# mfp_div_seq

===== config.mk =====
export PLATFORM = sky130hd
export DESIGN_NAME = mfp_div_seq
export DESIGN_NICKNAME = d
export VERILOG_FILES = /design/src/rtl/mfp_pkg.sv /design/src/rtl/mfp_div_step.sv /design/src/rtl/mfp_div_seq.sv
export SDC_FILE = /design/constraint.sdc
export NUM_CORES = 1
export LEC_CHECK = 0
export CAP_MARGIN = 5
export CORE_MARGIN = 3
export CORE_UTILIZATION = 62
export DETAILED_ROUTE_END_ITERATION = 16
export PLACE_DENSITY = 0.86
export SKIP_LAST_GASP = 1
export SLEW_MARGIN = 10
export SYNTH_ARGS = -nofsm -noshare
export SYNTH_HDL_FRONTEND = slang
export SYNTH_SLANG_ARGS = --single-unit

===== constraint.sdc =====
create_clock -name clk -period 9.3 [get_ports clk]
set_clock_uncertainty 0.15 [all_clocks]
set_input_delay 0.93 -clock clk [delete_from_list [all_inputs] [get_ports clk]]
set_output_delay 0.93 -clock clk [all_outputs]
set_load 0.02 [all_outputs]

===== src/rtl/mfp_pkg.sv =====
// mfp_pkg: shared constants and helpers for the MFixPoint sequential toolbox blocks
package mfp_pkg;

    localparam logic [1:0] IDLE = 2'd0;
    localparam logic [1:0] CALC = 2'd1;
    localparam logic [1:0] DONE = 2'd2;

    function automatic logic [63:0] mfp_max_pos(input int width, input bit is_unsigned);
        return is_unsigned ? (64'd1 << width) - 64'd1 : (64'd1 << (width - 1)) - 64'd1;
    endfunction

endpackage


===== src/rtl/mfp_div_step.sv =====
// mfp_div_step: one combinational restoring-division step (shift in a bit, conditionally subtract)
module mfp_div_step #(
    parameter int W = 8
) (
    input  logic [W-1:0] rem_i,
    input  logic [W-1:0] div_i,
    input  logic         bit_i,
    output logic [W-1:0] rem_o,
    output logic         q_o
);

    logic [W:0] sh;
    logic [W:0] diff;

    // remainder < divisor on entry, so a non-borrow difference always fits in W bits
    assign sh    = {rem_i, bit_i};
    assign diff  = sh - {1'b0, div_i};
    assign q_o   = !diff[W];
    assign rem_o = q_o ? diff[W-1:0] : sh[W-1:0];

endmodule


===== src/rtl/mfp_div_seq.sv =====
// mfp_div_seq: sequential fixed-point divider, one quotient bit per clock,
// with symmetric saturation and optional round-half-away-from-zero.
import mfp_pkg::*;

module mfp_div_seq #(
    parameter int In1W       = 16,
    parameter int In2W       = In1W,
    parameter int OutW       = In1W,
    parameter int FracW      = 0,
    parameter bit isFloor    = 1,
    parameter bit Saturate   = 1,
    parameter bit isUnsigned = 0
) (
    input  logic            clk,
    input  logic            rst,
    input  logic            in_valid,
    output logic            in_ready,
    input  logic [In1W-1:0] in_dividend,
    input  logic [In2W-1:0] in_divisor,
    output logic            out_valid,
    input  logic            out_ready,
    output logic [OutW-1:0] out_data,
    output logic            out_div0
);

    localparam int NW   = In1W + FracW;
    localparam int ITER = NW + (isFloor ? 0 : 1);
    localparam int CW   = $clog2(ITER + 1);
    localparam int QW   = NW + 1;
    localparam logic [63:0]     MAX_POS = mfp_max_pos(OutW, isUnsigned);
    localparam logic [OutW-1:0] MAX_O   = OutW'(MAX_POS);

    logic [1:0]      state_q, state_d;
    logic [CW-1:0]   cnt_q, cnt_d;
    logic [NW-1:0]   dvd_q, dvd_d;
    logic [In2W-1:0] dvs_q, dvs_d, rem_q, rem_d, rem_nx;
    logic [ITER-1:0] quot_q, quot_d, quot_nx;
    logic            sign_q, sign_d, div0_q, div0_d, qbit;
    logic [OutW-1:0] out_data_q, out_data_d;

    logic            dvd_neg, dvs_neg, ovf;
    logic [In1W-1:0] dvd_mag;
    logic [In2W-1:0] dvs_mag;
    logic [QW-1:0]   q_mag;
    logic [OutW-1:0] q_trunc, fin;

    mfp_div_step #(.W(In2W)) u_step (
        .rem_i (rem_q),
        .div_i (dvs_q),
        .bit_i (dvd_q[NW-1]),
        .rem_o (rem_nx),
        .q_o   (qbit)
    );

    assign dvd_neg = !isUnsigned && in_dividend[In1W-1];
    assign dvs_neg = !isUnsigned && in_divisor[In2W-1];
    assign dvd_mag = dvd_neg ? -in_dividend : in_dividend;
    assign dvs_mag = dvs_neg ? -in_divisor : in_divisor;

    // finalize works on the quotient including this cycle's bit so DONE follows the last step directly
    assign quot_nx = {quot_q[ITER-2:0], qbit};
    assign q_mag   = isFloor ? QW'(quot_nx) : QW'(quot_nx >> 1) + QW'(quot_nx[0]);
    assign ovf     = 64'(q_mag) > MAX_POS;
    assign q_trunc = OutW'(q_mag);
    assign fin     = (Saturate && ovf) ? (sign_q ? -MAX_O : MAX_O) : (sign_q ? -q_trunc : q_trunc);

    assign in_ready  = (state_q == IDLE) && !rst;
    assign out_valid = (state_q == DONE);
    assign out_data  = out_data_q;
    assign out_div0  = div0_q;

    always_comb begin
        state_d    = state_q;
        cnt_d      = cnt_q;
        dvd_d      = dvd_q;
        dvs_d      = dvs_q;
        rem_d      = rem_q;
        quot_d     = quot_q;
        sign_d     = sign_q;
        div0_d     = div0_q;
        out_data_d = out_data_q;
        if (state_q == IDLE && in_valid) begin
            if (in_divisor == '0) begin
                state_d    = DONE;
                div0_d     = 1'b1;
                out_data_d = dvd_neg ? -MAX_O : MAX_O;
            end else begin
                state_d = CALC;
                dvd_d   = NW'(dvd_mag) << FracW;
                dvs_d   = dvs_mag;
                sign_d  = dvd_neg ^ dvs_neg;
                rem_d   = '0;
                quot_d  = '0;
                cnt_d   = CW'(ITER);
            end
        end else if (state_q == CALC) begin
            rem_d  = rem_nx;
            quot_d = quot_nx;
            dvd_d  = dvd_q << 1;
            cnt_d  = cnt_q - 1'b1;
            if (cnt_q == CW'(1)) begin
                state_d    = DONE;
                div0_d     = 1'b0;
                out_data_d = fin;
            end
        end else if (state_q == DONE && out_ready) begin
            state_d = IDLE;
        end
    end

    always_ff @(posedge clk) begin
        if (rst) begin
            state_q    <= IDLE;
            cnt_q      <= '0;
            dvd_q      <= '0;
            dvs_q      <= '0;
            rem_q      <= '0;
            quot_q     <= '0;
            sign_q     <= 1'b0;
            div0_q     <= 1'b0;
            out_data_q <= '0;
        end else begin
            state_q    <= state_d;
            cnt_q      <= cnt_d;
            dvd_q      <= dvd_d;
            dvs_q      <= dvs_d;
            rem_q      <= rem_d;
            quot_q     <= quot_d;
            sign_q     <= sign_d;
            div0_q     <= div0_d;
            out_data_q <= out_data_d;
        end
    end

endmodule


==> mfp_div_seq/placement_by_type.png <==
Fill, decap, tap and diode cells in grey.
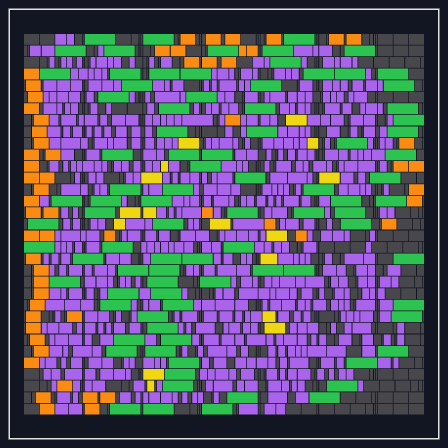
orange -> remaining buffers and delay cells  # cells 59, share of their area 9.4%
green -> sequential cells  # cells 88, share of their area 29%
yellow -> clock drivers and dummy loads  # cells 16, share of their area 2.9%
purple -> combinational and other logic  # cells 586, share of their area 59%

==> mfp_div_seq/layer_met2.png <==
Cells faint in the background.
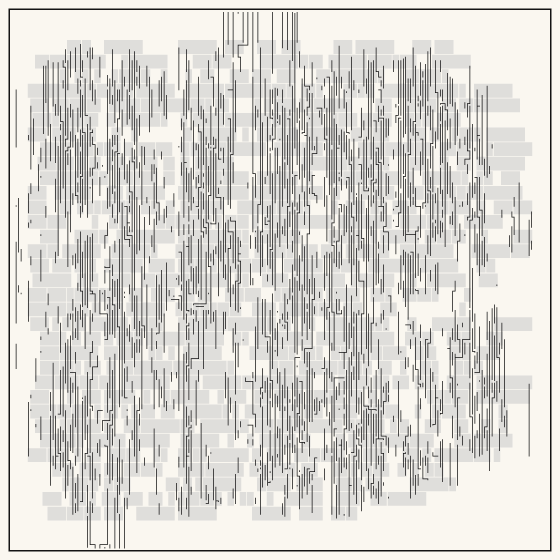
wire length on this layer = 6510 um
main direction = vertical
longest straight run = 36.0 um

==> mfp_div_seq/layer_met3.png <==
The bar under the picture is 20 um long.
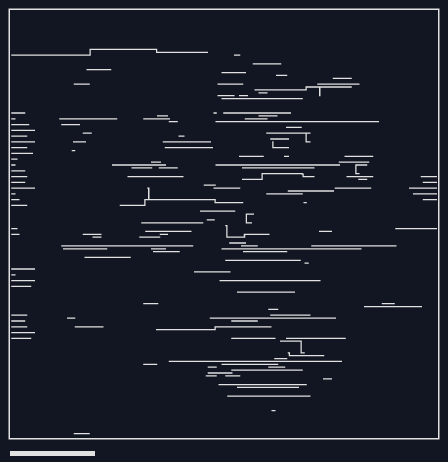
share of all routed wire = 8.1%
wire length on this layer = 1170 um
main direction = horizontal
longest straight run = 40.5 um

==> results.md <==
| Parameter | Value | Unit |
|---|---|---|
| Outcome | complete, no violations | - |
| Number of enable-type register cells in the synthesized netlist | 0 | - |
| Arrival time at the worst endpoint | 4.91 | ns |
| Sort of element at the start of the critical path | register | - |
| Final weighted congestion in routability-driven placement | 0.989 | - |
| Portion of synthesized cell area occupied by the leading cell type | 0.317 | - |
| Logic cell area | 3450 | um2 |
| Antenna violation net count after detailed routing | 0 | - |
| Largest class | logic gates | - |
| Prevailing post-synth register cell | dfxtp_1 | - |
| Filler cell count in the final layout | 675 | - |
| Power share of the sequential group | 0.327 | - |
| Number of global-route vias before repair | 5123 | - |
| Unrepaired setup endpoints after global routing | false | - |
| Reported sequential group power | 0.000454 | W |
| Main combinational cell family by area after synthesis | AND-OR/OR-AND gates | - |
| Global-route wire length before repair | 24.3 | mm |
| Most numerous logic cells after layout | nor2_1, dfxtp_1, a21oi_1 | - |
| Post-synthesis chip area from yosys | 5570 | um2 |
| End point of the critical path | out_data[14] | - |
| Adder-Cell Fraction of Synth Area | 0.0508 | - |
| Root buffer cell | clkbuf_8 | - |
| Nets | 802 | - |
| Vias after detailed routing | 5455 | - |
| Ys Warns | 0 | - |
| Endpoint with the worst hold slack | dvs_q[0] | - |
| Simple-gate portion of the synthesized area | 0.225 | - |
| Logic power comb | 0.000681 | W |

# mem_arbiter

==> config.mk <==
export PLATFORM = sky130hd
export DESIGN_NAME = mem_arbiter
export DESIGN_NICKNAME = d
export VERILOG_FILES = /design/src/rtl/mem_arbiter.sv
export SDC_FILE = /design/constraint.sdc
export NUM_CORES = 1
export LEC_CHECK = 0
export CAP_MARGIN = 20
export CORE_MARGIN = 1
export CORE_UTILIZATION = 38
export CTS_BUF_LIST = sky130_fd_sc_hd__clkbuf_16
export CTS_CLUSTER_DIAMETER = 120
export DETAILED_ROUTE_END_ITERATION = 7
export HOLD_SLACK_MARGIN = 0.15
export PLACE_DENSITY = 0.84
export SLEW_MARGIN = 20
export SYNTH_ARGS = -nofsm -noshare
export SYNTH_HDL_FRONTEND = slang
export SYNTH_SLANG_ARGS = --single-unit
export TNS_END_PERCENT = 10
==> constraint.sdc <==
create_clock -name clk -period 2 [get_ports clk]
set_clock_uncertainty 0.15 [all_clocks]
set_input_delay 0.4 -clock clk [delete_from_list [all_inputs] [get_ports clk]]
set_output_delay 0.4 -clock clk [all_outputs]
set_load 0.01 [all_outputs]
==> src/rtl/mem_arbiter.sv <==
// mem_arbiter: two-requester (fetch / data) arbiter onto a single memory port.
// One transaction outstanding at a time; data has priority unless fetch has
// lost MAX_WAIT consecutive arbitrations. Fetch responses can be discarded
// with if_flush while the fetch transaction is in flight.
module mem_arbiter #(
    parameter int unsigned MAX_WAIT = 4
) (
    input  logic        clk,
    input  logic        rst_n,
    // fetch requester
    input  logic        if_req,
    input  logic [31:0] if_addr,
    input  logic        if_flush,
    output logic        if_gnt,
    output logic        if_rvalid,
    output logic [31:0] if_rdata,
    // data requester
    input  logic        d_req,
    input  logic        d_we,
    input  logic [31:0] d_addr,
    input  logic [31:0] d_wdata,
    output logic        d_gnt,
    output logic        d_rvalid,
    output logic [31:0] d_rdata,
    // memory port
    output logic        mem_req,
    output logic        mem_we,
    output logic [31:0] mem_addr,
    output logic [31:0] mem_wdata,
    input  logic        mem_gnt,
    input  logic        mem_rvalid,
    input  logic [31:0] mem_rdata
);

    localparam logic [3:0] LP_MAX_WAIT = 4'(MAX_WAIT);

    typedef enum logic [1:0] {
        S_IDLE,
        S_ISSUE,
        S_WAIT
    } state_t;

    state_t      r_state;
    state_t      w_next;

    logic        r_owner_if;   // 1 = fetch owns the current transaction
    logic        r_we;
    logic [31:0] r_addr;
    logic [31:0] r_wdata;
    logic [3:0]  r_starve_cnt;
    logic        r_drop;

    logic        r_if_gnt;
    logic        r_d_gnt;
    logic        r_if_rvalid;
    logic        r_d_rvalid;
    logic [31:0] r_if_rdata;
    logic [31:0] r_d_rdata;

    logic        w_grant_if;
    logic        w_grant_d;
    logic        w_rsp;
    logic        w_if_deliver;
    logic        w_d_deliver;

    // State register
    always_ff @(posedge clk or negedge rst_n) begin
        if (!rst_n) begin
            r_state <= S_IDLE;
        end else begin
            r_state <= w_next;
        end
    end

    // Next-state logic, arbitration and response acceptance
    always_comb begin
        w_next       = r_state;
        w_grant_if   = 1'b0;
        w_grant_d    = 1'b0;
        w_rsp        = 1'b0;
        case (r_state)
            S_IDLE: begin
                if (if_req && (!d_req || (r_starve_cnt == LP_MAX_WAIT))) begin
                    w_grant_if = 1'b1;
                    w_next     = S_ISSUE;
                end else if (d_req) begin
                    w_grant_d  = 1'b1;
                    w_next     = S_ISSUE;
                end
            end
            S_ISSUE: begin
                if (mem_gnt) begin
                    w_next = S_WAIT;
                end
            end
            S_WAIT: begin
                if (mem_rvalid) begin
                    w_rsp  = 1'b1;
                    w_next = S_IDLE;
                end
            end
            default: begin
                w_next = S_IDLE;
            end
        endcase
        // a flush in the same cycle as the response still discards it
        w_if_deliver = w_rsp && r_owner_if && !r_drop && !if_flush;
        w_d_deliver  = w_rsp && !r_owner_if;
    end

    // Grant pulses and latched memory command
    always_ff @(posedge clk or negedge rst_n) begin
        if (!rst_n) begin
            r_if_gnt   <= 1'b0;
            r_d_gnt    <= 1'b0;
            r_owner_if <= 1'b0;
            r_we       <= 1'b0;
            r_addr     <= '0;
            r_wdata    <= '0;
        end else begin
            r_if_gnt <= w_grant_if;
            r_d_gnt  <= w_grant_d;
            if (w_grant_if) begin
                r_owner_if <= 1'b1;
                r_we       <= 1'b0;
                r_addr     <= if_addr;
                r_wdata    <= '0;
            end else if (w_grant_d) begin
                r_owner_if <= 1'b0;
                r_we       <= d_we;
                r_addr     <= d_addr;
                r_wdata    <= d_wdata;
            end
        end
    end

    // Fetch starvation counter and fetch-response drop flag
    always_ff @(posedge clk or negedge rst_n) begin
        if (!rst_n) begin
            r_starve_cnt <= '0;
            r_drop       <= 1'b0;
        end else begin
            if (w_grant_if) begin
                r_starve_cnt <= '0;
            end else if (w_grant_d && if_req && (r_starve_cnt != LP_MAX_WAIT)) begin
                r_starve_cnt <= r_starve_cnt + 4'd1;
            end

            if ((r_state == S_IDLE) || w_rsp) begin
                r_drop <= 1'b0;
            end else if (r_owner_if && if_flush) begin
                r_drop <= 1'b1;
            end
        end
    end

    // Response capture and rvalid pulses
    always_ff @(posedge clk or negedge rst_n) begin
        if (!rst_n) begin
            r_if_rvalid <= 1'b0;
            r_d_rvalid  <= 1'b0;
            r_if_rdata  <= '0;
            r_d_rdata   <= '0;
        end else begin
            r_if_rvalid <= w_if_deliver;
            r_d_rvalid  <= w_d_deliver;
            if (w_if_deliver) begin
                r_if_rdata <= mem_rdata;
            end
            if (w_d_deliver) begin
                r_d_rdata <= r_we ? '0 : mem_rdata;
            end
        end
    end

    assign if_gnt    = r_if_gnt;
    assign d_gnt     = r_d_gnt;
    assign if_rvalid = r_if_rvalid;
    assign d_rvalid  = r_d_rvalid;
    assign if_rdata  = r_if_rdata;
    assign d_rdata   = r_d_rdata;
    assign mem_req   = (r_state == S_ISSUE);
    assign mem_we    = r_we;
    assign mem_addr  = r_addr;
    assign mem_wdata = r_wdata;

endmodule
==> mem_arbiter/placement_by_type.png <==
Fill, decap, tap and diode cells in grey.
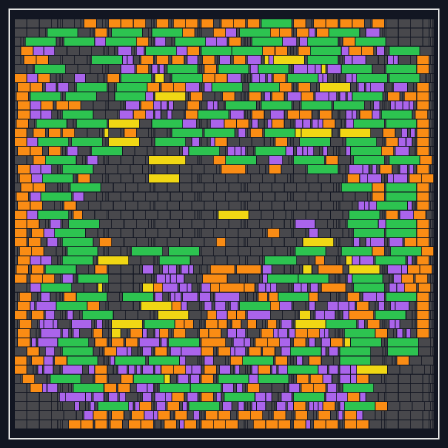
yellow -> clock drivers and dummy loads  # cells 31, share of their area 5.6%
green -> sequential cells  # cells 141, share of their area 38%
purple -> combinational and other logic  # cells 330, share of their area 24%
orange -> remaining buffers and delay cells  # cells 302, share of their area 32%

==> results.md <==
| Parameter | Value | Unit |
|---|---|---|
| N_diodes | 0 | - |
| Global route hottest layer | met2 | - |
| Post-DP Area | 9130 | um2 |
| Final weighted congestion in routability-driven placement | 0.785 | - |
| Most numerous logic cells after layout | clkdlybuf4s50_1, dfrtp_1, o21ai_0 | - |
| Die area | 16300 | um2 |
| Top routing layer in use | met4 | - |
| Sequential area share after synthesis | 0.587 | - |
| Portion of total power attributed to combinational logic | 0.453 | - |
| Worst stage delay on the critical path | 0.47 | ns |
| Crit path max-delay family | flip-flops | - |
| Cell Rows | 45 | - |
| MI comb cells | 291 | - |
| Count of non-CTS inverters in the layout | 39 | - |
| Vertical die size | 128 | um |
| Post-synthesis net count | 653 | - |
| Achievable Freq | 0.517 | GHz |
| Outcome | complete, no violations | - |
| Prevailing post-synth register cell | dfrtp_1 | - |
| Post-route clock period utilization | 0.968 | - |
==> mem_arbiter/layer_met3.png <==
The bar under the picture is 50 um long.
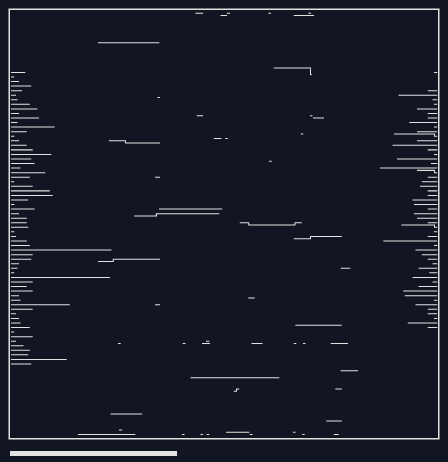
nets with wire on the layer = 141
longest straight run = 29.7 um
main direction = horizontal
wire length on this layer = 899 um
share of all routed wire = 5.3%


# shift_reg_univ_flat

==> shift_reg_univ_flat/io_fan.png <==
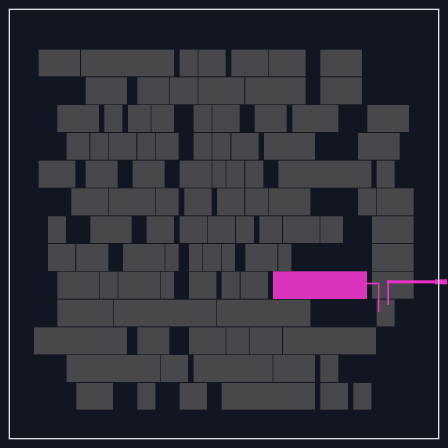
==> shift_reg_univ_flat/layer_met3.png <==
The bar under the picture is 10 um long.
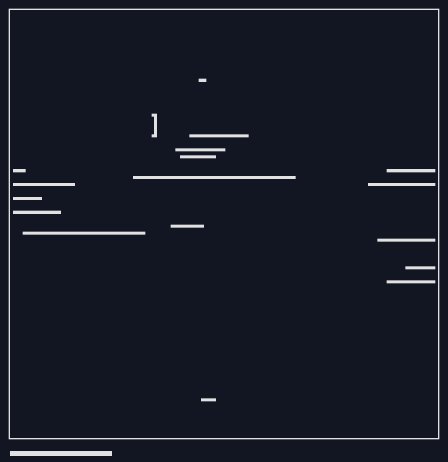
==> shift_reg_univ_flat/layer_met2.png <==
Cells faint in the background.
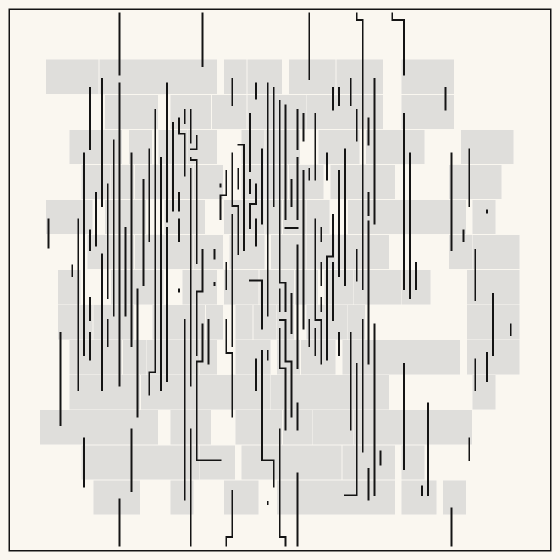
===== src/rtl/shift_reg_univ_pkg.sv =====
// Shared types for the universal shift register: operation modes and a
// helper that identifies the modes which advance the frame counter.
package shift_pkg;

    localparam int SH_MODE_W = 3;

    typedef enum logic [SH_MODE_W-1:0] {
        SH_HOLD     = 3'd0,
        SH_UP       = 3'd1,
        SH_DOWN     = 3'd2,
        SH_ROT_UP   = 3'd3,
        SH_ROT_DOWN = 3'd4,
        SH_LOAD     = 3'd5,
        SH_CLEAR    = 3'd6,
        SH_RSVD     = 3'd7
    } sh_mode_t;

    // Only true shifts consume serial data, so only they count toward a frame.
    function automatic logic is_shift(sh_mode_t m);
        return (m == SH_UP) || (m == SH_DOWN);
    endfunction

endpackage


===== src/rtl/shift_reg_univ_if.sv =====
// Bus bundle between the shift register and its user: mode/serial/parallel
// inputs and the register taps plus frame status.
interface shift_reg_univ_if
    import shift_pkg::*;
#(
    parameter int WIDTH = 1,
    parameter int DEPTH = 4
);
    sh_mode_t                     mode;
    logic [WIDTH-1:0]             sin_up;
    logic [WIDTH-1:0]             sin_dn;
    logic [DEPTH*WIDTH-1:0]       pin;
    logic [DEPTH*WIDTH-1:0]       pout;
    logic [WIDTH-1:0]             sout_up;
    logic [WIDTH-1:0]             sout_dn;
    logic [$clog2(DEPTH)-1:0]     frame_cnt;
    logic                         frame;

    modport master (
        output mode, sin_up, sin_dn, pin,
        input  pout, sout_up, sout_dn, frame_cnt, frame
    );

    modport slave (
        input  mode, sin_up, sin_dn, pin,
        output pout, sout_up, sout_dn, frame_cnt, frame
    );
endinterface


===== src/rtl/shift_reg_univ_frame_cnt.sv =====
// Modulo-DEPTH shift counter with a one-cycle pulse on the DEPTH-th shift.
// The wrap is an explicit compare so non-power-of-two depths behave the same.
module shift_frame_cnt #(
    parameter int DEPTH = 4
) (
    input  logic                      clk,
    input  logic                      reset,
    input  logic                      shift_en,
    input  logic                      clr,
    output logic [$clog2(DEPTH)-1:0]  frame_cnt,
    output logic                      frame
);
    localparam int             CW   = $clog2(DEPTH);
    localparam logic [CW-1:0]  LAST = CW'(DEPTH - 1);

    logic [CW-1:0] r_cnt;
    logic [CW-1:0] w_cnt_nxt;
    logic          r_frame;
    logic          w_frame_nxt;

    always_comb begin
        w_cnt_nxt   = r_cnt;
        w_frame_nxt = 1'b0;
        if (clr) begin
            w_cnt_nxt = '0;
        end else if (shift_en) begin
            if (r_cnt == LAST) begin
                w_cnt_nxt   = '0;
                w_frame_nxt = 1'b1;
            end else begin
                w_cnt_nxt = r_cnt + CW'(1);
            end
        end
    end

    always_ff @(posedge clk or negedge reset) begin
        if (!reset) begin
            r_cnt   <= '0;
            r_frame <= 1'b0;
        end else begin
            r_cnt   <= w_cnt_nxt;
            r_frame <= w_frame_nxt;
        end
    end

    assign frame_cnt = r_cnt;
    assign frame     = r_frame;
endmodule


===== src/rtl/shift_reg_univ.sv =====
// Universal shift register: DEPTH lanes of WIDTH bits with up/down shift,
// rotate, parallel load and clear; all outputs are plain register taps.
module shift_reg_univ
    import shift_pkg::*;
#(
    parameter int WIDTH = 1,
    parameter int DEPTH = 4
) (
    input  logic             clk,
    input  logic             reset,
    shift_reg_univ_if.slave  bus
);
    // Lane i of the packed array sits at bits [i*WIDTH +: WIDTH], matching pin/pout.
    logic [DEPTH-1:0][WIDTH-1:0] r_stage;
    logic [DEPTH-1:0][WIDTH-1:0] w_next;
    logic                        w_shift_en;
    logic                        w_clr;
    logic [$clog2(DEPTH)-1:0]    w_frame_cnt;
    logic                        w_frame;

    always_comb begin
        w_next = r_stage;
        case (bus.mode)
            SH_UP:       w_next = {r_stage[DEPTH-2:0], bus.sin_up};
            SH_DOWN:     w_next = {bus.sin_dn, r_stage[DEPTH-1:1]};
            SH_ROT_UP:   w_next = {r_stage[DEPTH-2:0], r_stage[DEPTH-1]};
            SH_ROT_DOWN: w_next = {r_stage[0], r_stage[DEPTH-1:1]};
            SH_LOAD:     w_next = bus.pin;
            SH_CLEAR:    w_next = '0;
            default:     w_next = r_stage;
        endcase
    end

    always_ff @(posedge clk or negedge reset) begin
        if (!reset) begin
            r_stage <= '0;
        end else begin
            r_stage <= w_next;
        end
    end

    assign w_shift_en = is_shift(bus.mode);
    assign w_clr      = (bus.mode == SH_LOAD) || (bus.mode == SH_CLEAR);

    shift_frame_cnt #(
        .DEPTH (DEPTH)
    ) u_frame_cnt (
        .clk       (clk),
        .reset     (reset),
        .shift_en  (w_shift_en),
        .clr       (w_clr),
        .frame_cnt (w_frame_cnt),
        .frame     (w_frame)
    );

    assign bus.pout      = r_stage;
    assign bus.sout_up   = r_stage[DEPTH-1];
    assign bus.sout_dn   = r_stage[0];
    assign bus.frame_cnt = w_frame_cnt;
    assign bus.frame     = w_frame;
endmodule


===== src/flat_wrapper.sv =====
// flat-port wrapper written by rule: the top's interface ports become plain ports
module shift_reg_univ_flat import shift_pkg::*;
#(
    parameter int WIDTH = 1,
    parameter int DEPTH = 4
)
  (clk, reset, bus_mode, bus_sin_up, bus_sin_dn, bus_pin, bus_pout, bus_sout_up, bus_sout_dn, bus_frame_cnt, bus_frame);
  shift_reg_univ_if #(.WIDTH(WIDTH), .DEPTH(DEPTH)) bus_i ();
  input  logic clk;
  input  logic reset;
  input wire logic [$bits(bus_i.mode)-1:0] bus_mode;
  input wire logic [$bits(bus_i.sin_up)-1:0] bus_sin_up;
  input wire logic [$bits(bus_i.sin_dn)-1:0] bus_sin_dn;
  input wire logic [$bits(bus_i.pin)-1:0] bus_pin;
  output wire logic [$bits(bus_i.pout)-1:0] bus_pout;
  output wire logic [$bits(bus_i.sout_up)-1:0] bus_sout_up;
  output wire logic [$bits(bus_i.sout_dn)-1:0] bus_sout_dn;
  output wire logic [$bits(bus_i.frame_cnt)-1:0] bus_frame_cnt;
  output wire logic [$bits(bus_i.frame)-1:0] bus_frame;
  assign bus_i.mode = bus_mode;
  assign bus_i.sin_up = bus_sin_up;
  assign bus_i.sin_dn = bus_sin_dn;
  assign bus_i.pin = bus_pin;
  assign bus_pout = bus_i.pout;
  assign bus_sout_up = bus_i.sout_up;
  assign bus_sout_dn = bus_i.sout_dn;
  assign bus_frame_cnt = bus_i.frame_cnt;
  assign bus_frame = bus_i.frame;
  shift_reg_univ #(.WIDTH(WIDTH), .DEPTH(DEPTH)) u_core (.clk(clk), .reset(reset), .bus(bus_i));
endmodule

===== config.mk =====
export PLATFORM = sky130hd
export DESIGN_NAME = shift_reg_univ_flat
export DESIGN_NICKNAME = d
export VERILOG_FILES = /design/src/rtl/shift_reg_univ_pkg.sv /design/src/rtl/shift_reg_univ_if.sv /design/src/rtl/shift_reg_univ_frame_cnt.sv /design/src/rtl/shift_reg_univ.sv /design/src/flat_wrapper.sv
export SDC_FILE = /design/constraint.sdc
export NUM_CORES = 1
export LEC_CHECK = 0
export CAP_MARGIN = 20
export CORE_MARGIN = 2
export CORE_UTILIZATION = 37
export DETAILED_ROUTE_END_ITERATION = 12
export HOLD_SLACK_MARGIN = 0.06
export PLACE_DENSITY = 0.69
export SYNTH_ARGS = -nofsm -noshare
export SYNTH_HDL_FRONTEND = slang
export SYNTH_SLANG_ARGS = --single-unit

===== constraint.sdc =====
create_clock -name clk -period 1.1 [get_ports clk]
set_clock_uncertainty 0.1 [all_clocks]
set_input_delay 0.33 -clock clk [delete_from_list [all_inputs] [get_ports clk]]
set_output_delay 0.33 -clock clk [all_outputs]
set_load 0.005 [all_outputs]

==> results.md <==
| Parameter | Value | Unit |
|---|---|---|
| Outcome | complete, but fails checks | - |
| Violations in the final reports | setup timing | - |
| Adder-Cell Fraction of Synth Area | 0.0424 | - |
| Kind of critical path | register to register | - |
| Path length in cells of the critical path | 5 | - |
| Most numerous logic cells after layout | buf_6, buf_2, buf_4 | - |
| Met1 layer usage reported by global route | 0.282 | - |
| Top area cell types | dfrtp_1, o21ai_0, a21oi_1 | - |
| Endpoints failing setup | 15 | - |
| Worst Setup Slack, final | -0.225 | ns |
| Mux share of post-synthesis cell area | 0 | - |
| Clock Buffer Count | 3 | - |
| Filler cell count in the final layout | 101 | - |
| Buffers inserted by post-CTS timing repair | 7 | - |
| Cell breakdown of the critical path | buf_6, buf_6, nor2b_4, or3_1, a311oi_1 | - |
| Power dissipated by switching net loads | 0.000406 | W |
About shift_reg_univ_flat/io_fan.png:
magenta -> bus_sout_up  # direction output, edge right, end cells 1, buffers 1, wire 10.8 um

About shift_reg_univ_flat/layer_met3.png:
longest straight run = 15.6 um
wire length on this layer = 84.5 um
share of all routed wire = 5.1%

About shift_reg_univ_flat/layer_met2.png:
nets with wire on the layer = 96
main direction = vertical


# pw_seq_ctrl

==> pw_seq_ctrl/layer_met3.png <==
The bar under the picture is 20 um long.
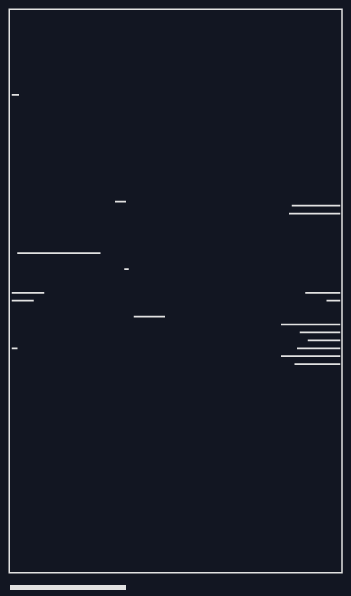
==> pw_seq_ctrl/layer_met2.png <==
Cells faint in the background.
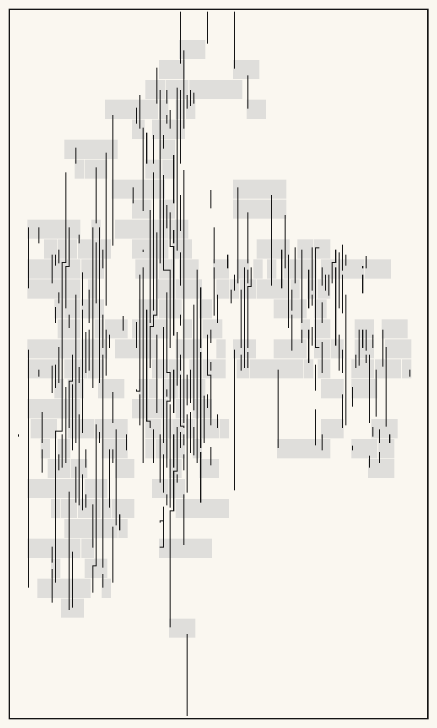
==> pw_seq_ctrl/io_fan.png <==
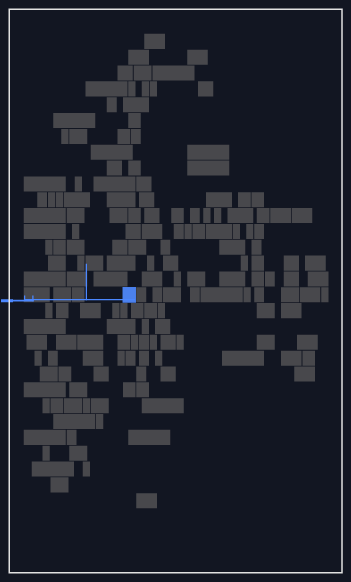
[src/rtl/pw_seq_ctrl.sv]
// rtl/pw_seq_ctrl.sv - multi-character password lock sequencer with timed lockout
//
// Purpose:
//   Collects PW_LEN characters one button press at a time and compares each
//   one with a fixed password. A single verdict is issued after the last
//   character, so verdict timing does not depend on where the first wrong
//   character was. Failed verdicts decrement tries_left. When tries_left
//   reaches zero the lock stays in lockout for exactly LOCKOUT_CYCLES cycles.
//
// Ports:
//   clk         in   rising-edge clock
//   reset_n     in   synchronous active-low reset
//   char_in     in   [PW_WIDTH] character presented with enter
//   enter       in   level button; accepted once per press in COLLECT
//   relock      in   returns an unlocked lock to locked
//   open        out  high while unlocked
//   wrong       out  high after a failed verdict until the next accepted char
//   lockout     out  high while locked out (and in ALARM)
//   tries_left  out  [$clog2(MAX_TRIES+1)] remaining attempts
//   alarm       out  redundancy fault latched (0 when FAULT_DETECT_EN is undefined)
//
// Optional feature macro: FAULT_DETECT_EN
//   This macro adds a complemented state register, an inverted duplicate
//   mismatch flag and a second comparator. Any disagreement sends the lock
//   to a sticky ALARM state.

module pw_seq_ctrl #(
  parameter int                           PW_WIDTH       = 8,
  parameter int                           PW_LEN         = 4,
  parameter logic [PW_WIDTH*PW_LEN-1:0]   PASSWORD       = 32'h48454C50,
  parameter int                           MAX_TRIES      = 3,
  parameter int                           LOCKOUT_CYCLES = 1000
) (
  input  logic                             clk,
  input  logic                             reset_n,
  input  logic [PW_WIDTH-1:0]              char_in,
  input  logic                             enter,
  input  logic                             relock,
  output logic                             open,
  output logic                             wrong,
  output logic                             lockout,
  output logic [$clog2(MAX_TRIES+1)-1:0]   tries_left,
  output logic                             alarm
);

  localparam int IDX_W = $clog2(PW_LEN + 1);
  localparam int TRY_W = $clog2(MAX_TRIES + 1);
  localparam int CNT_W = $clog2(LOCKOUT_CYCLES + 1);

  localparam logic [IDX_W-1:0] IDX_LAST   = IDX_W'(PW_LEN);
  localparam logic [TRY_W-1:0] TRIES_INIT = TRY_W'(MAX_TRIES);
  localparam logic [CNT_W-1:0] CNT_LAST   = CNT_W'(LOCKOUT_CYCLES - 1);

  typedef enum logic [2:0] {
    S_COLLECT  = 3'd0,
    S_RELEASE  = 3'd1,
    S_VERDICT  = 3'd2,
    S_UNLOCKED = 3'd3,
`ifdef FAULT_DETECT_EN
    S_LOCKOUT  = 3'd4,
    S_ALARM    = 3'd5
`else
    S_LOCKOUT  = 3'd4
`endif
  } state_t;

  state_t               r_state;
  logic [IDX_W-1:0]     r_idx;
  logic                 r_mismatch;
  logic [CNT_W-1:0]     r_cnt;
  logic [TRY_W-1:0]     r_tries;
  logic                 r_wrong;

  state_t               w_state_nxt;
  logic [IDX_W-1:0]     w_idx_nxt;
  logic                 w_mis_nxt;
  logic [CNT_W-1:0]     w_cnt_nxt;
  logic [TRY_W-1:0]     w_tries_nxt;
  logic                 w_wrong_nxt;
  logic [TRY_W-1:0]     w_tries_dec;

  logic [PW_WIDTH-1:0]  w_exp;
  logic                 w_char_ne;

  // Primary comparator: select the expected character by index.
  always_comb begin
    w_exp = '0;
    for (int k = 0; k < PW_LEN; k++) begin
      if (int'(r_idx) == k) begin
        w_exp = PASSWORD[(PW_LEN-1-k)*PW_WIDTH +: PW_WIDTH];
      end
    end
  end

  assign w_char_ne   = (char_in != w_exp);
  assign w_tries_dec = r_tries - 1'b1;

`ifdef FAULT_DETECT_EN
  logic [2:0]                  r_state_n;
  logic                        r_mismatch_n;
  logic                        w_mis_n_nxt;
  logic [PW_WIDTH*PW_LEN-1:0]  w_pw_shift;
  logic [PW_WIDTH-1:0]         w_exp2;
  logic                        w_char_ne2;
  logic                        w_fault;
  logic                        w_bad_enc;

  // Second comparator built differently: shift the password instead of
  // muxing it, then XOR-reduce instead of using !=.
  assign w_pw_shift = PASSWORD << (PW_WIDTH * int'(r_idx));
  assign w_exp2     = w_pw_shift[PW_WIDTH*PW_LEN-1 -: PW_WIDTH];
  assign w_char_ne2 = |(char_in ^ w_exp2);

  assign w_bad_enc = !(r_state inside {S_COLLECT, S_RELEASE, S_VERDICT,
                                       S_UNLOCKED, S_LOCKOUT, S_ALARM});
  assign w_fault   = (r_state_n != ~r_state) || (r_mismatch_n == r_mismatch);

  // The inverted duplicate follows its own update path from comparator 2.
  always_comb begin
    w_mis_n_nxt = r_mismatch_n;
    if ((r_state == S_COLLECT) && enter) begin
      w_mis_n_nxt = r_mismatch_n & ~w_char_ne2;
    end else if ((r_state == S_VERDICT) || w_bad_enc) begin
      w_mis_n_nxt = 1'b1;
    end
  end
`endif

  always_comb begin
    w_state_nxt = r_state;
    w_idx_nxt   = r_idx;
    w_mis_nxt   = r_mismatch;
    w_cnt_nxt   = r_cnt;
    w_tries_nxt = r_tries;
    w_wrong_nxt = r_wrong;
    case (r_state)
      S_COLLECT: begin
        if (enter) begin
          w_mis_nxt   = r_mismatch | w_char_ne;
          w_idx_nxt   = r_idx + 1'b1;
          w_wrong_nxt = 1'b0;
          w_state_nxt = S_RELEASE;
        end
      end
      S_RELEASE: begin
        if (!enter) begin
          w_state_nxt = (r_idx == IDX_LAST) ? S_VERDICT : S_COLLECT;
        end
      end
      S_VERDICT: begin
        w_idx_nxt = '0;
        w_mis_nxt = 1'b0;
        if (!r_mismatch) begin
          w_tries_nxt = TRIES_INIT;
          w_state_nxt = S_UNLOCKED;
        end else begin
          w_wrong_nxt = 1'b1;
          w_tries_nxt = w_tries_dec;
          w_cnt_nxt   = '0;
          w_state_nxt = (w_tries_dec == '0) ? S_LOCKOUT : S_COLLECT;
        end
      end
      S_UNLOCKED: begin
        // RELEASE waits for enter low, so a button held through relock is
        // never counted as a character.
        if (relock) begin
          w_idx_nxt   = '0;
          w_state_nxt = S_RELEASE;
        end
      end
      S_LOCKOUT: begin
        if (r_cnt == CNT_LAST) begin
          w_cnt_nxt   = '0;
          w_tries_nxt = TRIES_INIT;
          w_wrong_nxt = 1'b0;
          w_idx_nxt   = '0;
          w_state_nxt = S_RELEASE;
        end else begin
          w_cnt_nxt = r_cnt + 1'b1;
        end
      end
`ifdef FAULT_DETECT_EN
      S_ALARM: begin
        w_state_nxt = S_ALARM;
      end
`endif
      default: begin
        w_state_nxt = S_COLLECT;
        w_idx_nxt   = '0;
        w_mis_nxt   = 1'b0;
        w_cnt_nxt   = '0;
        w_tries_nxt = TRIES_INIT;
        w_wrong_nxt = 1'b0;
      end
    endcase
`ifdef FAULT_DETECT_EN
    if (w_fault) begin
      w_state_nxt = S_ALARM;
    end
`endif
  end

  always_ff @(posedge clk) begin
    if (!reset_n) begin
      r_state <= S_COLLECT;
    end else begin
      r_state <= w_state_nxt;
    end
  end

  always_ff @(posedge clk) begin
    if (!reset_n) begin
      r_idx      <= '0;
      r_mismatch <= 1'b0;
      r_cnt      <= '0;
      r_tries    <= TRIES_INIT;
      r_wrong    <= 1'b0;
    end else begin
      r_idx      <= w_idx_nxt;
      r_mismatch <= w_mis_nxt;
      r_cnt      <= w_cnt_nxt;
      r_tries    <= w_tries_nxt;
      r_wrong    <= w_wrong_nxt;
    end
  end

`ifdef FAULT_DETECT_EN
  always_ff @(posedge clk) begin
    if (!reset_n) begin
      r_state_n    <= ~S_COLLECT;
      r_mismatch_n <= 1'b1;
    end else begin
      r_state_n    <= ~w_state_nxt;
      r_mismatch_n <= w_mis_n_nxt;
    end
  end

  assign open    = (r_state == S_UNLOCKED);
  assign lockout = (r_state == S_LOCKOUT) || (r_state == S_ALARM);
  assign alarm   = (r_state == S_ALARM);
`else
  assign open    = (r_state == S_UNLOCKED);
  assign lockout = (r_state == S_LOCKOUT);
  assign alarm   = 1'b0;
`endif

  assign wrong      = r_wrong;
  assign tries_left = r_tries;

endmodule
[config.mk]
export PLATFORM = sky130hd
export DESIGN_NAME = pw_seq_ctrl
export DESIGN_NICKNAME = d
export VERILOG_FILES = /design/src/rtl/pw_seq_ctrl.sv
export SDC_FILE = /design/constraint.sdc
export NUM_CORES = 1
export LEC_CHECK = 0
export CAP_MARGIN = 20
export CORE_ASPECT_RATIO = 1.75
export CORE_MARGIN = 2
export CORE_UTILIZATION = 25
export CTS_BUF_LIST = sky130_fd_sc_hd__clkbuf_8
export DETAILED_ROUTE_END_ITERATION = 16
export GPL_TIMING_DRIVEN = 1
export SYNTH_ARGS = -nofsm -noshare
export SYNTH_HDL_FRONTEND = slang
export SYNTH_SLANG_ARGS = --single-unit
[constraint.sdc]
create_clock -name clk -period 1.9 [get_ports clk]
set_input_delay 0.285 -clock clk [delete_from_list [all_inputs] [get_ports clk]]
set_output_delay 0.285 -clock clk [all_outputs]
set_load 0.02 [all_outputs]
==> results.md <==
| Parameter | Value | Unit |
|---|---|---|
| Port bufs | 16 | - |
| Final slew viol count | 0 | - |
| GR Util met2 | 0.217 | - |
| Number of global-route vias before repair | 1089 | - |
| Startpoint of the worst-slack reg-to-reg timing path | r_idx[0] | - |
| Category of the worst setup path capture point | primary output | - |
| Largest voltage drop on the vdd net | 0.432 | mV |
| Clock network fraction of design power | 0.339 | - |
| Worst setup slack before clock tree synthesis | 0.255 | ns |
| # clock sinks | 20 | - |
| Endpoints failing setup | 0 | - |
| Multi-input logic portion of the cell area | 0.510 | - |
| Final weighted congestion in routability-driven placement | 0.745 | - |
| Register with the most flip-flops | r_cnt | - |
| Outcome | complete, no violations | - |
| Internal power summed over all cells | 0.000619 | W |
| Logic power comb | 0.000102 | W |
| Reported sequential group power | 0.000431 | W |
| Power in the clock group | 0.000274 | W |
| Worst reg2reg path depth | 6 | - |
| Residual DRC count | 0 | - |
| Worst hold path class | register to register | - |
| Launching element of the worst setup path | r_state[2] | - |
| N_diodes | 0 | - |
| Number of levels the H-tree was split into | 1 | - |
| Ys Warns | 0 | - |
| Worst stage delay on the critical path | 0.62 | ns |
| Number of enable-type register cells in the synthesized netlist | 0 | - |
| Cell Rows | 33 | - |
| Global route hottest layer | met2 | - |
| Antenna violation net count after detailed routing | 0 | - |
| Power per cell area | 539 | nW/um2 |
## Picture notes: pw_seq_ctrl/layer_met3.png
nets with wire on the layer = 16
main direction = horizontal
wire length on this layer = 102 um
longest straight run = 14.0 um

## Picture notes: pw_seq_ctrl/layer_met2.png
main direction = vertical
wire length on this layer = 1500 um

## Picture notes: pw_seq_ctrl/io_fan.png
blue -> lockout  # direction output, edge left, end cells 1, buffers 1, wire 30.0 um


# seg7_frame_decoder

==> seg7_frame_decoder/io_fan.png <==
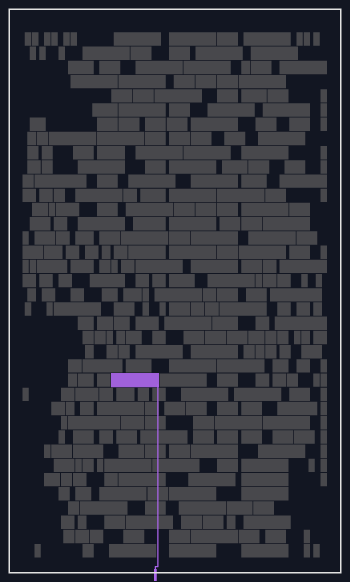
==> seg7_frame_decoder/layer_met3.png <==
The bar under the picture is 20 um long.
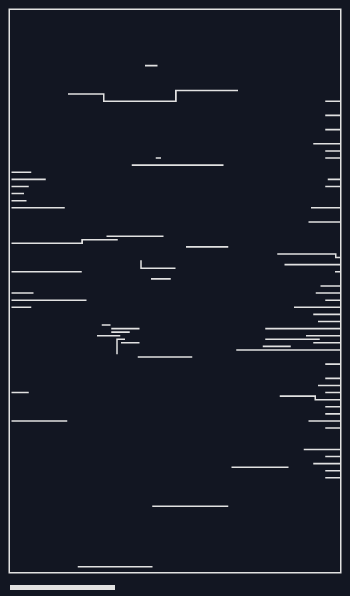
$ cat config.mk
export PLATFORM = sky130hd
export DESIGN_NAME = seg7_frame_decoder
export DESIGN_NICKNAME = d
export VERILOG_FILES = /design/src/rtl/seg7_frame_decoder_pkg.sv /design/src/rtl/seg7_to_bcd.sv /design/src/rtl/seg7_frame_decoder.sv
export SDC_FILE = /design/constraint.sdc
export NUM_CORES = 1
export LEC_CHECK = 0
export CAP_MARGIN = 10
export CORE_ASPECT_RATIO = 1.75
export CORE_MARGIN = 2
export CORE_UTILIZATION = 63
export DETAILED_ROUTE_END_ITERATION = 8
export DONT_BUFFER_PORTS = 1
export PLACE_DENSITY = 0.84
export SETUP_SLACK_MARGIN = 0.5
export SLEW_MARGIN = 20
export SYNTH_ARGS = -nofsm -noshare
export SYNTH_HDL_FRONTEND = slang
export SYNTH_HIERARCHICAL = 1
export SYNTH_SLANG_ARGS = --single-unit
$ cat constraint.sdc
create_clock -name CLOCK_50 -period 1.8 [get_ports CLOCK_50]
set_input_delay 0.18 -clock CLOCK_50 [delete_from_list [all_inputs] [get_ports CLOCK_50]]
set_output_delay 0.18 -clock CLOCK_50 [all_outputs]
set_load 0.02 [all_outputs]
$ cat src/rtl/seg7_frame_decoder_pkg.sv
// Shared types and constants for the seven-segment frame decoder.
// SEG7_DEC_BIN_CONV_EN adds the CONV state for binary conversion.
package seg7_frame_decoder_pkg;

  localparam int DIGITS = 9;
  localparam int VAL_W  = 36;
  localparam int ACC_W  = 30;

  // Active-low a_to_g, bit 6 is segment a
  localparam logic [6:0] SEG_BLANK = 7'b1111111;
  localparam logic [6:0] SEG_0 = 7'b0000001;
  localparam logic [6:0] SEG_1 = 7'b1001111;
  localparam logic [6:0] SEG_2 = 7'b0010010;
  localparam logic [6:0] SEG_3 = 7'b0000110;
  localparam logic [6:0] SEG_4 = 7'b1001100;
  localparam logic [6:0] SEG_5 = 7'b0100100;
  localparam logic [6:0] SEG_6 = 7'b0100000;
  localparam logic [6:0] SEG_7 = 7'b0001111;
  localparam logic [6:0] SEG_8 = 7'b0000000;
  localparam logic [6:0] SEG_9 = 7'b0000100;

  typedef enum logic [2:0] {
    ST_HUNT,
    ST_SYNC,
    ST_G2,
    ST_G1,
`ifdef SEG7_DEC_BIN_CONV_EN
    ST_G0,
    ST_CONV
`else
    ST_G0
`endif
  } state_t;

endpackage

$ cat src/rtl/seg7_to_bcd.sv
// Classifies one seven-segment pattern as digit, blank or illegal.
// Purely combinational.
module seg7_to_bcd
  import seg7_frame_decoder_pkg::*;
(
  input  logic [6:0] i_seg,
  output logic [3:0] o_digit,
  output logic       o_blank,
  output logic       o_illegal
);

  always_comb begin
    o_digit   = 4'd0;
    o_blank   = 1'b0;
    o_illegal = 1'b0;
    unique case (i_seg)
      SEG_0:     o_digit = 4'd0;
      SEG_1:     o_digit = 4'd1;
      SEG_2:     o_digit = 4'd2;
      SEG_3:     o_digit = 4'd3;
      SEG_4:     o_digit = 4'd4;
      SEG_5:     o_digit = 4'd5;
      SEG_6:     o_digit = 4'd6;
      SEG_7:     o_digit = 4'd7;
      SEG_8:     o_digit = 4'd8;
      SEG_9:     o_digit = 4'd9;
      SEG_BLANK: o_blank = 1'b1;
      default:   o_illegal = 1'b1;
    endcase
  end

endmodule

$ cat src/rtl/seg7_frame_decoder.sv
// Frame-synchronised nine-digit seven-segment decoder.
// SEG7_DEC_BIN_CONV_EN enables the serial BCD-to-binary CONV stage.
module seg7_frame_decoder
  import seg7_frame_decoder_pkg::*;
(
  input  logic             CLOCK_50,
  input  logic             reset_n,
  input  logic             frame_stb,
  input  logic [6:0]       seg2,
  input  logic [6:0]       seg1,
  input  logic [6:0]       seg0,
  output logic [VAL_W-1:0] bcd_out,
  output logic [VAL_W-1:0] value,
  output logic             valid,
  output logic             locked,
  output logic             err
);

  logic [3:0] w_d2, w_d1, w_d0;
  logic       w_b2, w_b1, w_b0;
  logic       w_i2, w_i1, w_i0;
  logic       w_all_blank, w_all_digit;

  seg7_to_bcd u_dec2 (.i_seg(seg2), .o_digit(w_d2),
                      .o_blank(w_b2), .o_illegal(w_i2));
  seg7_to_bcd u_dec1 (.i_seg(seg1), .o_digit(w_d1),
                      .o_blank(w_b1), .o_illegal(w_i1));
  seg7_to_bcd u_dec0 (.i_seg(seg0), .o_digit(w_d0),
                      .o_blank(w_b0), .o_illegal(w_i0));

  assign w_all_blank = w_b2 & w_b1 & w_b0;
  assign w_all_digit = ~(w_b2 | w_b1 | w_b0 |
                         w_i2 | w_i1 | w_i0);

  state_t           r_state, w_next;
  logic             w_err, w_done;
  logic             w_lat2, w_lat1, w_lat0;
  logic             r_err, r_done, r_valid, r_locked;
  logic [VAL_W-1:0] r_dig, r_bcd;

`ifdef SEG7_DEC_BIN_CONV_EN
  logic             w_start, w_sync_set;
  logic [ACC_W-1:0] r_acc;
  logic [VAL_W-1:0] r_sh;
  logic [VAL_W-1:0] r_value;
  logic [3:0]       r_cnt;
  logic             r_sync;
`endif

  always_ff @(posedge CLOCK_50 or negedge reset_n) begin
    if (!reset_n) r_state <= ST_HUNT;
    else          r_state <= w_next;
  end

  always_comb begin
    w_next = r_state;
    w_err  = 1'b0;
    w_done = 1'b0;
    w_lat2 = 1'b0;
    w_lat1 = 1'b0;
    w_lat0 = 1'b0;
`ifdef SEG7_DEC_BIN_CONV_EN
    w_start    = 1'b0;
    w_sync_set = 1'b0;
`endif
    unique case (r_state)
      ST_HUNT: begin
        if (frame_stb && w_all_blank) w_next = ST_G2;
      end
      ST_SYNC: begin
        if (frame_stb) begin
          if (w_all_blank) w_next = ST_G2;
          else begin
            w_err  = 1'b1;
            w_next = ST_HUNT;
          end
        end
      end
      ST_G2: begin
        if (frame_stb) begin
          if (w_all_digit) begin
            w_lat2 = 1'b1;
            w_next = ST_G1;
          end else if (!w_all_blank) begin
            w_err  = 1'b1;
            w_next = ST_HUNT;
          end
        end
      end
      ST_G1: begin
        if (frame_stb) begin
          w_err = ~w_all_digit;
          if (w_all_digit) begin
            w_lat1 = 1'b1;
            w_next = ST_G0;
          end else if (w_all_blank) w_next = ST_G2;
          else                      w_next = ST_HUNT;
        end
      end
      ST_G0: begin
        if (frame_stb) begin
          w_err = ~w_all_digit;
          if (w_all_digit) begin
            w_lat0 = 1'b1;
`ifdef SEG7_DEC_BIN_CONV_EN
            w_start = 1'b1;
            w_next  = ST_CONV;
`else
            w_done = 1'b1;
            w_next = ST_SYNC;
`endif
          end else if (w_all_blank) w_next = ST_G2;
          else                      w_next = ST_HUNT;
        end
      end
`ifdef SEG7_DEC_BIN_CONV_EN
      ST_CONV: begin
        // A blank on the last step still counts as a resync
        if (frame_stb && !w_all_blank) begin
          w_err  = 1'b1;
          w_next = ST_HUNT;
        end else if (r_cnt == 4'(DIGITS - 1)) begin
          w_done = 1'b1;
          w_next = (r_sync || frame_stb) ? ST_G2 : ST_SYNC;
        end else if (frame_stb) begin
          w_sync_set = 1'b1;
        end
      end
`endif
      default: w_next = ST_HUNT;
    endcase
  end

  always_ff @(posedge CLOCK_50 or negedge reset_n) begin
    if (!reset_n) begin
      r_err    <= 1'b0;
      r_done   <= 1'b0;
      r_valid  <= 1'b0;
      r_locked <= 1'b0;
      r_dig    <= '0;
      r_bcd    <= '0;
    end else begin
      r_err   <= w_err;
      r_done  <= w_done;
      r_valid <= r_done;
      if (w_lat2) r_dig[35:24] <= {w_d2, w_d1, w_d0};
      if (w_lat1) r_dig[23:12] <= {w_d2, w_d1, w_d0};
      if (w_lat0) r_dig[11:0]  <= {w_d2, w_d1, w_d0};
      if (r_done) r_bcd <= r_dig;
      if (w_err)       r_locked <= 1'b0;
      else if (r_done) r_locked <= 1'b1;
    end
  end

`ifdef SEG7_DEC_BIN_CONV_EN
  always_ff @(posedge CLOCK_50 or negedge reset_n) begin
    if (!reset_n) begin
      r_acc   <= '0;
      r_sh    <= '0;
      r_cnt   <= '0;
      r_sync  <= 1'b0;
      r_value <= '0;
    end else begin
      if (w_start) begin
        r_acc  <= '0;
        r_cnt  <= '0;
        r_sync <= 1'b0;
        r_sh   <= {r_dig[35:12], w_d2, w_d1, w_d0};
      end else if (r_state == ST_CONV) begin
        r_acc <= r_acc * ACC_W'(10) + ACC_W'(r_sh[35:32]);
        r_sh  <= {r_sh[31:0], 4'd0};
        r_cnt <= r_cnt + 4'd1;
        if (w_sync_set) r_sync <= 1'b1;
      end
      if (r_done) r_value <= VAL_W'(r_acc);
    end
  end

  assign value = r_value;
`else
  assign value = '0;
`endif

  assign bcd_out = r_bcd;
  assign valid   = r_valid;
  assign locked  = r_locked;
  assign err     = r_err;

endmodule

==> results.md <==
| Parameter | Value | Unit |
|---|---|---|
| Outcome | complete, but fails checks | - |
| Violations in the final reports | hold timing, setup timing | - |
| Worst Setup Slack, final | -0.0405 | ns |
| Arrival time at the worst endpoint | 2.08 | ns |
| Resize count post-CTS | 12 | - |
| Met3 Resource Use GR | 0.0659 | - |
| Number of optimization iterations in the first detailed-route pass | 6 | - |
| Worst setup slack before clock tree synthesis | -0.370 | ns |
| Final core occ | 0.750 | - |
| Switching share of total power | 0.231 | - |
| Endpoints failing setup | 17 | - |
| Initial antenna violation count | 0 | - |
| Prevailing post-synth register cell | dfrtp_1 | - |
| Number of CTS-inserted buffers | 9 | - |
| Fin. Hold Viols | 79 | - |
| Portion of total power attributed to combinational logic | 0.055 | - |
| Worst hold slack after final layout | -0.474 | ns |
| Main combinational cell family by area after synthesis | multiplexers | - |
| Multi-input logic portion of the cell area | 0.416 | - |
| Number of tap cells added at floorplan | 78 | - |
About seg7_frame_decoder/io_fan.png:
purple -> err  # direction output, edge bottom, end cells 1, buffers 0, wire 36.0 um

About seg7_frame_decoder/layer_met3.png:
longest straight run = 19.6 um
wire length on this layer = 451 um
main direction = horizontal
share of all routed wire = 6.0%
nets with wire on the layer = 62


# ppp_controller

==> ppp_controller/io_fan.png <==
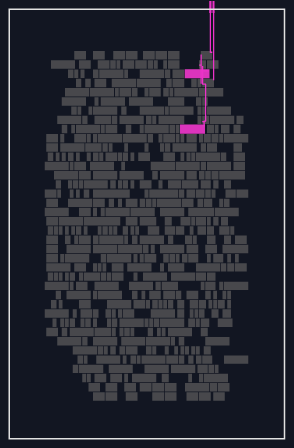
==> ppp_controller/placement.png <==
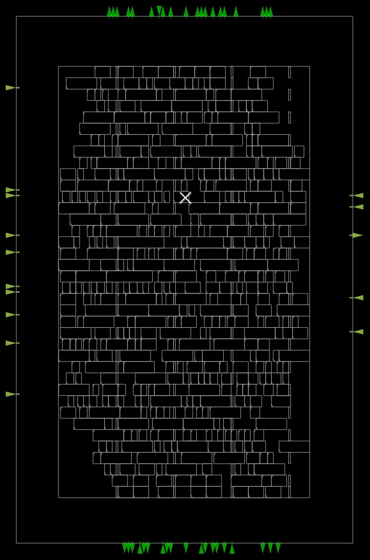
<file path="config.mk">
export PLATFORM = sky130hd
export DESIGN_NAME = ppp_controller
export DESIGN_NICKNAME = d
export VERILOG_FILES = /design/src/rtl/ppp_controller_pkg.sv /design/src/rtl/ppp_bufstate.sv /design/src/rtl/ppp_controller.sv
export SDC_FILE = /design/constraint.sdc
export NUM_CORES = 1
export LEC_CHECK = 0
export ABC_AREA = 0
export CORE_ASPECT_RATIO = 1.75
export CORE_MARGIN = 10
export CORE_UTILIZATION = 58
export DETAILED_ROUTE_END_ITERATION = 6
export PLACE_DENSITY = 0.84
export SETUP_SLACK_MARGIN = 0.3
export SLEW_MARGIN = 5
export SYNTH_ARGS = -nofsm -noshare
export SYNTH_HDL_FRONTEND = slang
export SYNTH_SLANG_ARGS = --single-unit
export TNS_END_PERCENT = 50
</file>
<file path="constraint.sdc">
create_clock -name clk -period 4.17 [get_ports clk]
set_clock_uncertainty 0.05 [all_clocks]
set_input_delay 0.6255 -clock clk [delete_from_list [all_inputs] [get_ports clk]]
set_output_delay 0.6255 -clock clk [all_outputs]
set_load 0.02 [all_outputs]
</file>
<file path="src/rtl/ppp_controller_pkg.sv">
// Shared definitions for the ping/pang/pung buffer sequencer: sel encodings,
// buffer-state enum and rotation-pointer helpers.
package ppp_controller_pkg;

  localparam int NUM_BUF = 3;

  localparam logic [1:0] SEL_NONE = 2'b00;
  localparam logic [1:0] SEL_PING = 2'b01;
  localparam logic [1:0] SEL_PANG = 2'b10;
  localparam logic [1:0] SEL_PUNG = 2'b11;

  typedef enum logic [2:0] {
    BUF_FREE,
    BUF_FILLING,
    BUF_FULL,
    BUF_READING,
    BUF_ACCEPTED,
    BUF_SENDING,
    BUF_REJECTED
  } buf_state_e;

  function automatic logic [1:0] ptr_inc(input logic [1:0] ptr);
    return (ptr == 2'd2) ? 2'd0 : ptr + 2'd1;
  endfunction

  function automatic logic [1:0] ptr_to_sel(input logic [1:0] ptr);
    case (ptr)
      2'd0:    return SEL_PING;
      2'd1:    return SEL_PANG;
      default: return SEL_PUNG;
    endcase
  endfunction

endpackage

</file>
<file path="src/rtl/ppp_bufstate.sv">
// One packet buffer's ownership state and stored byte length.
//   state        | meaning
//   BUF_FREE     | empty, waiting for the snooper
//   BUF_FILLING  | snooper writing
//   BUF_FULL     | packet complete, waiting for the CPU
//   BUF_READING  | CPU filtering
//   BUF_ACCEPTED | accepted, waiting for the forwarder
//   BUF_SENDING  | forwarder draining
//   BUF_REJECTED | rejected, forwarder will skip and free it
module ppp_bufstate
  import ppp_controller_pkg::*;
#(
  parameter int LEN_WIDTH = 13
) (
  input  logic                 clk,
  input  logic                 rst_n,
  input  logic                 sn_take,
  input  logic                 sn_give,
  input  logic [LEN_WIDTH-1:0] sn_len,
  input  logic                 cpu_take,
  input  logic                 cpu_acc,
  input  logic                 cpu_rej,
  input  logic                 fwd_take,
  input  logic                 fwd_free,
  output buf_state_e           state,
  output logic [LEN_WIDTH-1:0] len
);

  // The top only raises one of these per buffer per cycle, since each
  // request is qualified by a distinct current state.
  always_ff @(posedge clk) begin
    if (!rst_n) begin
      state <= BUF_FREE;
      len   <= '0;
    end else if (sn_take) begin
      state <= BUF_FILLING;
    end else if (sn_give) begin
      state <= BUF_FULL;
      len   <= sn_len;
    end else if (cpu_take) begin
      state <= BUF_READING;
    end else if (cpu_rej) begin
      state <= BUF_REJECTED;
    end else if (cpu_acc) begin
      state <= BUF_ACCEPTED;
    end else if (fwd_take) begin
      state <= BUF_SENDING;
    end else if (fwd_free) begin
      state <= BUF_FREE;
    end
  end

endmodule

</file>
<file path="src/rtl/ppp_controller.sv">
// Ping/pang/pung buffer rotation between snooper, CPU and forwarder.
// Optional packet counters enabled by defining PPP_PKT_COUNT_EN.
module ppp_controller
  import ppp_controller_pkg::*;
#(
  parameter int LEN_WIDTH = 13
) (
  input  logic                 clk,
  input  logic                 rst_n,
  input  logic                 sn_done,
  input  logic [LEN_WIDTH-1:0] sn_len,
  input  logic                 cpu_accept,
  input  logic                 cpu_reject,
  input  logic                 fwd_done,
  output logic [1:0]           sn_sel,
  output logic [1:0]           cpu_sel,
  output logic [1:0]           fwd_sel,
  output logic                 sn_grant,
  output logic                 cpu_grant,
  output logic                 fwd_grant,
  output logic [LEN_WIDTH-1:0] cpu_len,
`ifdef PPP_PKT_COUNT_EN
  output logic [LEN_WIDTH-1:0] fwd_len,
  output logic [31:0]          acc_count,
  output logic [31:0]          rej_count
`else
  output logic [LEN_WIDTH-1:0] fwd_len
`endif
);

  logic [1:0] sn_ptr, cpu_ptr, fwd_ptr;
  logic       sn_active, cpu_active, fwd_active;

  buf_state_e           buf_st  [NUM_BUF];
  logic [LEN_WIDTH-1:0] buf_len [NUM_BUF];

  logic [NUM_BUF-1:0] sn_take, sn_give, cpu_take, cpu_acc, cpu_rej;
  logic [NUM_BUF-1:0] fwd_take, fwd_give, fwd_skip;

  logic [LEN_WIDTH-1:0] cpu_len_nxt, fwd_len_nxt;

  for (genvar i = 0; i < NUM_BUF; i++) begin : g_buf
    // Idle agents grab their pointed buffer; active agents release it.
    assign sn_take[i]  = !sn_active  && sn_ptr  == 2'(i) && buf_st[i] == BUF_FREE;
    assign sn_give[i]  =  sn_active  && sn_ptr  == 2'(i) && sn_done;
    assign cpu_take[i] = !cpu_active && cpu_ptr == 2'(i) && buf_st[i] == BUF_FULL;
    assign cpu_rej[i]  =  cpu_active && cpu_ptr == 2'(i) && cpu_reject;
    assign cpu_acc[i]  =  cpu_active && cpu_ptr == 2'(i) && cpu_accept && !cpu_reject;
    assign fwd_take[i] = !fwd_active && fwd_ptr == 2'(i) && buf_st[i] == BUF_ACCEPTED;
    assign fwd_give[i] =  fwd_active && fwd_ptr == 2'(i) && fwd_done;
    assign fwd_skip[i] = !fwd_active && fwd_ptr == 2'(i) && buf_st[i] == BUF_REJECTED;

    ppp_bufstate #(.LEN_WIDTH(LEN_WIDTH)) u_buf (
      .clk      (clk),
      .rst_n    (rst_n),
      .sn_take  (sn_take[i]),
      .sn_give  (sn_give[i]),
      .sn_len   (sn_len),
      .cpu_take (cpu_take[i]),
      .cpu_acc  (cpu_acc[i]),
      .cpu_rej  (cpu_rej[i]),
      .fwd_take (fwd_take[i]),
      .fwd_free (fwd_give[i] | fwd_skip[i]),
      .state    (buf_st[i]),
      .len      (buf_len[i])
    );
  end

  always_comb begin
    cpu_len_nxt = '0;
    fwd_len_nxt = '0;
    for (int j = 0; j < NUM_BUF; j++) begin
      if (cpu_take[j]) cpu_len_nxt = buf_len[j];
      if (fwd_take[j]) fwd_len_nxt = buf_len[j];
    end
  end

  always_ff @(posedge clk) begin
    if (!rst_n) begin
      sn_ptr     <= 2'd0;
      cpu_ptr    <= 2'd0;
      fwd_ptr    <= 2'd0;
      sn_active  <= 1'b0;
      cpu_active <= 1'b0;
      fwd_active <= 1'b0;
      sn_sel     <= SEL_NONE;
      cpu_sel    <= SEL_NONE;
      fwd_sel    <= SEL_NONE;
      cpu_len    <= '0;
      fwd_len    <= '0;
    end else begin
      if (|sn_take) begin
        sn_active <= 1'b1;
        sn_sel    <= ptr_to_sel(sn_ptr);
      end else if (|sn_give) begin
        sn_active <= 1'b0;
        sn_sel    <= SEL_NONE;
        sn_ptr    <= ptr_inc(sn_ptr);
      end

      if (|cpu_take) begin
        cpu_active <= 1'b1;
        cpu_sel    <= ptr_to_sel(cpu_ptr);
        cpu_len    <= cpu_len_nxt;
      end else if (|(cpu_acc | cpu_rej)) begin
        cpu_active <= 1'b0;
        cpu_sel    <= SEL_NONE;
        cpu_len    <= '0;
        cpu_ptr    <= ptr_inc(cpu_ptr);
      end

      // A rejected buffer costs the forwarder one cycle and no grant.
      if (|fwd_take) begin
        fwd_active <= 1'b1;
        fwd_sel    <= ptr_to_sel(fwd_ptr);
        fwd_len    <= fwd_len_nxt;
      end else if (|fwd_give) begin
        fwd_active <= 1'b0;
        fwd_sel    <= SEL_NONE;
        fwd_len    <= '0;
        fwd_ptr    <= ptr_inc(fwd_ptr);
      end else if (|fwd_skip) begin
        fwd_ptr    <= ptr_inc(fwd_ptr);
      end
    end
  end

  assign sn_grant  = |sn_sel;
  assign cpu_grant = |cpu_sel;
  assign fwd_grant = |fwd_sel;

`ifdef PPP_PKT_COUNT_EN
  always_ff @(posedge clk) begin
    if (!rst_n) begin
      acc_count <= '0;
      rej_count <= '0;
    end else begin
      if (|cpu_acc) acc_count <= acc_count + 32'd1;
      if (|cpu_rej) rej_count <= rej_count + 32'd1;
    end
  end
`endif

endmodule
</file>
==> results.md <==
| Parameter | Value | Unit |
|---|---|---|
| Power per cell area | 459 | nW/um2 |
| Xor/xnor share of the synthesized area | 0 | - |
| Reported sequential group power | 0.000989 | W |
| GR Util met2 | 0.370 | - |
| Simple-gate portion of the synthesized area | 0.245 | - |
| Main combinational cell family by area after synthesis | simple AND/OR/NAND/NOR gates | - |
| Violations in the final reports | DRC | - |
| Residual DRC count | 6 | - |
| Worst setup slack before clock tree synthesis | 1.39 | ns |
| Outcome | complete, but fails checks | - |
| Ports placed on the boundary | 54 | - |
| Final core occ | 0.714 | - |
| Nets | 501 | - |
| Launching element of the worst setup path | fwd_active | - |
| Adder-Cell Fraction of Synth Area | 0 | - |
| Final period demand of the worst path | 2.59 | ns |
| Clock Buffer Count | 9 | - |
| Clock tree from TritonCTS | yes | - |
| Total GRT Usage | 0.204 | - |
| Global-route wire length before repair | 16.6 | mm |
| Root buffer cell | clkbuf_8 | - |
| Worst stage delay on the critical path | 1.06 | ns |
| Worst-path maximum fanout | 19 | - |
## Picture notes: ppp_controller/io_fan.png
magenta -> fwd_sel  # direction output, edge top, end cells 2, buffers 2, wire 63.9 um

## Picture notes: ppp_controller/placement.png
sequential cells: 89
proportion of cell area occupied by registers: 0.401
number of tap cells added at floorplan: 80


# clock_time_controller

**config.mk**
```make
export PLATFORM = sky130hd
export DESIGN_NAME = clock_time_controller
export DESIGN_NICKNAME = d
export VERILOG_FILES = /design/src/rtl/clock_time_controller.sv
export SDC_FILE = /design/constraint.sdc
export NUM_CORES = 1
export LEC_CHECK = 0
export ABC_CLOCK_PERIOD_IN_PS = 4900
export CORE_MARGIN = 2
export CORE_UTILIZATION = 60
export DETAILED_ROUTE_END_ITERATION = 10
export PLACE_DENSITY = 0.85
export SYNTH_ARGS = -nofsm -noshare
export SYNTH_HDL_FRONTEND = slang
export SYNTH_SLANG_ARGS = --single-unit
export TNS_END_PERCENT = 20
```
**constraint.sdc**
```tcl
create_clock -name clk -period 4.9 [get_ports clk]
set_input_delay 1.225 -clock clk [delete_from_list [all_inputs] [get_ports clk]]
set_output_delay 1.225 -clock clk [all_outputs]
set_load 0.03 [all_outputs]
```
**src/rtl/clock_time_controller.sv**
```systemverilog
// MM:SS time sequencer: seconds tick, button debounce, and run/set/countdown/hold control.
// state       | meaning
// ST_RUN      | time counts up on each tick
// ST_SET      | buttons step minutes / seconds
// ST_COUNTDOWN| time counts down on each tick
// ST_HOLD     | time frozen, seconds button clears
// ST_EXPIRED  | countdown reached 00:00, alarm raised
module clock_time_controller #(
    parameter int TICK_DIV        = 100000000,
    parameter int DEBOUNCE_CYCLES = 1000000
) (
    input  logic        clk,
    input  logic        rst,
    input  logic [1:0]  mode,
    input  logic [1:0]  buttonsInput,
    output logic [15:0] big_bin,
    output logic        alarm,
    output logic        tick,
    output logic        setting
);

    localparam int TW = (TICK_DIV > 1) ? $clog2(TICK_DIV) : 1;
    localparam int DW = (DEBOUNCE_CYCLES > 1) ? $clog2(DEBOUNCE_CYCLES) : 1;
    localparam logic [TW-1:0] TICK_LAST = TW'(TICK_DIV - 1);
    localparam logic [DW-1:0] DB_LAST   = DW'(DEBOUNCE_CYCLES - 1);

    typedef enum logic [2:0] {
        ST_RUN       = 3'd0,
        ST_SET       = 3'd1,
        ST_COUNTDOWN = 3'd2,
        ST_HOLD      = 3'd3,
        ST_EXPIRED   = 3'd4
    } state_t;

    state_t state, next_state;
    logic [1:0]         mode_s1, mode_s2, mode_q;
    logic [1:0]         btn_s1, btn_s2, db_level, press;
    logic [1:0][DW-1:0] db_cnt;
    logic [TW-1:0]      tick_cnt;
    logic [15:0]        time_next;
    logic               time_zero, mode_changed;

    function automatic logic [7:0] inc60(input logic [7:0] v);
        logic [7:0] r;
        r = v;
        if (v[3:0] == 4'd9) begin
            r[3:0] = 4'd0;
            r[7:4] = (v[7:4] == 4'd5) ? 4'd0 : v[7:4] + 4'd1;
        end else begin
            r[3:0] = v[3:0] + 4'd1;
        end
        return r;
    endfunction

    function automatic logic [7:0] dec60(input logic [7:0] v);
        logic [7:0] r;
        r = v;
        if (v[3:0] == 4'd0) begin
            r[3:0] = 4'd9;
            r[7:4] = (v[7:4] == 4'd0) ? 4'd5 : v[7:4] - 4'd1;
        end else begin
            r[3:0] = v[3:0] - 4'd1;
        end
        return r;
    endfunction

    function automatic state_t mode_state(input logic [1:0] m);
        state_t s;
        case (m)
            2'b00:   s = ST_RUN;
            2'b01:   s = ST_SET;
            2'b10:   s = ST_COUNTDOWN;
            default: s = ST_HOLD;
        endcase
        return s;
    endfunction

    always_ff @(posedge clk or negedge rst) begin
        if (!rst) begin
            mode_s1 <= '0;
            mode_s2 <= '0;
            mode_q  <= '0;
            btn_s1  <= '0;
            btn_s2  <= '0;
        end else begin
            mode_s1 <= mode;
            mode_s2 <= mode_s1;
            mode_q  <= mode_s2;
            btn_s1  <= buttonsInput;
            btn_s2  <= btn_s1;
        end
    end

    // Counter runs only while the synchronized sample disagrees with the accepted level.
    always_ff @(posedge clk or negedge rst) begin
        if (!rst) begin
            db_cnt   <= '0;
            db_level <= '0;
            press    <= '0;
        end else begin
            for (int i = 0; i < 2; i++) begin
                press[i] <= 1'b0;
                if (btn_s2[i] == db_level[i]) begin
                    db_cnt[i] <= '0;
                end else if (db_cnt[i] == DB_LAST) begin
                    db_cnt[i]   <= '0;
                    db_level[i] <= btn_s2[i];
                    press[i]    <= btn_s2[i];
                end else begin
                    db_cnt[i] <= db_cnt[i] + DW'(1);
                end
            end
        end
    end

    assign time_zero    = (big_bin == 16'h0000);
    assign mode_changed = (mode_s2 != mode_q);

    always_ff @(posedge clk or negedge rst) begin
        if (!rst) state <= ST_RUN;
        else      state <= next_state;
    end

    always_comb begin
        next_state = mode_state(mode_s2);
        case (state)
            ST_COUNTDOWN: if (time_zero && mode_s2 == 2'b10) next_state = ST_EXPIRED;
            ST_EXPIRED:   if (press == 2'b00 && !mode_changed) next_state = ST_EXPIRED;
            default: ;
        endcase
    end

    // Counter restarts on every state change, so a tick landing on a transition is dropped.
    always_ff @(posedge clk or negedge rst) begin
        if (!rst) begin
            tick_cnt <= '0;
            tick     <= 1'b0;
            alarm    <= 1'b0;
            setting  <= 1'b0;
        end else begin
            tick    <= 1'b0;
            alarm   <= (next_state == ST_EXPIRED);
            setting <= (next_state == ST_SET);
            if ((state == ST_RUN || state == ST_COUNTDOWN) && next_state == state) begin
                if (tick_cnt == TICK_LAST) begin
                    tick_cnt <= '0;
                    tick     <= 1'b1;
                end else begin
                    tick_cnt <= tick_cnt + TW'(1);
                end
            end else begin
                tick_cnt <= '0;
            end
        end
    end

    always_comb begin
        time_next = big_bin;
        case (state)
            ST_RUN: if (tick) begin
                time_next[7:0] = inc60(big_bin[7:0]);
                if (big_bin[7:0] == 8'h59) time_next[15:8] = inc60(big_bin[15:8]);
            end
            ST_SET: begin
                if (press[0]) time_next[15:8] = inc60(big_bin[15:8]);
                if (press[1]) time_next[7:0]  = inc60(big_bin[7:0]);
            end
            ST_COUNTDOWN: if (tick && !time_zero) begin
                time_next[7:0] = dec60(big_bin[7:0]);
                if (big_bin[7:0] == 8'h00) time_next[15:8] = dec60(big_bin[15:8]);
            end
            ST_HOLD: if (press[1]) time_next = 16'h0000;
            default: time_next = 16'h0000;
        endcase
    end

    always_ff @(posedge clk or negedge rst) begin
        if (!rst) big_bin <= 16'h0000;
        else      big_bin <= time_next;
    end

endmodule

```
==> clock_time_controller/layer_met2.png <==
Cells faint in the background.
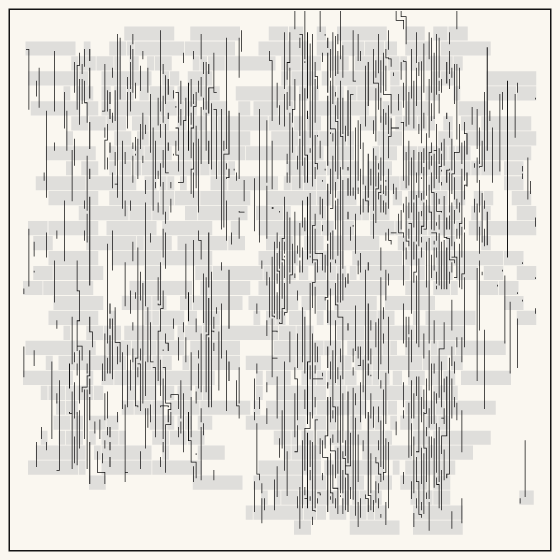
nets with wire on the layer = 486
main direction = vertical
longest straight run = 32.0 um
share of all routed wire = 49%
wire length on this layer = 4980 um

==> clock_time_controller/io_fan.png <==
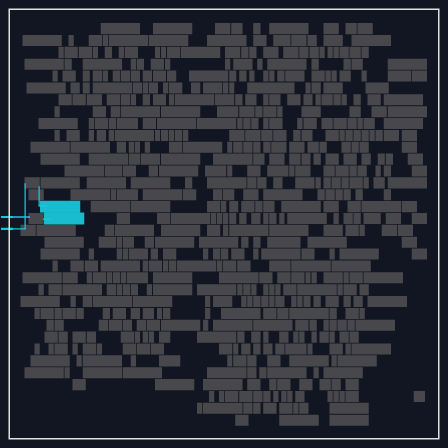
cyan -> mode  # direction input, edge left, end cells 2, buffers 2, wire 25.5 um

==> clock_time_controller/placement.png <==
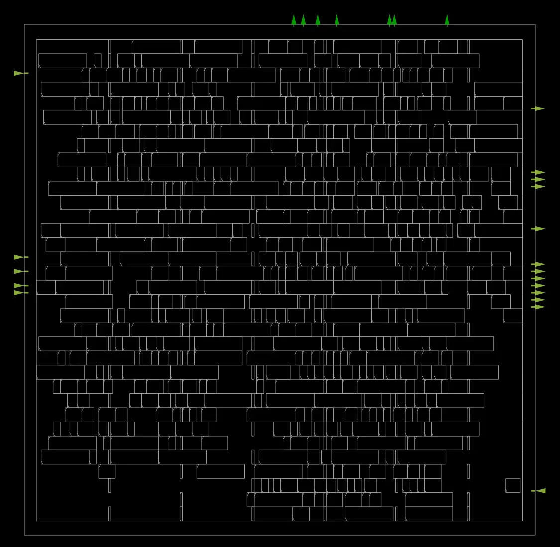
final core occ: 0.674
filler cell count in the final layout: 655

==> results.md <==
| Parameter | Value | Unit |
|---|---|---|
| Kind of critical path | register to register | - |
| Fin. Hold Viols | 0 | - |
| Number of optimization iterations in the first detailed-route pass | 5 | - |
| Portion of total power attributed to combinational logic | 0.269 | - |
| Number of levels the H-tree was split into | 3 | - |
| Total wirelength of the detailed-routed design | 10.3 | mm |
| Final slew viol count | 0 | - |
| Number of enable-type register cells in the synthesized netlist | 0 | - |
| Wire length on met1 | 4.66 | mm |
| Via count normalized by instance count | 5.92 | - |
| Antenna violation net count after detailed routing | 0 | - |
| Met3 wire len | 432 | um |
| Sequential cells | 103 | - |
| Vias after detailed routing | 4023 | - |
| Detailed route wirelength on metal2 | 4.98 | mm |
| Multi-input logic portion of the cell area | 0.444 | - |
| Cell Count, Final, Fillers Out | 679 | - |
| Launching element of the worst setup path | big_bin[0] | - |
| Unrepaired setup endpoints after global routing | false | - |
| Complex Gates by Area | 0.0810 | - |
| Post-Syn Area per Cell | 9.77 | um2 |
| Detail Placement HPWL | 7.10 | mm |
| Top routing layer in use | met4 | - |
| Overall power consumption | 0.00213 | W |
| Buffering stage count on the worst path with inverters included | 1 | - |
| Outcome | complete, no violations | - |
| Fin Setup TNS | 0 | ns |
| N_diodes | 0 | - |
| Adder-Cell Fraction of Synth Area | 0.0306 | - |
| Number of CTS-inserted buffers | 9 | - |
| Slew Limit Headroom | 0.192 | - |
| Internal power summed over all cells | 0.00139 | W |
| Achievable Freq | 0.315 | GHz |
| Sort of element at the start of the critical path | register | - |

# clk_phase_monitor

==> clk_phase_monitor/placement_by_type.png <==
Fill, decap, tap and diode cells in grey.
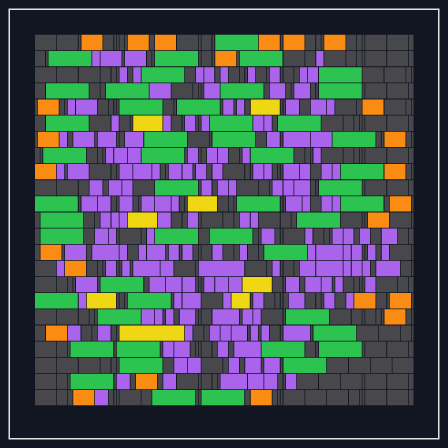
`src/rtl/clk_phase_monitor.sv`:
```
// ============================================================================
// Module      : clk_phase_monitor
// Description : Oversamples a clock pair with a reference clock, measures the
//               A period and A-to-B lag, and flags lock/phase/miss/stall.
// Revision    : 1.0 - initial release
// ============================================================================
`default_nettype none

module clk_phase_monitor #(
    parameter int CNT_W    = 8,
    parameter int EXP_LAG  = 2,
    parameter int LAG_TOL  = 0,
    parameter int LOCK_CNT = 4,
    parameter int TIMEOUT  = 64
) (
    input  logic             i_ref_ck,
    input  logic             i_ref_rst_n,
    input  logic             i_ck_a,
    input  logic             i_ck_b,
    output logic [CNT_W-1:0] o_period,
    output logic [CNT_W-1:0] o_lag,
    output logic             o_valid,
    output logic             o_lock,
    output logic             o_phase_err,
    output logic             o_miss_b,
    output logic             o_stall
);

    localparam int               LC_W       = $clog2(LOCK_CNT + 1);
    localparam logic [CNT_W-1:0] c_cnt_max  = '1;
    localparam logic [CNT_W-1:0] c_cnt_one  = CNT_W'(1);
    localparam logic [CNT_W-1:0] c_timeout  = CNT_W'(TIMEOUT);
    localparam logic [CNT_W:0]   c_exp_lag  = (CNT_W + 1)'(EXP_LAG);
    localparam logic [CNT_W:0]   c_lag_tol  = (CNT_W + 1)'(LAG_TOL);
    localparam logic [LC_W-1:0]  c_lock_max = LC_W'(LOCK_CNT);

    typedef enum logic [1:0] {
        ST_IDLE   = 2'd0,
        ST_WAIT_B = 2'd1,
        ST_WAIT_A = 2'd2
    } state_t;

    state_t            r_state,    w_state_nxt;
    logic              r_a_s1, r_a_s2, r_a_prev;
    logic              r_b_s1, r_b_s2, r_b_prev;
    logic [CNT_W-1:0]  r_cnt,      w_cnt_nxt;
    logic [CNT_W-1:0]  r_lag_cap,  w_lag_cap_nxt;
    logic [CNT_W-1:0]  r_period,   w_period_nxt;
    logic [CNT_W-1:0]  r_lag,      w_lag_nxt;
    logic [LC_W-1:0]   r_lock_cnt, w_lock_cnt_nxt;
    logic              r_valid,    w_valid_nxt;
    logic              r_lock,     w_lock_nxt;
    logic              r_err,      w_err_nxt;
    logic              r_miss,     w_miss_nxt;
    logic              r_stall,    w_stall_nxt;
    logic              w_rise_a, w_rise_b, w_publish, w_in_win;
    logic [CNT_W-1:0]  w_pub_lag;
    logic [CNT_W:0]    w_lag_x, w_diff;

    // Two-stage synchronizer plus one history flop per input
    always_ff @(posedge i_ref_ck) begin
        if (!i_ref_rst_n) begin
            {r_a_s1, r_a_s2, r_a_prev} <= 3'b000;
            {r_b_s1, r_b_s2, r_b_prev} <= 3'b000;
        end else begin
            {r_a_s1, r_a_s2, r_a_prev} <= {i_ck_a, r_a_s1, r_a_s2};
            {r_b_s1, r_b_s2, r_b_prev} <= {i_ck_b, r_b_s1, r_b_s2};
        end
    end

    assign w_rise_a = r_a_s2 & ~r_a_prev;
    assign w_rise_b = r_b_s2 & ~r_b_prev;

    // A coincident A/B edge seen while waiting for B publishes a zero lag
    assign w_pub_lag = (r_state == ST_WAIT_B) ? '0 : r_lag_cap;
    assign w_lag_x   = {1'b0, w_pub_lag};
    assign w_diff    = (w_lag_x >= c_exp_lag) ? (w_lag_x - c_exp_lag) : (c_exp_lag - w_lag_x);
    assign w_in_win  = (w_diff <= c_lag_tol);

    always_comb begin
        w_state_nxt    = r_state;
        w_cnt_nxt      = w_rise_a ? c_cnt_one :
                         ((r_cnt == c_cnt_max) ? r_cnt : r_cnt + c_cnt_one);
        w_lag_cap_nxt  = r_lag_cap;
        w_period_nxt   = r_period;
        w_lag_nxt      = r_lag;
        w_lock_cnt_nxt = r_lock_cnt;
        w_valid_nxt    = 1'b0;
        w_lock_nxt     = r_lock;
        w_err_nxt      = r_err;
        w_miss_nxt     = 1'b0;
        w_stall_nxt    = w_rise_a ? 1'b0 : r_stall;
        w_publish      = 1'b0;

        case (r_state)
            ST_IDLE: begin
                if (w_rise_a) w_state_nxt = ST_WAIT_B;
            end
            ST_WAIT_B: begin
                if (w_rise_a && w_rise_b) begin
                    w_publish     = 1'b1;
                    w_lag_cap_nxt = '0;
                    w_state_nxt   = ST_WAIT_A;
                end else if (w_rise_a) begin
                    w_miss_nxt     = 1'b1;
                    w_period_nxt   = r_cnt;
                    w_lock_cnt_nxt = '0;
                    w_lock_nxt     = 1'b0;
                end else if (w_rise_b) begin
                    w_lag_cap_nxt = r_cnt;
                    w_state_nxt   = ST_WAIT_A;
                end else if (r_cnt == c_timeout) begin
                    w_stall_nxt    = 1'b1;
                    w_lock_cnt_nxt = '0;
                    w_lock_nxt     = 1'b0;
                    w_state_nxt    = ST_IDLE;
                end
            end
            ST_WAIT_A: begin
                if (w_rise_a) begin
                    w_publish   = 1'b1;
                    w_state_nxt = ST_WAIT_B;
                end else if (r_cnt == c_timeout) begin
                    w_stall_nxt    = 1'b1;
                    w_lock_cnt_nxt = '0;
                    w_lock_nxt     = 1'b0;
                    w_state_nxt    = ST_IDLE;
                end
            end
            default: w_state_nxt = ST_IDLE;
        endcase

        if (w_publish) begin
            w_period_nxt = r_cnt;
            w_lag_nxt    = w_pub_lag;
            w_valid_nxt  = 1'b1;
            if (w_in_win) begin
                w_lock_cnt_nxt = (r_lock_cnt == c_lock_max) ? r_lock_cnt : r_lock_cnt + LC_W'(1);
                w_lock_nxt     = (w_lock_cnt_nxt == c_lock_max);
            end else begin
                w_err_nxt      = 1'b1;
                w_lock_cnt_nxt = '0;
                w_lock_nxt     = 1'b0;
            end
        end
    end

    always_ff @(posedge i_ref_ck) begin
        if (!i_ref_rst_n) begin
            r_state    <= ST_IDLE;
            r_cnt      <= '0;
            r_lag_cap  <= '0;
            r_period   <= '0;
            r_lag      <= '0;
            r_lock_cnt <= '0;
            r_valid    <= 1'b0;
            r_lock     <= 1'b0;
            r_err      <= 1'b0;
            r_miss     <= 1'b0;
            r_stall    <= 1'b0;
        end else begin
            r_state    <= w_state_nxt;
            r_cnt      <= w_cnt_nxt;
            r_lag_cap  <= w_lag_cap_nxt;
            r_period   <= w_period_nxt;
            r_lag      <= w_lag_nxt;
            r_lock_cnt <= w_lock_cnt_nxt;
            r_valid    <= w_valid_nxt;
            r_lock     <= w_lock_nxt;
            r_err      <= w_err_nxt;
            r_miss     <= w_miss_nxt;
            r_stall    <= w_stall_nxt;
        end
    end

    assign o_period    = r_period;
    assign o_lag       = r_lag;
    assign o_valid     = r_valid;
    assign o_lock      = r_lock;
    assign o_phase_err = r_err;
    assign o_miss_b    = r_miss;
    assign o_stall     = r_stall;

endmodule

`default_nettype wire

```
`config.mk`:
```
export PLATFORM = sky130hd
export DESIGN_NAME = clk_phase_monitor
export DESIGN_NICKNAME = d
export VERILOG_FILES = /design/src/rtl/clk_phase_monitor.sv
export SDC_FILE = /design/constraint.sdc
export NUM_CORES = 1
export LEC_CHECK = 0
export CAP_MARGIN = 10
export CORE_MARGIN = 4
export CORE_UTILIZATION = 50
export DETAILED_ROUTE_END_ITERATION = 7
export PLACE_DENSITY = 0.73
export SETUP_SLACK_MARGIN = 0.5
export SLEW_MARGIN = 10
export SYNTH_ARGS = -nofsm -noshare
export SYNTH_HDL_FRONTEND = slang
export SYNTH_SLANG_ARGS = --single-unit
```
`constraint.sdc`:
```
create_clock -name i_ref_ck -period 4.6 [get_ports i_ref_ck]
set_input_delay 0.92 -clock i_ref_ck [delete_from_list [all_inputs] [get_ports i_ref_ck]]
set_output_delay 0.92 -clock i_ref_ck [all_outputs]
set_load 0.02 [all_outputs]
```
==> results.md <==
| Parameter | Value | Unit |
|---|---|---|
| Count of non-CTS inverters in the layout | 7 | - |
| Clock Buffer Count | 6 | - |
| Post-synthesis net count | 246 | - |
| Slack of the worst reg-to-reg path | 2.11 | ns |
| Pin count of the biggest net entering global routing | 32 | - |
| Filler cell count in the final layout | 367 | - |
| Outcome | complete, no violations | - |
| Endpoints failing setup | 0 | - |
| Portion of synthesized cell area occupied by the leading cell type | 0.467 | - |
| Sequential area share after synthesis | 0.467 | - |
| Synth top cells by count | dfxtp_1, nor2_1, a21oi_1 | - |
| Number of global-route vias before repair | 1410 | - |
| Mux share of post-synthesis cell area | 0.0493 | - |
| Slew @ Worst Pin | 0.985 | ns |
| Met1 layer usage reported by global route | 0.198 | - |
| Unrepaired setup endpoints after global routing | false | - |
| Fin. Hold Viols | 0 | - |
| Buffers inserted by post-CTS timing repair | 0 | - |
| Width of the die | 72.1 | um |
| End point of the critical path | o_lock | - |
| Residual DRC count | 0 | - |
| Cell repeated most along the worst path | ha_1 | - |
## Picture notes: clk_phase_monitor/placement_by_type.png
purple -> combinational and other logic  # cells 175, share of their area 44%
yellow -> clock drivers and dummy loads  # cells 8, share of their area 5.1%
orange -> remaining buffers and delay cells  # cells 24, share of their area 10%
green -> sequential cells  # cells 48, share of their area 41%


# scan_chain_ctrl_flat

==> scan_chain_ctrl_flat/layer_met2.png <==
Cells faint in the background.
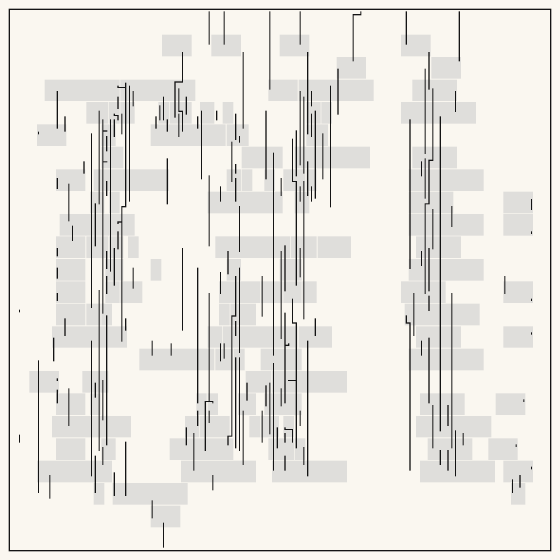
## src/rtl/scan_chain_ctrl_pkg.sv

```systemverilog
// Shared constants for the scan chain controller: default sizes and FSM encodings.
// Build option: SCAN_CAPTURE_EN adds the CAPT/UNLOAD states.
package scan_chain_ctrl_pkg;
    localparam int DEF_N  = 8;
    localparam int DEF_CW = 4;

    localparam logic [2:0] ST_IDLE   = 3'd0;
    localparam logic [2:0] ST_SHIFT  = 3'd1;
    localparam logic [2:0] ST_FIN    = 3'd2;
`ifdef SCAN_CAPTURE_EN
    localparam logic [2:0] ST_CAPT   = 3'd3;
    localparam logic [2:0] ST_UNLOAD = 3'd4;
`endif
endpackage

```

## src/rtl/scan_chain_ctrl_if.sv

```systemverilog
// Host handshake plus scan-chain pins of the scan chain controller.
interface scan_chain_ctrl_if
    import scan_chain_ctrl_pkg::*;
#(
    parameter int N = DEF_N
);
    logic         START;
    logic [N-1:0] LOAD_DATA;
    logic         FUNC_EN;
    logic         SCANOUT;
    logic         TEST;
    logic         SCANIN;
    logic         HOLD;
    logic         BUSY;
    logic         DONE;
    logic [N-1:0] CAPT_DATA;

    modport slave (
        input  START, LOAD_DATA, FUNC_EN, SCANOUT,
        output TEST, SCANIN, HOLD, BUSY, DONE, CAPT_DATA
    );
    modport master (
        output START, LOAD_DATA, FUNC_EN, SCANOUT,
        input  TEST, SCANIN, HOLD, BUSY, DONE, CAPT_DATA
    );
endinterface

```

## src/rtl/scan_chain_ctrl_shreg.sv

```systemverilog
// N-bit left-shift register: parallel load, synchronous clear, serial-in at bit 0.
module scan_shreg #(
    parameter int N = 8
) (
    input  logic         gclk,
    input  logic         grst_n,
    input  logic         clr,
    input  logic         load,
    input  logic         shift,
    input  logic         sin,
    input  logic [N-1:0] d,
    output logic [N-1:0] q
);
    always_ff @(posedge gclk or negedge grst_n) begin
        if (!grst_n)    q <= '0;
        else if (clr)   q <= '0;
        else if (load)  q <= d;
        // truncating cast keeps this legal for N=1
        else if (shift) q <= N'({q, sin});
    end
endmodule

```

## src/rtl/scan_chain_ctrl.sv

```systemverilog
// Scan chain controller: shifts a pattern into the chain MSB-first while unloading
// the old contents into CAPT_DATA. Build option: SCAN_CAPTURE_EN (capture + unload pass).
module scan_chain_ctrl
    import scan_chain_ctrl_pkg::*;
#(
    parameter int N  = DEF_N,
    parameter int CW = DEF_CW
) (
    input logic             CLK,
    input logic             CLR,
    scan_chain_ctrl_if.slave bus
);
    logic [2:0]    state;
    logic [CW-1:0] cnt;
    logic [N-1:0]  pat_q;
    logic          accept, last, pat_shift, capt_shift, capt_clr;

    assign accept    = (state == ST_IDLE) && bus.START;
    assign last      = (cnt == CW'(N - 1));
    assign pat_shift = (state == ST_SHIFT);
`ifdef SCAN_CAPTURE_EN
    assign capt_shift = (state == ST_SHIFT) || (state == ST_UNLOAD);
    assign capt_clr   = (state == ST_CAPT);
`else
    assign capt_shift = pat_shift;
    assign capt_clr   = 1'b0;
`endif

    // SCANIN is the pattern register's MSB flop; it drains to zero after the shift pass.
    assign bus.SCANIN = pat_q[N-1];
    wire unused_pat = ^pat_q;

    scan_shreg #(.N(N)) u_pat (
        .gclk(CLK), .grst_n(CLR), .clr(1'b0), .load(accept), .shift(pat_shift),
        .sin(1'b0), .d(bus.LOAD_DATA), .q(pat_q)
    );

    scan_shreg #(.N(N)) u_capt (
        .gclk(CLK), .grst_n(CLR), .clr(capt_clr), .load(1'b0), .shift(capt_shift),
        .sin(bus.SCANOUT), .d('0), .q(bus.CAPT_DATA)
    );

    always_ff @(posedge CLK or negedge CLR) begin
        if (!CLR) begin
            state    <= ST_IDLE;
            cnt      <= '0;
            bus.TEST <= 1'b0;
            bus.HOLD <= 1'b1;
            bus.BUSY <= 1'b0;
            bus.DONE <= 1'b0;
        end else begin
            bus.DONE <= 1'b0;
            case (state)
                ST_IDLE: begin
                    if (bus.START) begin
                        state    <= ST_SHIFT;
                        cnt      <= '0;
                        bus.TEST <= 1'b1;
                        bus.HOLD <= 1'b1;
                        bus.BUSY <= 1'b1;
                    end else begin
                        bus.HOLD <= ~bus.FUNC_EN;
                    end
                end
                ST_SHIFT: begin
                    cnt <= cnt + CW'(1);
                    if (last) begin
                        cnt      <= '0;
                        bus.TEST <= 1'b0;
`ifdef SCAN_CAPTURE_EN
                        state    <= ST_CAPT;
                        bus.HOLD <= 1'b0;
`else
                        state    <= ST_FIN;
                        bus.DONE <= 1'b1;
`endif
                    end
                end
`ifdef SCAN_CAPTURE_EN
                ST_CAPT: begin
                    state    <= ST_UNLOAD;
                    cnt      <= '0;
                    bus.TEST <= 1'b1;
                    bus.HOLD <= 1'b1;
                end
                ST_UNLOAD: begin
                    cnt <= cnt + CW'(1);
                    if (last) begin
                        cnt      <= '0;
                        state    <= ST_FIN;
                        bus.TEST <= 1'b0;
                        bus.DONE <= 1'b1;
                    end
                end
`endif
                ST_FIN: begin
                    state    <= ST_IDLE;
                    bus.BUSY <= 1'b0;
                    bus.HOLD <= ~bus.FUNC_EN;
                end
                default: state <= ST_IDLE;
            endcase
        end
    end
endmodule

```

## src/flat_wrapper.sv

```systemverilog
// flat-port wrapper written by rule: the top's interface ports become plain ports
module scan_chain_ctrl_flat import scan_chain_ctrl_pkg::*;
#(
    parameter int N  = DEF_N,
    parameter int CW = DEF_CW
)
  (CLK, CLR, bus_START, bus_LOAD_DATA, bus_FUNC_EN, bus_SCANOUT, bus_TEST, bus_SCANIN, bus_HOLD, bus_BUSY, bus_DONE, bus_CAPT_DATA);
  scan_chain_ctrl_if #(.N(N)) bus_i ();
  input logic CLK;
  input logic CLR;
  input wire logic [$bits(bus_i.START)-1:0] bus_START;
  input wire logic [$bits(bus_i.LOAD_DATA)-1:0] bus_LOAD_DATA;
  input wire logic [$bits(bus_i.FUNC_EN)-1:0] bus_FUNC_EN;
  input wire logic [$bits(bus_i.SCANOUT)-1:0] bus_SCANOUT;
  output wire logic [$bits(bus_i.TEST)-1:0] bus_TEST;
  output wire logic [$bits(bus_i.SCANIN)-1:0] bus_SCANIN;
  output wire logic [$bits(bus_i.HOLD)-1:0] bus_HOLD;
  output wire logic [$bits(bus_i.BUSY)-1:0] bus_BUSY;
  output wire logic [$bits(bus_i.DONE)-1:0] bus_DONE;
  output wire logic [$bits(bus_i.CAPT_DATA)-1:0] bus_CAPT_DATA;
  assign bus_i.START = bus_START;
  assign bus_i.LOAD_DATA = bus_LOAD_DATA;
  assign bus_i.FUNC_EN = bus_FUNC_EN;
  assign bus_i.SCANOUT = bus_SCANOUT;
  assign bus_TEST = bus_i.TEST;
  assign bus_SCANIN = bus_i.SCANIN;
  assign bus_HOLD = bus_i.HOLD;
  assign bus_BUSY = bus_i.BUSY;
  assign bus_DONE = bus_i.DONE;
  assign bus_CAPT_DATA = bus_i.CAPT_DATA;
  scan_chain_ctrl #(.N(N), .CW(CW)) u_core (.CLK(CLK), .CLR(CLR), .bus(bus_i));
endmodule
```

## config.mk

```make
export PLATFORM = sky130hd
export DESIGN_NAME = scan_chain_ctrl_flat
export DESIGN_NICKNAME = d
export VERILOG_FILES = /design/src/rtl/scan_chain_ctrl_pkg.sv /design/src/rtl/scan_chain_ctrl_if.sv /design/src/rtl/scan_chain_ctrl_shreg.sv /design/src/rtl/scan_chain_ctrl.sv /design/src/flat_wrapper.sv
export SDC_FILE = /design/constraint.sdc
export NUM_CORES = 1
export LEC_CHECK = 0
export CAP_MARGIN = 20
export CORE_MARGIN = 2
export CORE_UTILIZATION = 30
export DETAILED_ROUTE_END_ITERATION = 16
export GPL_TIMING_DRIVEN = 0
export PLACE_DENSITY_LB_ADDON = 0.05
export SETUP_SLACK_MARGIN = 0.2
export SLEW_MARGIN = 20
export SYNTH_ARGS = -nofsm -noshare
export SYNTH_HDL_FRONTEND = slang
export SYNTH_SLANG_ARGS = --single-unit
```

## constraint.sdc

```tcl
create_clock -name CLK -period 3.65 [get_ports CLK]
set_clock_uncertainty 0.2 [all_clocks]
set_input_delay 0.9125 -clock CLK [delete_from_list [all_inputs] [get_ports CLK]]
set_output_delay 0.9125 -clock CLK [all_outputs]
set_load 0.005 [all_outputs]
```

==> results.md <==
| Parameter | Value | Unit |
|---|---|---|
| Worst hold slack after final layout | 0.287 | ns |
| Post-synthesis chip area from yosys | 1130 | um2 |
| Endpoint with the worst hold slack | u_core.u_pat.q[7] | - |
| Largest voltage drop on the vdd net | 0.247 | mV |
| Flop and latch count out of synthesis | 26 | - |
| Violation tally from detailed-route iteration zero | 32 | - |
| Outcome | complete, no violations | - |
| Power dissipated by switching net loads | 0.000393 | W |
| Post-Syn Area per Cell | 12.2 | um2 |
| Final-layout clock-cell area share | 0.0303 | - |
| Residual DRC count | 0 | - |
| Category of the worst setup path capture point | primary output | - |
| # clock sinks | 26 | - |
| Path length in cells of the critical path | 1 | - |
| Achievable Freq | 0.416 | GHz |
| Vertical die size | 65.5 | um |
| Count of non-CTS inverters in the layout | 2 | - |
| Worst reg2reg path depth | 4 | - |
| Post-route clock period utilization | 0.659 | - |
| Total wirelength of the detailed-routed design | 2.09 | mm |
| Detail Placement HPWL | 1.39 | mm |
| Internal power summed over all cells | 0.000847 | W |
| Netlist area before placement | 1130 | um2 |
| Adder-Cell Fraction of Synth Area | 0.0110 | - |
| Sort of element at the start of the critical path | register | - |
| Clock Buffer Count | 4 | - |
| Launching element of the worst setup path | u_core.bus.HOLD | - |
| Tool warning count | 26 | - |
Notes on scan_chain_ctrl_flat/layer_met2.png above:
main direction = vertical
share of all routed wire = 47%
nets with wire on the layer = 117


# alu_share_arb

==> alu_share_arb/placement.png <==
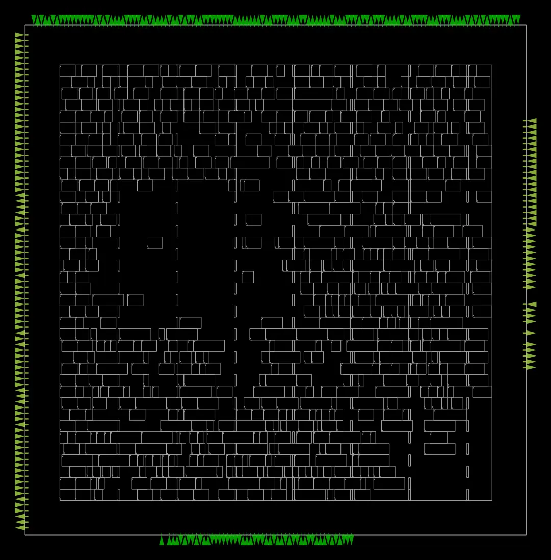
File: src/rtl/alu_share_arb.sv
// alu_share_arb
//   Shares one combinational ALU between two requesters (req0 = EX stage,
//   req1 = branch/compare unit). Picks at most one requester per cycle,
//   drives the ALU inputs with its payload and captures the ALU result in a
//   one-entry output register with valid/ready handshaking.
//
// Configuration macro:
//   ALU_ARB_FIXED_PRIO_EN  defined   -> req1 always wins when both are valid
//                          undefined -> round-robin between the two requesters
//
// Ports:
//   clk, reset             rising-edge clock, synchronous active-high reset
//   req_valid / req_ready  per-requester handshake (bit i = requester i)
//   req{0,1}_a/_b          operands
//   req{0,1}_ctrl/_ctrl1   ALU control / branch code, passed through undecoded
//   alu_a/_b/_ctrl/_ctrl1  to the shared ALU (zero when nothing is granted)
//   alu_out                ALU result, combinational from alu_*
//   resp_valid/resp_ready  output register handshake
//   resp_id, resp_data     owner and value of the registered result
//   conflict_cnt           saturating count of cycles with both requesters valid
module alu_share_arb #(
    parameter int unsigned XLEN  = 32,
    parameter int unsigned CNT_W = 16
) (
    input  logic             clk,
    input  logic             reset,
    input  logic [1:0]       req_valid,
    output logic [1:0]       req_ready,
    input  logic [XLEN-1:0]  req0_a,
    input  logic [XLEN-1:0]  req0_b,
    input  logic [3:0]       req0_ctrl,
    input  logic [2:0]       req0_ctrl1,
    input  logic [XLEN-1:0]  req1_a,
    input  logic [XLEN-1:0]  req1_b,
    input  logic [3:0]       req1_ctrl,
    input  logic [2:0]       req1_ctrl1,
    output logic [XLEN-1:0]  alu_a,
    output logic [XLEN-1:0]  alu_b,
    output logic [3:0]       alu_ctrl,
    output logic [2:0]       alu_ctrl1,
    input  logic [XLEN-1:0]  alu_out,
    output logic             resp_valid,
    input  logic             resp_ready,
    output logic             resp_id,
    output logic [XLEN-1:0]  resp_data,
    output logic [CNT_W-1:0] conflict_cnt
);

    typedef enum logic {EMPTY = 1'b0, FULL = 1'b1} state_t;

    localparam logic [CNT_W-1:0] CNT_ONE = CNT_W'(1);

    state_t            state_q, state_d;
    logic              resp_id_q, resp_id_d;
    logic [XLEN-1:0]   resp_data_q, resp_data_d;
    logic [CNT_W-1:0]  conflict_cnt_q, conflict_cnt_d;

    logic              can_issue;
    logic              both_valid;
    logic              pick_id;
    logic [1:0]        grant;
    logic              grant_id;
    logic              accept;

    assign both_valid = &req_valid;

`ifdef ALU_ARB_FIXED_PRIO_EN
    assign pick_id = 1'b1;
`else
    logic rr_ptr_q, rr_ptr_d;

    // Pointer only moves after a contended accept; it then favours the loser.
    always_comb begin
        rr_ptr_d = rr_ptr_q;
        if (accept && both_valid) rr_ptr_d = ~grant_id;
    end

    always_ff @(posedge clk) begin
        if (reset) rr_ptr_q <= 1'b0;
        else       rr_ptr_q <= rr_ptr_d;
    end

    assign pick_id = rr_ptr_q;
`endif

    always_comb begin
        grant = req_valid;
        if (both_valid) grant = pick_id ? 2'b10 : 2'b01;
    end

    assign grant_id = grant[1];
    // Ready is held low during reset so a requester never sees its op taken
    // in a cycle whose result the reset would discard.
    assign req_ready = grant & {2{can_issue & ~reset}};
    assign accept    = |(req_valid & req_ready);

    // State register
    always_ff @(posedge clk) begin
        if (reset) begin
            state_q        <= EMPTY;
            resp_id_q      <= 1'b0;
            resp_data_q    <= '0;
            conflict_cnt_q <= '0;
        end else begin
            state_q        <= state_d;
            resp_id_q      <= resp_id_d;
            resp_data_q    <= resp_data_d;
            conflict_cnt_q <= conflict_cnt_d;
        end
    end

    // Next-state logic
    always_comb begin
        state_d        = state_q;
        resp_id_d      = resp_id_q;
        resp_data_d    = resp_data_q;
        conflict_cnt_d = conflict_cnt_q;
        case (state_q)
            EMPTY:   if (accept) state_d = FULL;
            FULL:    if (resp_ready && !accept) state_d = EMPTY;
            default: state_d = EMPTY;
        endcase
        if (accept) begin
            resp_id_d   = grant_id;
            resp_data_d = alu_out;
        end
        if (both_valid && !(&conflict_cnt_q)) conflict_cnt_d = conflict_cnt_q + CNT_ONE;
    end

    // Output logic
    always_comb begin
        resp_valid   = (state_q == FULL);
        can_issue    = ~resp_valid | resp_ready;
        resp_id      = resp_id_q;
        resp_data    = resp_data_q;
        conflict_cnt = conflict_cnt_q;
        alu_a        = '0;
        alu_b        = '0;
        alu_ctrl     = 4'b0;
        alu_ctrl1    = 3'b000;
        if (grant[0]) begin
            alu_a     = req0_a;
            alu_b     = req0_b;
            alu_ctrl  = req0_ctrl;
            alu_ctrl1 = req0_ctrl1;
        end else if (grant[1]) begin
            alu_a     = req1_a;
            alu_b     = req1_b;
            alu_ctrl  = req1_ctrl;
            alu_ctrl1 = req1_ctrl1;
        end
    end

endmodule

File: config.mk
export PLATFORM = sky130hd
export DESIGN_NAME = alu_share_arb
export DESIGN_NICKNAME = d
export VERILOG_FILES = /design/src/rtl/alu_share_arb.sv
export SDC_FILE = /design/constraint.sdc
export NUM_CORES = 1
export LEC_CHECK = 0
export CAP_MARGIN = 15
export CORE_AREA = 8 8 111 113
export CTS_BUF_LIST = sky130_fd_sc_hd__clkbuf_8
export CTS_CLUSTER_DIAMETER = 200
export DETAILED_ROUTE_END_ITERATION = 7
export DIE_AREA = 0 0 119 121
export MAX_ROUTING_LAYER = met4
export PLACE_DENSITY = 0.83
export SKIP_CTS_REPAIR_TIMING = 1
export SLEW_MARGIN = 20
export SYNTH_ARGS = -nofsm -noshare
export SYNTH_HDL_FRONTEND = slang
export SYNTH_SLANG_ARGS = --single-unit
File: constraint.sdc
create_clock -name clk -period 1.7 [get_ports clk]
set_input_delay 0.34 -clock clk [delete_from_list [all_inputs] [get_ports clk]]
set_output_delay 0.34 -clock clk [all_outputs]
set_load 0.02 [all_outputs]
==> results.md <==
| Parameter | Value | Unit |
|---|---|---|
| Outcome | complete, but fails checks | - |
| Violations in the final reports | setup timing | - |
| Startpoint of the worst-slack reg-to-reg timing path | conflict_cnt[0] | - |
| Number of enable-type register cells in the synthesized netlist | 0 | - |
| Cell Count, Final, Fillers Out | 800 | - |
| Largest voltage drop on the vdd net | 0.386 | mV |
| Slew @ Worst Pin | 0.536 | ns |
| Unrepaired setup endpoints after global routing | true | - |
| Worst Setup Slack, final | -0.146 | ns |
| Die area | 14400 | um2 |
| Antenna violation net count after detailed routing | 0 | - |
| Worst hold slack after final layout | 0.443 | ns |
| Worst reg2reg path depth | 6 | - |
| Width of the die | 119 | um |
| Clock network fraction of design power | 0.200 | - |
| Wire length on met1 | 6.96 | mm |
| Endpoints failing setup | 72 | - |
| N_diodes | 6 | - |
Notes on alu_share_arb/placement.png above:
Cell Rows: 38
final core occ: 0.574
proportion of cell area occupied by registers: 0.168


# rx_packet_arbiter

File: config.mk
export PLATFORM = sky130hd
export DESIGN_NAME = rx_packet_arbiter
export DESIGN_NICKNAME = d
export VERILOG_FILES = /design/src/rtl/rx_packet_arbiter_pkg.sv /design/src/rtl/rx_packet_arbiter_rr_arbiter2.sv /design/src/rtl/rx_packet_arbiter.sv
export SDC_FILE = /design/constraint.sdc
export NUM_CORES = 1
export LEC_CHECK = 0
export ABC_AREA = 1
export CORE_ASPECT_RATIO = 1.25
export CORE_MARGIN = 1
export CORE_UTILIZATION = 34
export DETAILED_ROUTE_END_ITERATION = 10
export PLACE_DENSITY = 0.79
export SYNTH_ARGS = -nofsm -noshare
export SYNTH_HDL_FRONTEND = slang
export SYNTH_HIERARCHICAL = 1
export SYNTH_SLANG_ARGS = --single-unit
File: constraint.sdc
create_clock -name clk -period 1.9 [get_ports clk]
set_input_delay 0.19 -clock clk [delete_from_list [all_inputs] [get_ports clk]]
set_output_delay 0.19 -clock clk [all_outputs]
set_load 0.02 [all_outputs]
File: src/rtl/rx_packet_arbiter_pkg.sv
// Shared definitions for the FX2 packet controllers: state encoding and default packet size.
package rx_packet_arbiter_pkg;

  typedef enum logic [1:0] {
    IDLE  = 2'd0,
    GRANT = 2'd1,
    XFER  = 2'd2,
    DONE  = 2'd3
  } rx_state_t;

  localparam int unsigned PKT_WORDS_DEFAULT = 256;

  // States in which FX2 strobes are allowed to pop the granted FIFO.
  function automatic logic is_active(input rx_state_t s);
    return (s == GRANT) || (s == XFER);
  endfunction

endpackage

File: src/rtl/rx_packet_arbiter_rr_arbiter2.sv
// Two-way round-robin pick: a lone request wins, a tie goes to the side not served last.
module rr_arbiter2 (
  input  logic req_a,
  input  logic req_b,
  input  logic last_b,
  output logic gnt_a,
  output logic gnt_b
);

  // One-hot grant; on a tie, last_b = 1 hands the grant to A.
  always_comb begin
    gnt_a = req_a & (~req_b | last_b);
    gnt_b = req_b & (~req_a | ~last_b);
  end

endmodule

File: src/rtl/rx_packet_arbiter.sv
// Shares the FX2 read port between rx FIFOs A and B, one full packet per grant.
module rx_packet_arbiter
  import rx_packet_arbiter_pkg::*;
#(
  parameter int unsigned PKT_WORDS = PKT_WORDS_DEFAULT,
  parameter int unsigned LEVEL_W   = 12,
  parameter int unsigned CNT_W     = 9
) (
  input  logic               clk,
  input  logic               reset,
  input  logic               bus_reset,
  input  logic               clear_status,
  input  logic               en_a,
  input  logic               en_b,
  input  logic [LEVEL_W-1:0] level_a,
  input  logic [LEVEL_W-1:0] level_b,
  input  logic [15:0]        d_a,
  input  logic [15:0]        d_b,
  input  logic               rd_req,
  output logic               rdreq_a,
  output logic               rdreq_b,
  output logic [15:0]        d_out,
  output logic               packet_rdy,
  output logic               grant_b,
  output logic               req_overrun,
  output logic               aborted
);

  rx_state_t        state, state_n;
  logic [CNT_W-1:0] count;
  logic [CNT_W-1:0] count_inc;
  logic             last_word;
  logic             last_b;
  logic             elig_a, elig_b;
  logic             pick_a, pick_b;
  logic             active;
  logic             step;

  assign elig_a    = en_a & (level_a >= LEVEL_W'(PKT_WORDS));
  assign elig_b    = en_b & (level_b >= LEVEL_W'(PKT_WORDS));
  assign count_inc = count + 1'b1;
  assign last_word = (count_inc == CNT_W'(PKT_WORDS));
  assign active    = is_active(state);
  assign step      = active & rd_req & ~bus_reset;

  rr_arbiter2 u_rr (
    .req_a  (elig_a),
    .req_b  (elig_b),
    .last_b (last_b),
    .gnt_a  (pick_a),
    .gnt_b  (pick_b)
  );

  // State register.
  always_ff @(posedge clk or negedge reset) begin
    if (!reset) state <= IDLE;
    else        state <= state_n;
  end

  // Next-state logic; GRANT and XFER share the word-count exit so one-word packets work too.
  always_comb begin
    state_n = state;
    if (bus_reset) begin
      state_n = IDLE;
    end else begin
      unique case (state)
        IDLE:        if (pick_a | pick_b) state_n = GRANT;
        GRANT, XFER: if (rd_req)          state_n = last_word ? DONE : XFER;
        DONE:        if (!rd_req)         state_n = IDLE;
        default:     state_n = IDLE;
      endcase
    end
  end

  // Pop requests and data mux; strobes outside GRANT/XFER or during bus_reset never pop.
  always_comb begin
    rdreq_a = step & ~grant_b;
    rdreq_b = step &  grant_b;
    d_out   = grant_b ? d_b : d_a;
  end

  // Word counter, grant bookkeeping and packet_rdy.
  always_ff @(posedge clk or negedge reset) begin
    if (!reset) begin
      count      <= '0;
      packet_rdy <= 1'b0;
      grant_b    <= 1'b0;
      last_b     <= 1'b1;
    end else begin
      packet_rdy <= (state_n == GRANT);
      if (bus_reset) begin
        count <= '0;
      end else begin
        unique case (state)
          IDLE: begin
            if (pick_a | pick_b) begin
              grant_b <= pick_b;
              count   <= '0;
            end
          end
          GRANT, XFER: begin
            if (rd_req) begin
              count <= count_inc;
              if (last_word) last_b <= grant_b;
            end
          end
          default: ;
        endcase
      end
    end
  end

  // Sticky status flags; a set event in the same cycle overrides clear_status.
  always_ff @(posedge clk or negedge reset) begin
    if (!reset) begin
      req_overrun <= 1'b0;
      aborted     <= 1'b0;
    end else begin
      req_overrun <= (rd_req & ((state == IDLE) | (state == DONE)))
                   | (req_overrun & ~clear_status);
      aborted     <= (bus_reset & active) | (aborted & ~clear_status);
    end
  end

endmodule

==> rx_packet_arbiter/layer_met3.png <==
The bar under the picture is 20 um long.
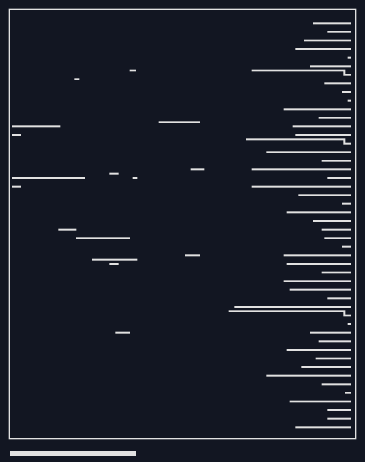
nets with wire on the layer = 58
share of all routed wire = 12%
wire length on this layer = 406 um
longest straight run = 18.2 um

==> results.md <==
| Parameter | Value | Unit |
|---|---|---|
| Portion of synthesized cell area occupied by the leading cell type | 0.319 | - |
| Largest voltage drop on the vdd net | 0.445 | mV |
| Total GRT Usage | 0.197 | - |
| Unrepaired setup endpoints after global routing | true | - |
| Global-route wire length before repair | 5.22 | mm |
| Count of cell types in the netlist | 29 | - |
| Hold buffer count at cts | 0 | - |
| Portion of total power attributed to combinational logic | 0.541 | - |
| Worst setup slack before clock tree synthesis | -0.375 | ns |
| Met1 layer usage reported by global route | 0.179 | - |
| Netlist area before placement | 1170 | um2 |
| Xor/xnor share of the synthesized area | 0.0149 | - |
| Vias after detailed routing | 1431 | - |
| Most used logic cell in the final layout | nand2_1 | - |
| Most numerous logic cells after layout | nand2_1, clkdlybuf4s50_1, inv_1 | - |
| Number of buffers on the longest clock path | 2 | - |
| Switching share of total power | 0.376 | - |
| Power dissipated by switching net loads | 0.000580 | W |
| Power share of the sequential group | 0.260 | - |
| Power in the clock group | 0.000307 | W |
| Worst Setup Slack, final | 0.0716 | ns |
| # clock sinks | 16 | - |
| Max-cap check violation count | 0 | - |
| Port bufs | 68 | - |
| Slew @ Worst Pin | 0.364 | ns |
| Vertical die size | 67.7 | um |
| Capturing point of the worst reg2reg path | count[4] | - |
| Main combinational cell family by area after synthesis | simple AND/OR/NAND/NOR gates | - |
| Detailed route wirelength on metal2 | 1.65 | mm |
| Endpoints failing setup | 0 | - |
| Outcome | complete, no violations | - |
| Final instance area | 2040 | um2 |
| Ports placed on the boundary | 85 | - |
| Fraction of layout cells with a size suffix above 1 | 0.134 | - |
| Clock insertion delay at the later pin of the skew report | 0.26 | ns |
| Pleak | 1.01 | nW |
| Clock Buffer Count | 4 | - |
| Clock network fraction of design power | 0.199 | - |
| Total wirelength of the detailed-routed design | 3.38 | mm |
| Die area | 3700 | um2 |
| End point of the critical path | d_out[11] | - |
| Post-synthesis cell type with the largest combined area | dfrtp_1 | - |
==> rx_packet_arbiter/placement.png <==
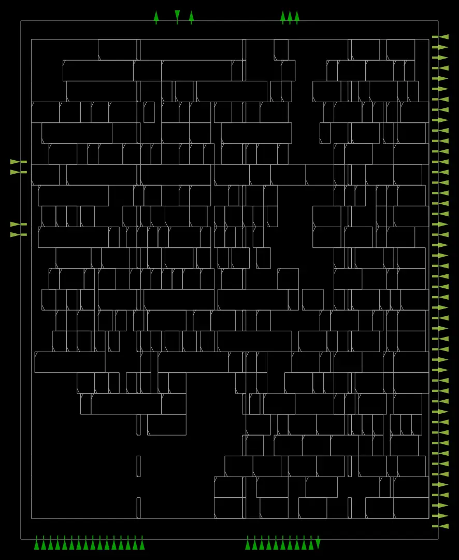
sequential cells: 16
final core occ: 0.628
number of tap cells added at floorplan: 37
proportion of cell area occupied by registers: 0.197
filler cell count in the final layout: 300


# fxp_mul_flat

==> fxp_mul_flat/placement_by_type.png <==
Fill, decap, tap and diode cells in grey.
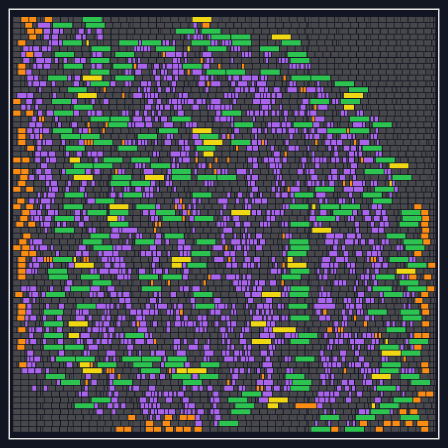
==> fxp_mul_flat/layer_met3.png <==
The bar under the picture is 50 um long.
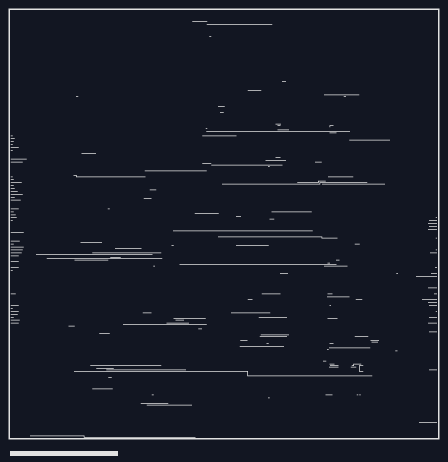
==> fxp_mul_flat/layer_met2.png <==
Cells faint in the background.
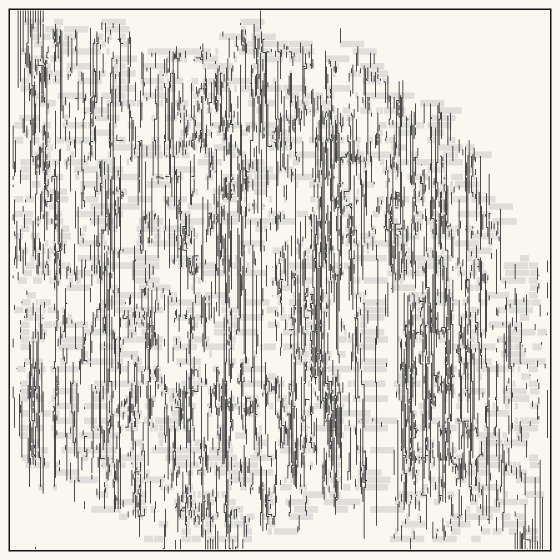
===== src/rtl/fxp_mul_if.sv =====
`default_nettype none
// ============================================================================
//  Module      : fxp_mul_if
//  Description : Start/done handshake bundle for the sequential fixed-point
//                multiplier.
//                master : drives a, b, start; receives p, done, busy, overflow
//                slave  : the multiplier itself
//  Revision    : 1.0  initial release
// ============================================================================
interface fxp_mul_if #(
   parameter int WIDTH = 32
) ();
   logic [WIDTH-1:0] a;        // multiplicand, signed fixed-point
   logic [WIDTH-1:0] b;        // multiplier, signed fixed-point
   logic             start;    // request, sampled only while idle
   logic [WIDTH-1:0] p;        // product, held until the next result
   logic             done;     // one-cycle result-valid pulse
   logic             busy;     // operation in progress
   logic             overflow; // result saturated, updated with done

   modport master (
      output a, b, start,
      input  p, done, busy, overflow
   );

   modport slave (
      input  a, b, start,
      output p, done, busy, overflow
   );
endinterface
`default_nettype wire


===== src/rtl/fxp_mul.sv =====
`default_nettype none
// ============================================================================
//  Module      : fxp_mul
//  Description : Sequential signed fixed-point multiplier, Q(WIDTH-FRAC).FRAC.
//                Shift-add on operand magnitudes over WIDTH cycles, then a
//                sign fix-up cycle that truncates toward zero and saturates.
//                Result appears WIDTH+1 cycles after the accepting edge.
//  Ports       : clk   - clock, rising edge
//                rst_n - asynchronous active-low reset
//                bus   - fxp_mul_if.slave (a, b, start / p, done, busy,
//                        overflow)
//  Revision    : 1.0  initial release
// ============================================================================
module fxp_mul #(
   parameter int WIDTH = 32,
   parameter int FRAC  = 16
) (
   input  wire logic  clk,
   input  wire logic  rst_n,
   fxp_mul_if.slave   bus
);

   localparam int CW = $clog2(WIDTH + 1);

   // Largest positive / most negative representable results.
   localparam logic [WIDTH-1:0] c_min_neg = {1'b1, {(WIDTH-1){1'b0}}};
   localparam logic [WIDTH-1:0] c_max_pos = {1'b0, {(WIDTH-1){1'b1}}};
   // Magnitude limits, widened to the accumulator width for comparison.
   localparam logic [2*WIDTH-1:0] c_pos_lim = {{(WIDTH+1){1'b0}}, {(WIDTH-1){1'b1}}};
   localparam logic [2*WIDTH-1:0] c_neg_lim = {{WIDTH{1'b0}}, 1'b1, {(WIDTH-1){1'b0}}};

   typedef enum logic [1:0] {
      IDLE = 2'd0,
      RUN  = 2'd1,
      FIX  = 2'd2
   } state_t;

   state_t             r_state;
   logic [2*WIDTH-1:0] r_mcand;   // |a|, shifted left one place per RUN cycle
   logic [WIDTH-1:0]   r_mplier;  // |b|, shifted right one place per RUN cycle
   logic [2*WIDTH-1:0] r_acc;
   logic [CW-1:0]      r_cnt;
   logic               r_sign;
   logic [WIDTH-1:0]   r_p;
   logic               r_done;
   logic               r_busy;
   logic               r_ovf;

   logic [WIDTH-1:0]   w_a_abs;
   logic [WIDTH-1:0]   w_b_abs;
   logic [2*WIDTH-1:0] w_mag;

   // Unsigned negation of the most negative value yields 2^(WIDTH-1), which
   // is exactly the magnitude wanted when read back as unsigned.
   assign w_a_abs = bus.a[WIDTH-1] ? -bus.a : bus.a;
   assign w_b_abs = bus.b[WIDTH-1] ? -bus.b : bus.b;

   // Dropping the low FRAC bits of the magnitude rounds toward zero.
   assign w_mag = r_acc >> FRAC;

   always_ff @(posedge clk or negedge rst_n) begin
      if (!rst_n) begin
         r_state  <= IDLE;
         r_mcand  <= '0;
         r_mplier <= '0;
         r_acc    <= '0;
         r_cnt    <= '0;
         r_sign   <= 1'b0;
         r_p      <= '0;
         r_done   <= 1'b0;
         r_busy   <= 1'b0;
         r_ovf    <= 1'b0;
      end else begin
         r_done <= 1'b0;
         case (r_state)
            IDLE: begin
               if (bus.start) begin
                  r_mcand  <= {{WIDTH{1'b0}}, w_a_abs};
                  r_mplier <= w_b_abs;
                  r_sign   <= bus.a[WIDTH-1] ^ bus.b[WIDTH-1];
                  r_acc    <= '0;
                  r_cnt    <= '0;
                  r_busy   <= 1'b1;
                  r_state  <= RUN;
               end
            end

            RUN: begin
               if (r_mplier[0]) begin
                  r_acc <= r_acc + r_mcand;
               end
               r_mcand  <= r_mcand << 1;
               r_mplier <= r_mplier >> 1;
               r_cnt    <= r_cnt + CW'(1);
               if (r_cnt == CW'(WIDTH - 1)) begin
                  r_state <= FIX;
               end
            end

            FIX: begin
               if (!r_sign) begin
                  if (w_mag > c_pos_lim) begin
                     r_p   <= c_max_pos;
                     r_ovf <= 1'b1;
                  end else begin
                     r_p   <= w_mag[WIDTH-1:0];
                     r_ovf <= 1'b0;
                  end
               end else begin
                  // Magnitude 2^(WIDTH-1) negates onto itself: the most
                  // negative value, representable without saturation.
                  // A zero magnitude negates to zero, so no negative zero.
                  if (w_mag > c_neg_lim) begin
                     r_p   <= c_min_neg;
                     r_ovf <= 1'b1;
                  end else begin
                     r_p   <= -w_mag[WIDTH-1:0];
                     r_ovf <= 1'b0;
                  end
               end
               r_done  <= 1'b1;
               r_busy  <= 1'b0;
               r_state <= IDLE;
            end

            default: begin
               r_state <= IDLE;
               r_busy  <= 1'b0;
            end
         endcase
      end
   end

   assign bus.p        = r_p;
   assign bus.done     = r_done;
   assign bus.busy     = r_busy;
   assign bus.overflow = r_ovf;

endmodule
`default_nettype wire


===== src/flat_wrapper.sv =====
// flat-port wrapper written by rule: the top's interface ports become plain ports
module fxp_mul_flat 
#(
   parameter int WIDTH = 32,
   parameter int FRAC  = 16
)
  (clk, rst_n, bus_a, bus_b, bus_start, bus_p, bus_done, bus_busy, bus_overflow);
  fxp_mul_if #(.WIDTH(WIDTH)) bus_i ();
  input  wire logic clk;
  input  wire logic rst_n;
  input wire logic [$bits(bus_i.a)-1:0] bus_a;
  input wire logic [$bits(bus_i.b)-1:0] bus_b;
  input wire logic [$bits(bus_i.start)-1:0] bus_start;
  output wire logic [$bits(bus_i.p)-1:0] bus_p;
  output wire logic [$bits(bus_i.done)-1:0] bus_done;
  output wire logic [$bits(bus_i.busy)-1:0] bus_busy;
  output wire logic [$bits(bus_i.overflow)-1:0] bus_overflow;
  assign bus_i.a = bus_a;
  assign bus_i.b = bus_b;
  assign bus_i.start = bus_start;
  assign bus_p = bus_i.p;
  assign bus_done = bus_i.done;
  assign bus_busy = bus_i.busy;
  assign bus_overflow = bus_i.overflow;
  fxp_mul #(.WIDTH(WIDTH), .FRAC(FRAC)) u_core (.clk(clk), .rst_n(rst_n), .bus(bus_i));
endmodule

===== config.mk =====
export PLATFORM = sky130hd
export DESIGN_NAME = fxp_mul_flat
export DESIGN_NICKNAME = d
export VERILOG_FILES = /design/src/rtl/fxp_mul_if.sv /design/src/rtl/fxp_mul.sv /design/src/flat_wrapper.sv
export SDC_FILE = /design/constraint.sdc
export NUM_CORES = 1
export LEC_CHECK = 0
export CAP_MARGIN = 25
export CORE_UTILIZATION = 35
export DETAILED_ROUTE_END_ITERATION = 16
export GPL_TIMING_DRIVEN = 0
export MAX_ROUTING_LAYER = met4
export PLACE_DENSITY_LB_ADDON = 0.1
export SYNTH_ARGS = -nofsm -noshare
export SYNTH_HDL_FRONTEND = slang
export SYNTH_SLANG_ARGS = --single-unit

===== constraint.sdc =====
create_clock -name clk -period 7.6 [get_ports clk]
set_input_delay 1.9 -clock clk [delete_from_list [all_inputs] [get_ports clk]]
set_output_delay 1.9 -clock clk [all_outputs]
set_load 0.005 [all_outputs]

==> results.md <==
| Parameter | Value | Unit |
|---|---|---|
| Sort of element at the start of the critical path | input pin | - |
| Global-route wire length before repair | 66.1 | mm |
| Post-synthesis net count | 1760 | - |
| Power per cell area | 371 | nW/um2 |
| Residual DRC count | 0 | - |
| Outcome | complete, no violations | - |
| Count of non-CTS inverters in the layout | 34 | - |
| Met3 wire len | 1.65 | mm |
| Largest voltage drop on the vdd net | 0.185 | mV |
| Flop and latch count out of synthesis | 204 | - |
| Slew @ Worst Pin | 0.909 | ns |
| Worst stage delay on the critical path | 0.57 | ns |
| Power dissipated by switching net loads | 0.00272 | W |
| Total of plain and repair buffers excluding clock buffers | 192 | - |
| FF/Latch Area | 5100 | um2 |
| Largest class | logic gates | - |
| Path length in cells of the critical path | 9 | - |
| Overall power consumption | 0.00598 | W |
| Met3 Resource Use GR | 0.0285 | - |
| Buffers inserted by post-CTS timing repair | 0 | - |
| Pin count of the biggest net entering global routing | 114 | - |
| Number of cells in Yosys stat | 1625 | - |
| Prevailing post-synth register cell | dfrtp_1 | - |
| Port bufs | 101 | - |
| Fraction of layout cells with a size suffix above 1 | 0.0384 | - |
| Post-DP Area | 15300 | um2 |
| Portion of total power attributed to combinational logic | 0.491 | - |
| Floorplan Core Area | 37900 | um2 |
| CP Data Required Time | 8.04 | ns |
| Clock insertion delay at the later pin of the skew report | 0.57 | ns |
| Cell Rows | 71 | - |
| Power share of the sequential group | 0.306 | - |
| Antenna violation net count after detailed routing | 0 | - |
| Post-synthesis chip area from yosys | 13600 | um2 |
| Slack of the worst reg-to-reg path | 3.37 | ns |
| Total GRT Usage | 0.217 | - |
## Picture notes: fxp_mul_flat/placement_by_type.png
orange -> remaining buffers and delay cells  # cells 192, share of their area 9.0%
yellow -> clock drivers and dummy loads  # cells 44, share of their area 5.4%
purple -> combinational and other logic  # cells 1332, share of their area 53%
green -> sequential cells  # cells 204, share of their area 33%

## Picture notes: fxp_mul_flat/layer_met3.png
nets with wire on the layer = 131
longest straight run = 80.5 um
share of all routed wire = 4.0%
main direction = horizontal
wire length on this layer = 1650 um

## Picture notes: fxp_mul_flat/layer_met2.png
nets with wire on the layer = 1459
wire length on this layer = 18700 um
longest straight run = 88.1 um



==> notes/layouts.md <==
Pictures saved along the way, in no particular order.

Nets reached from selected ports.
(a)
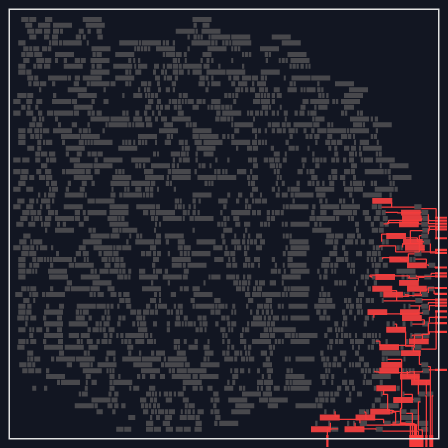
(b)
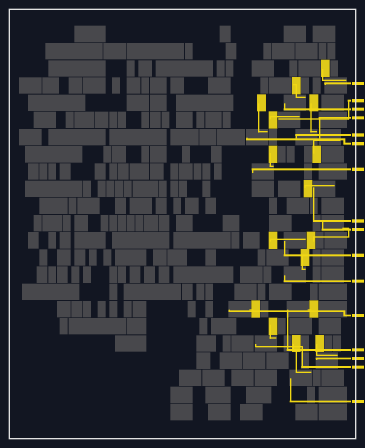
(c)
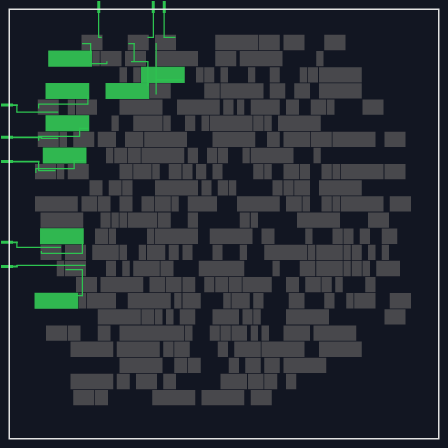
(d)
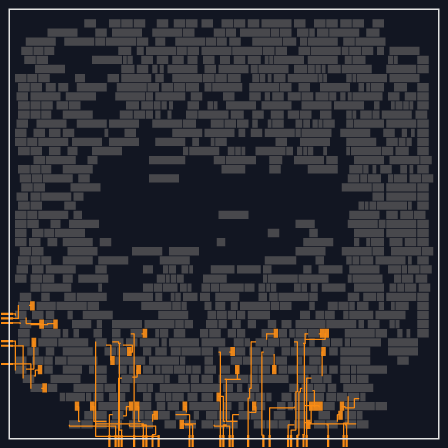
(e)
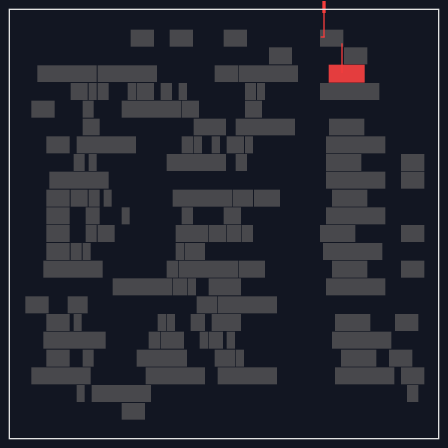
(f)
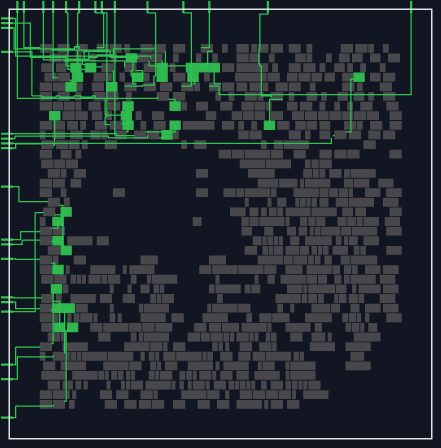
The one with the most cells is (a).
The one with the fewest cells is (e).
- (f) = alu_share_arb
- (c) = clk_phase_monitor
- (d) = mem_arbiter
- (b) = rx_packet_arbiter
- (a) = fxp_mul_flat
- (e) = scan_chain_ctrl_flat


==> layout pictures side by side <==
Met2 routing.
Cells faint in the background.
Plate I
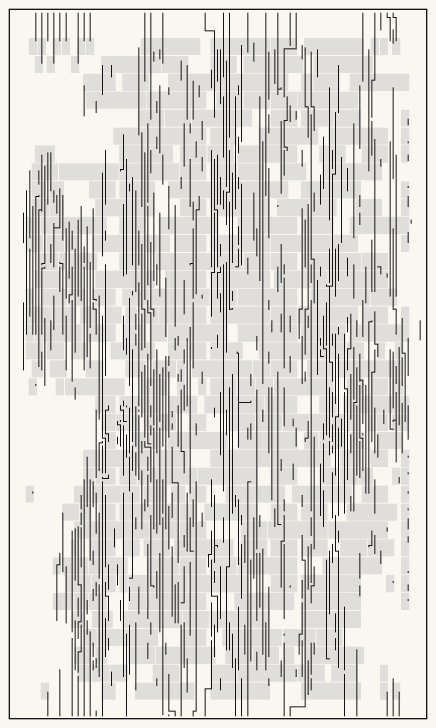
Plate II
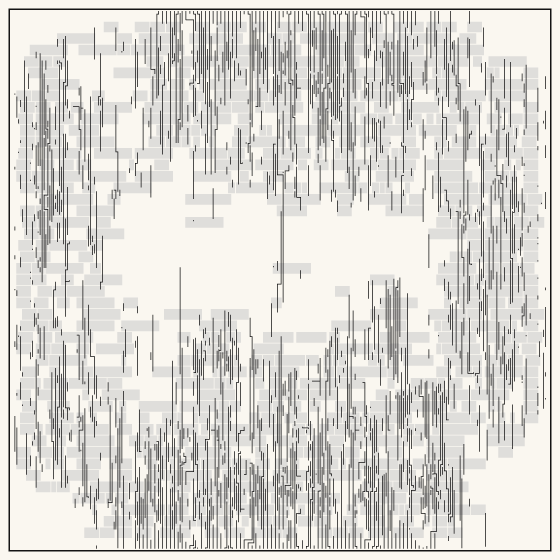
Plate III
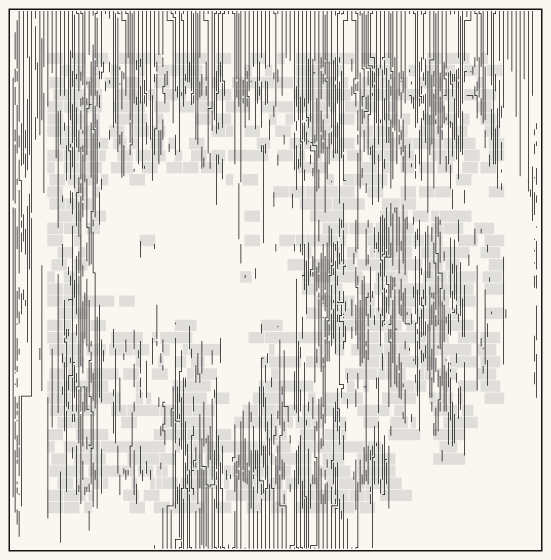
Plate IV
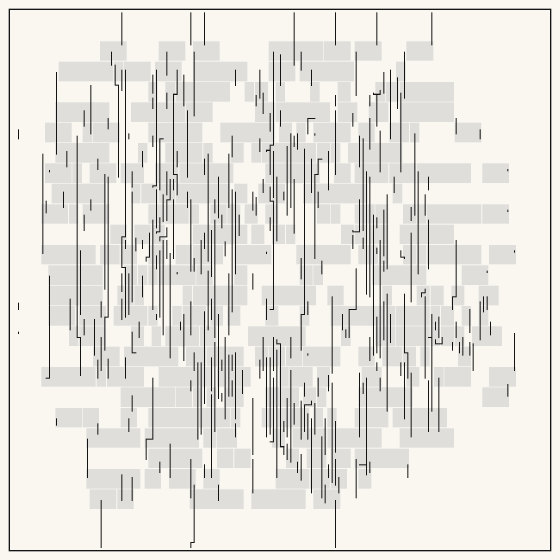
Plate V
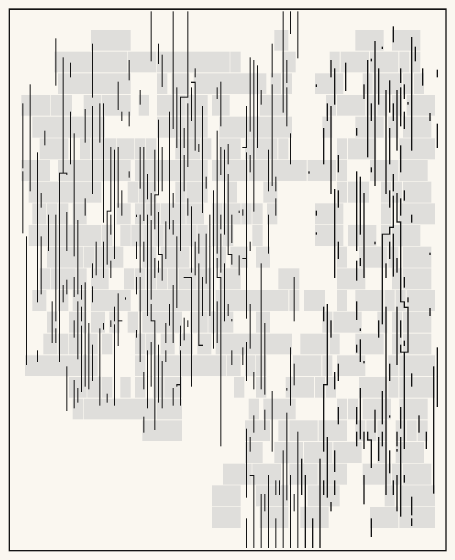
mem_arbiter: Plate II
alu_share_arb: Plate III
seg7_frame_decoder: Plate I
rx_packet_arbiter: Plate V
clk_phase_monitor: Plate IV

Key to Plate II:
longest straight run = 52.4 um
share of all routed wire = 48%
wire length on this layer = 8180 um
nets with wire on the layer = 802
main direction = vertical

Power figures rest on the tool's default switching activity, not on a simulated workload.
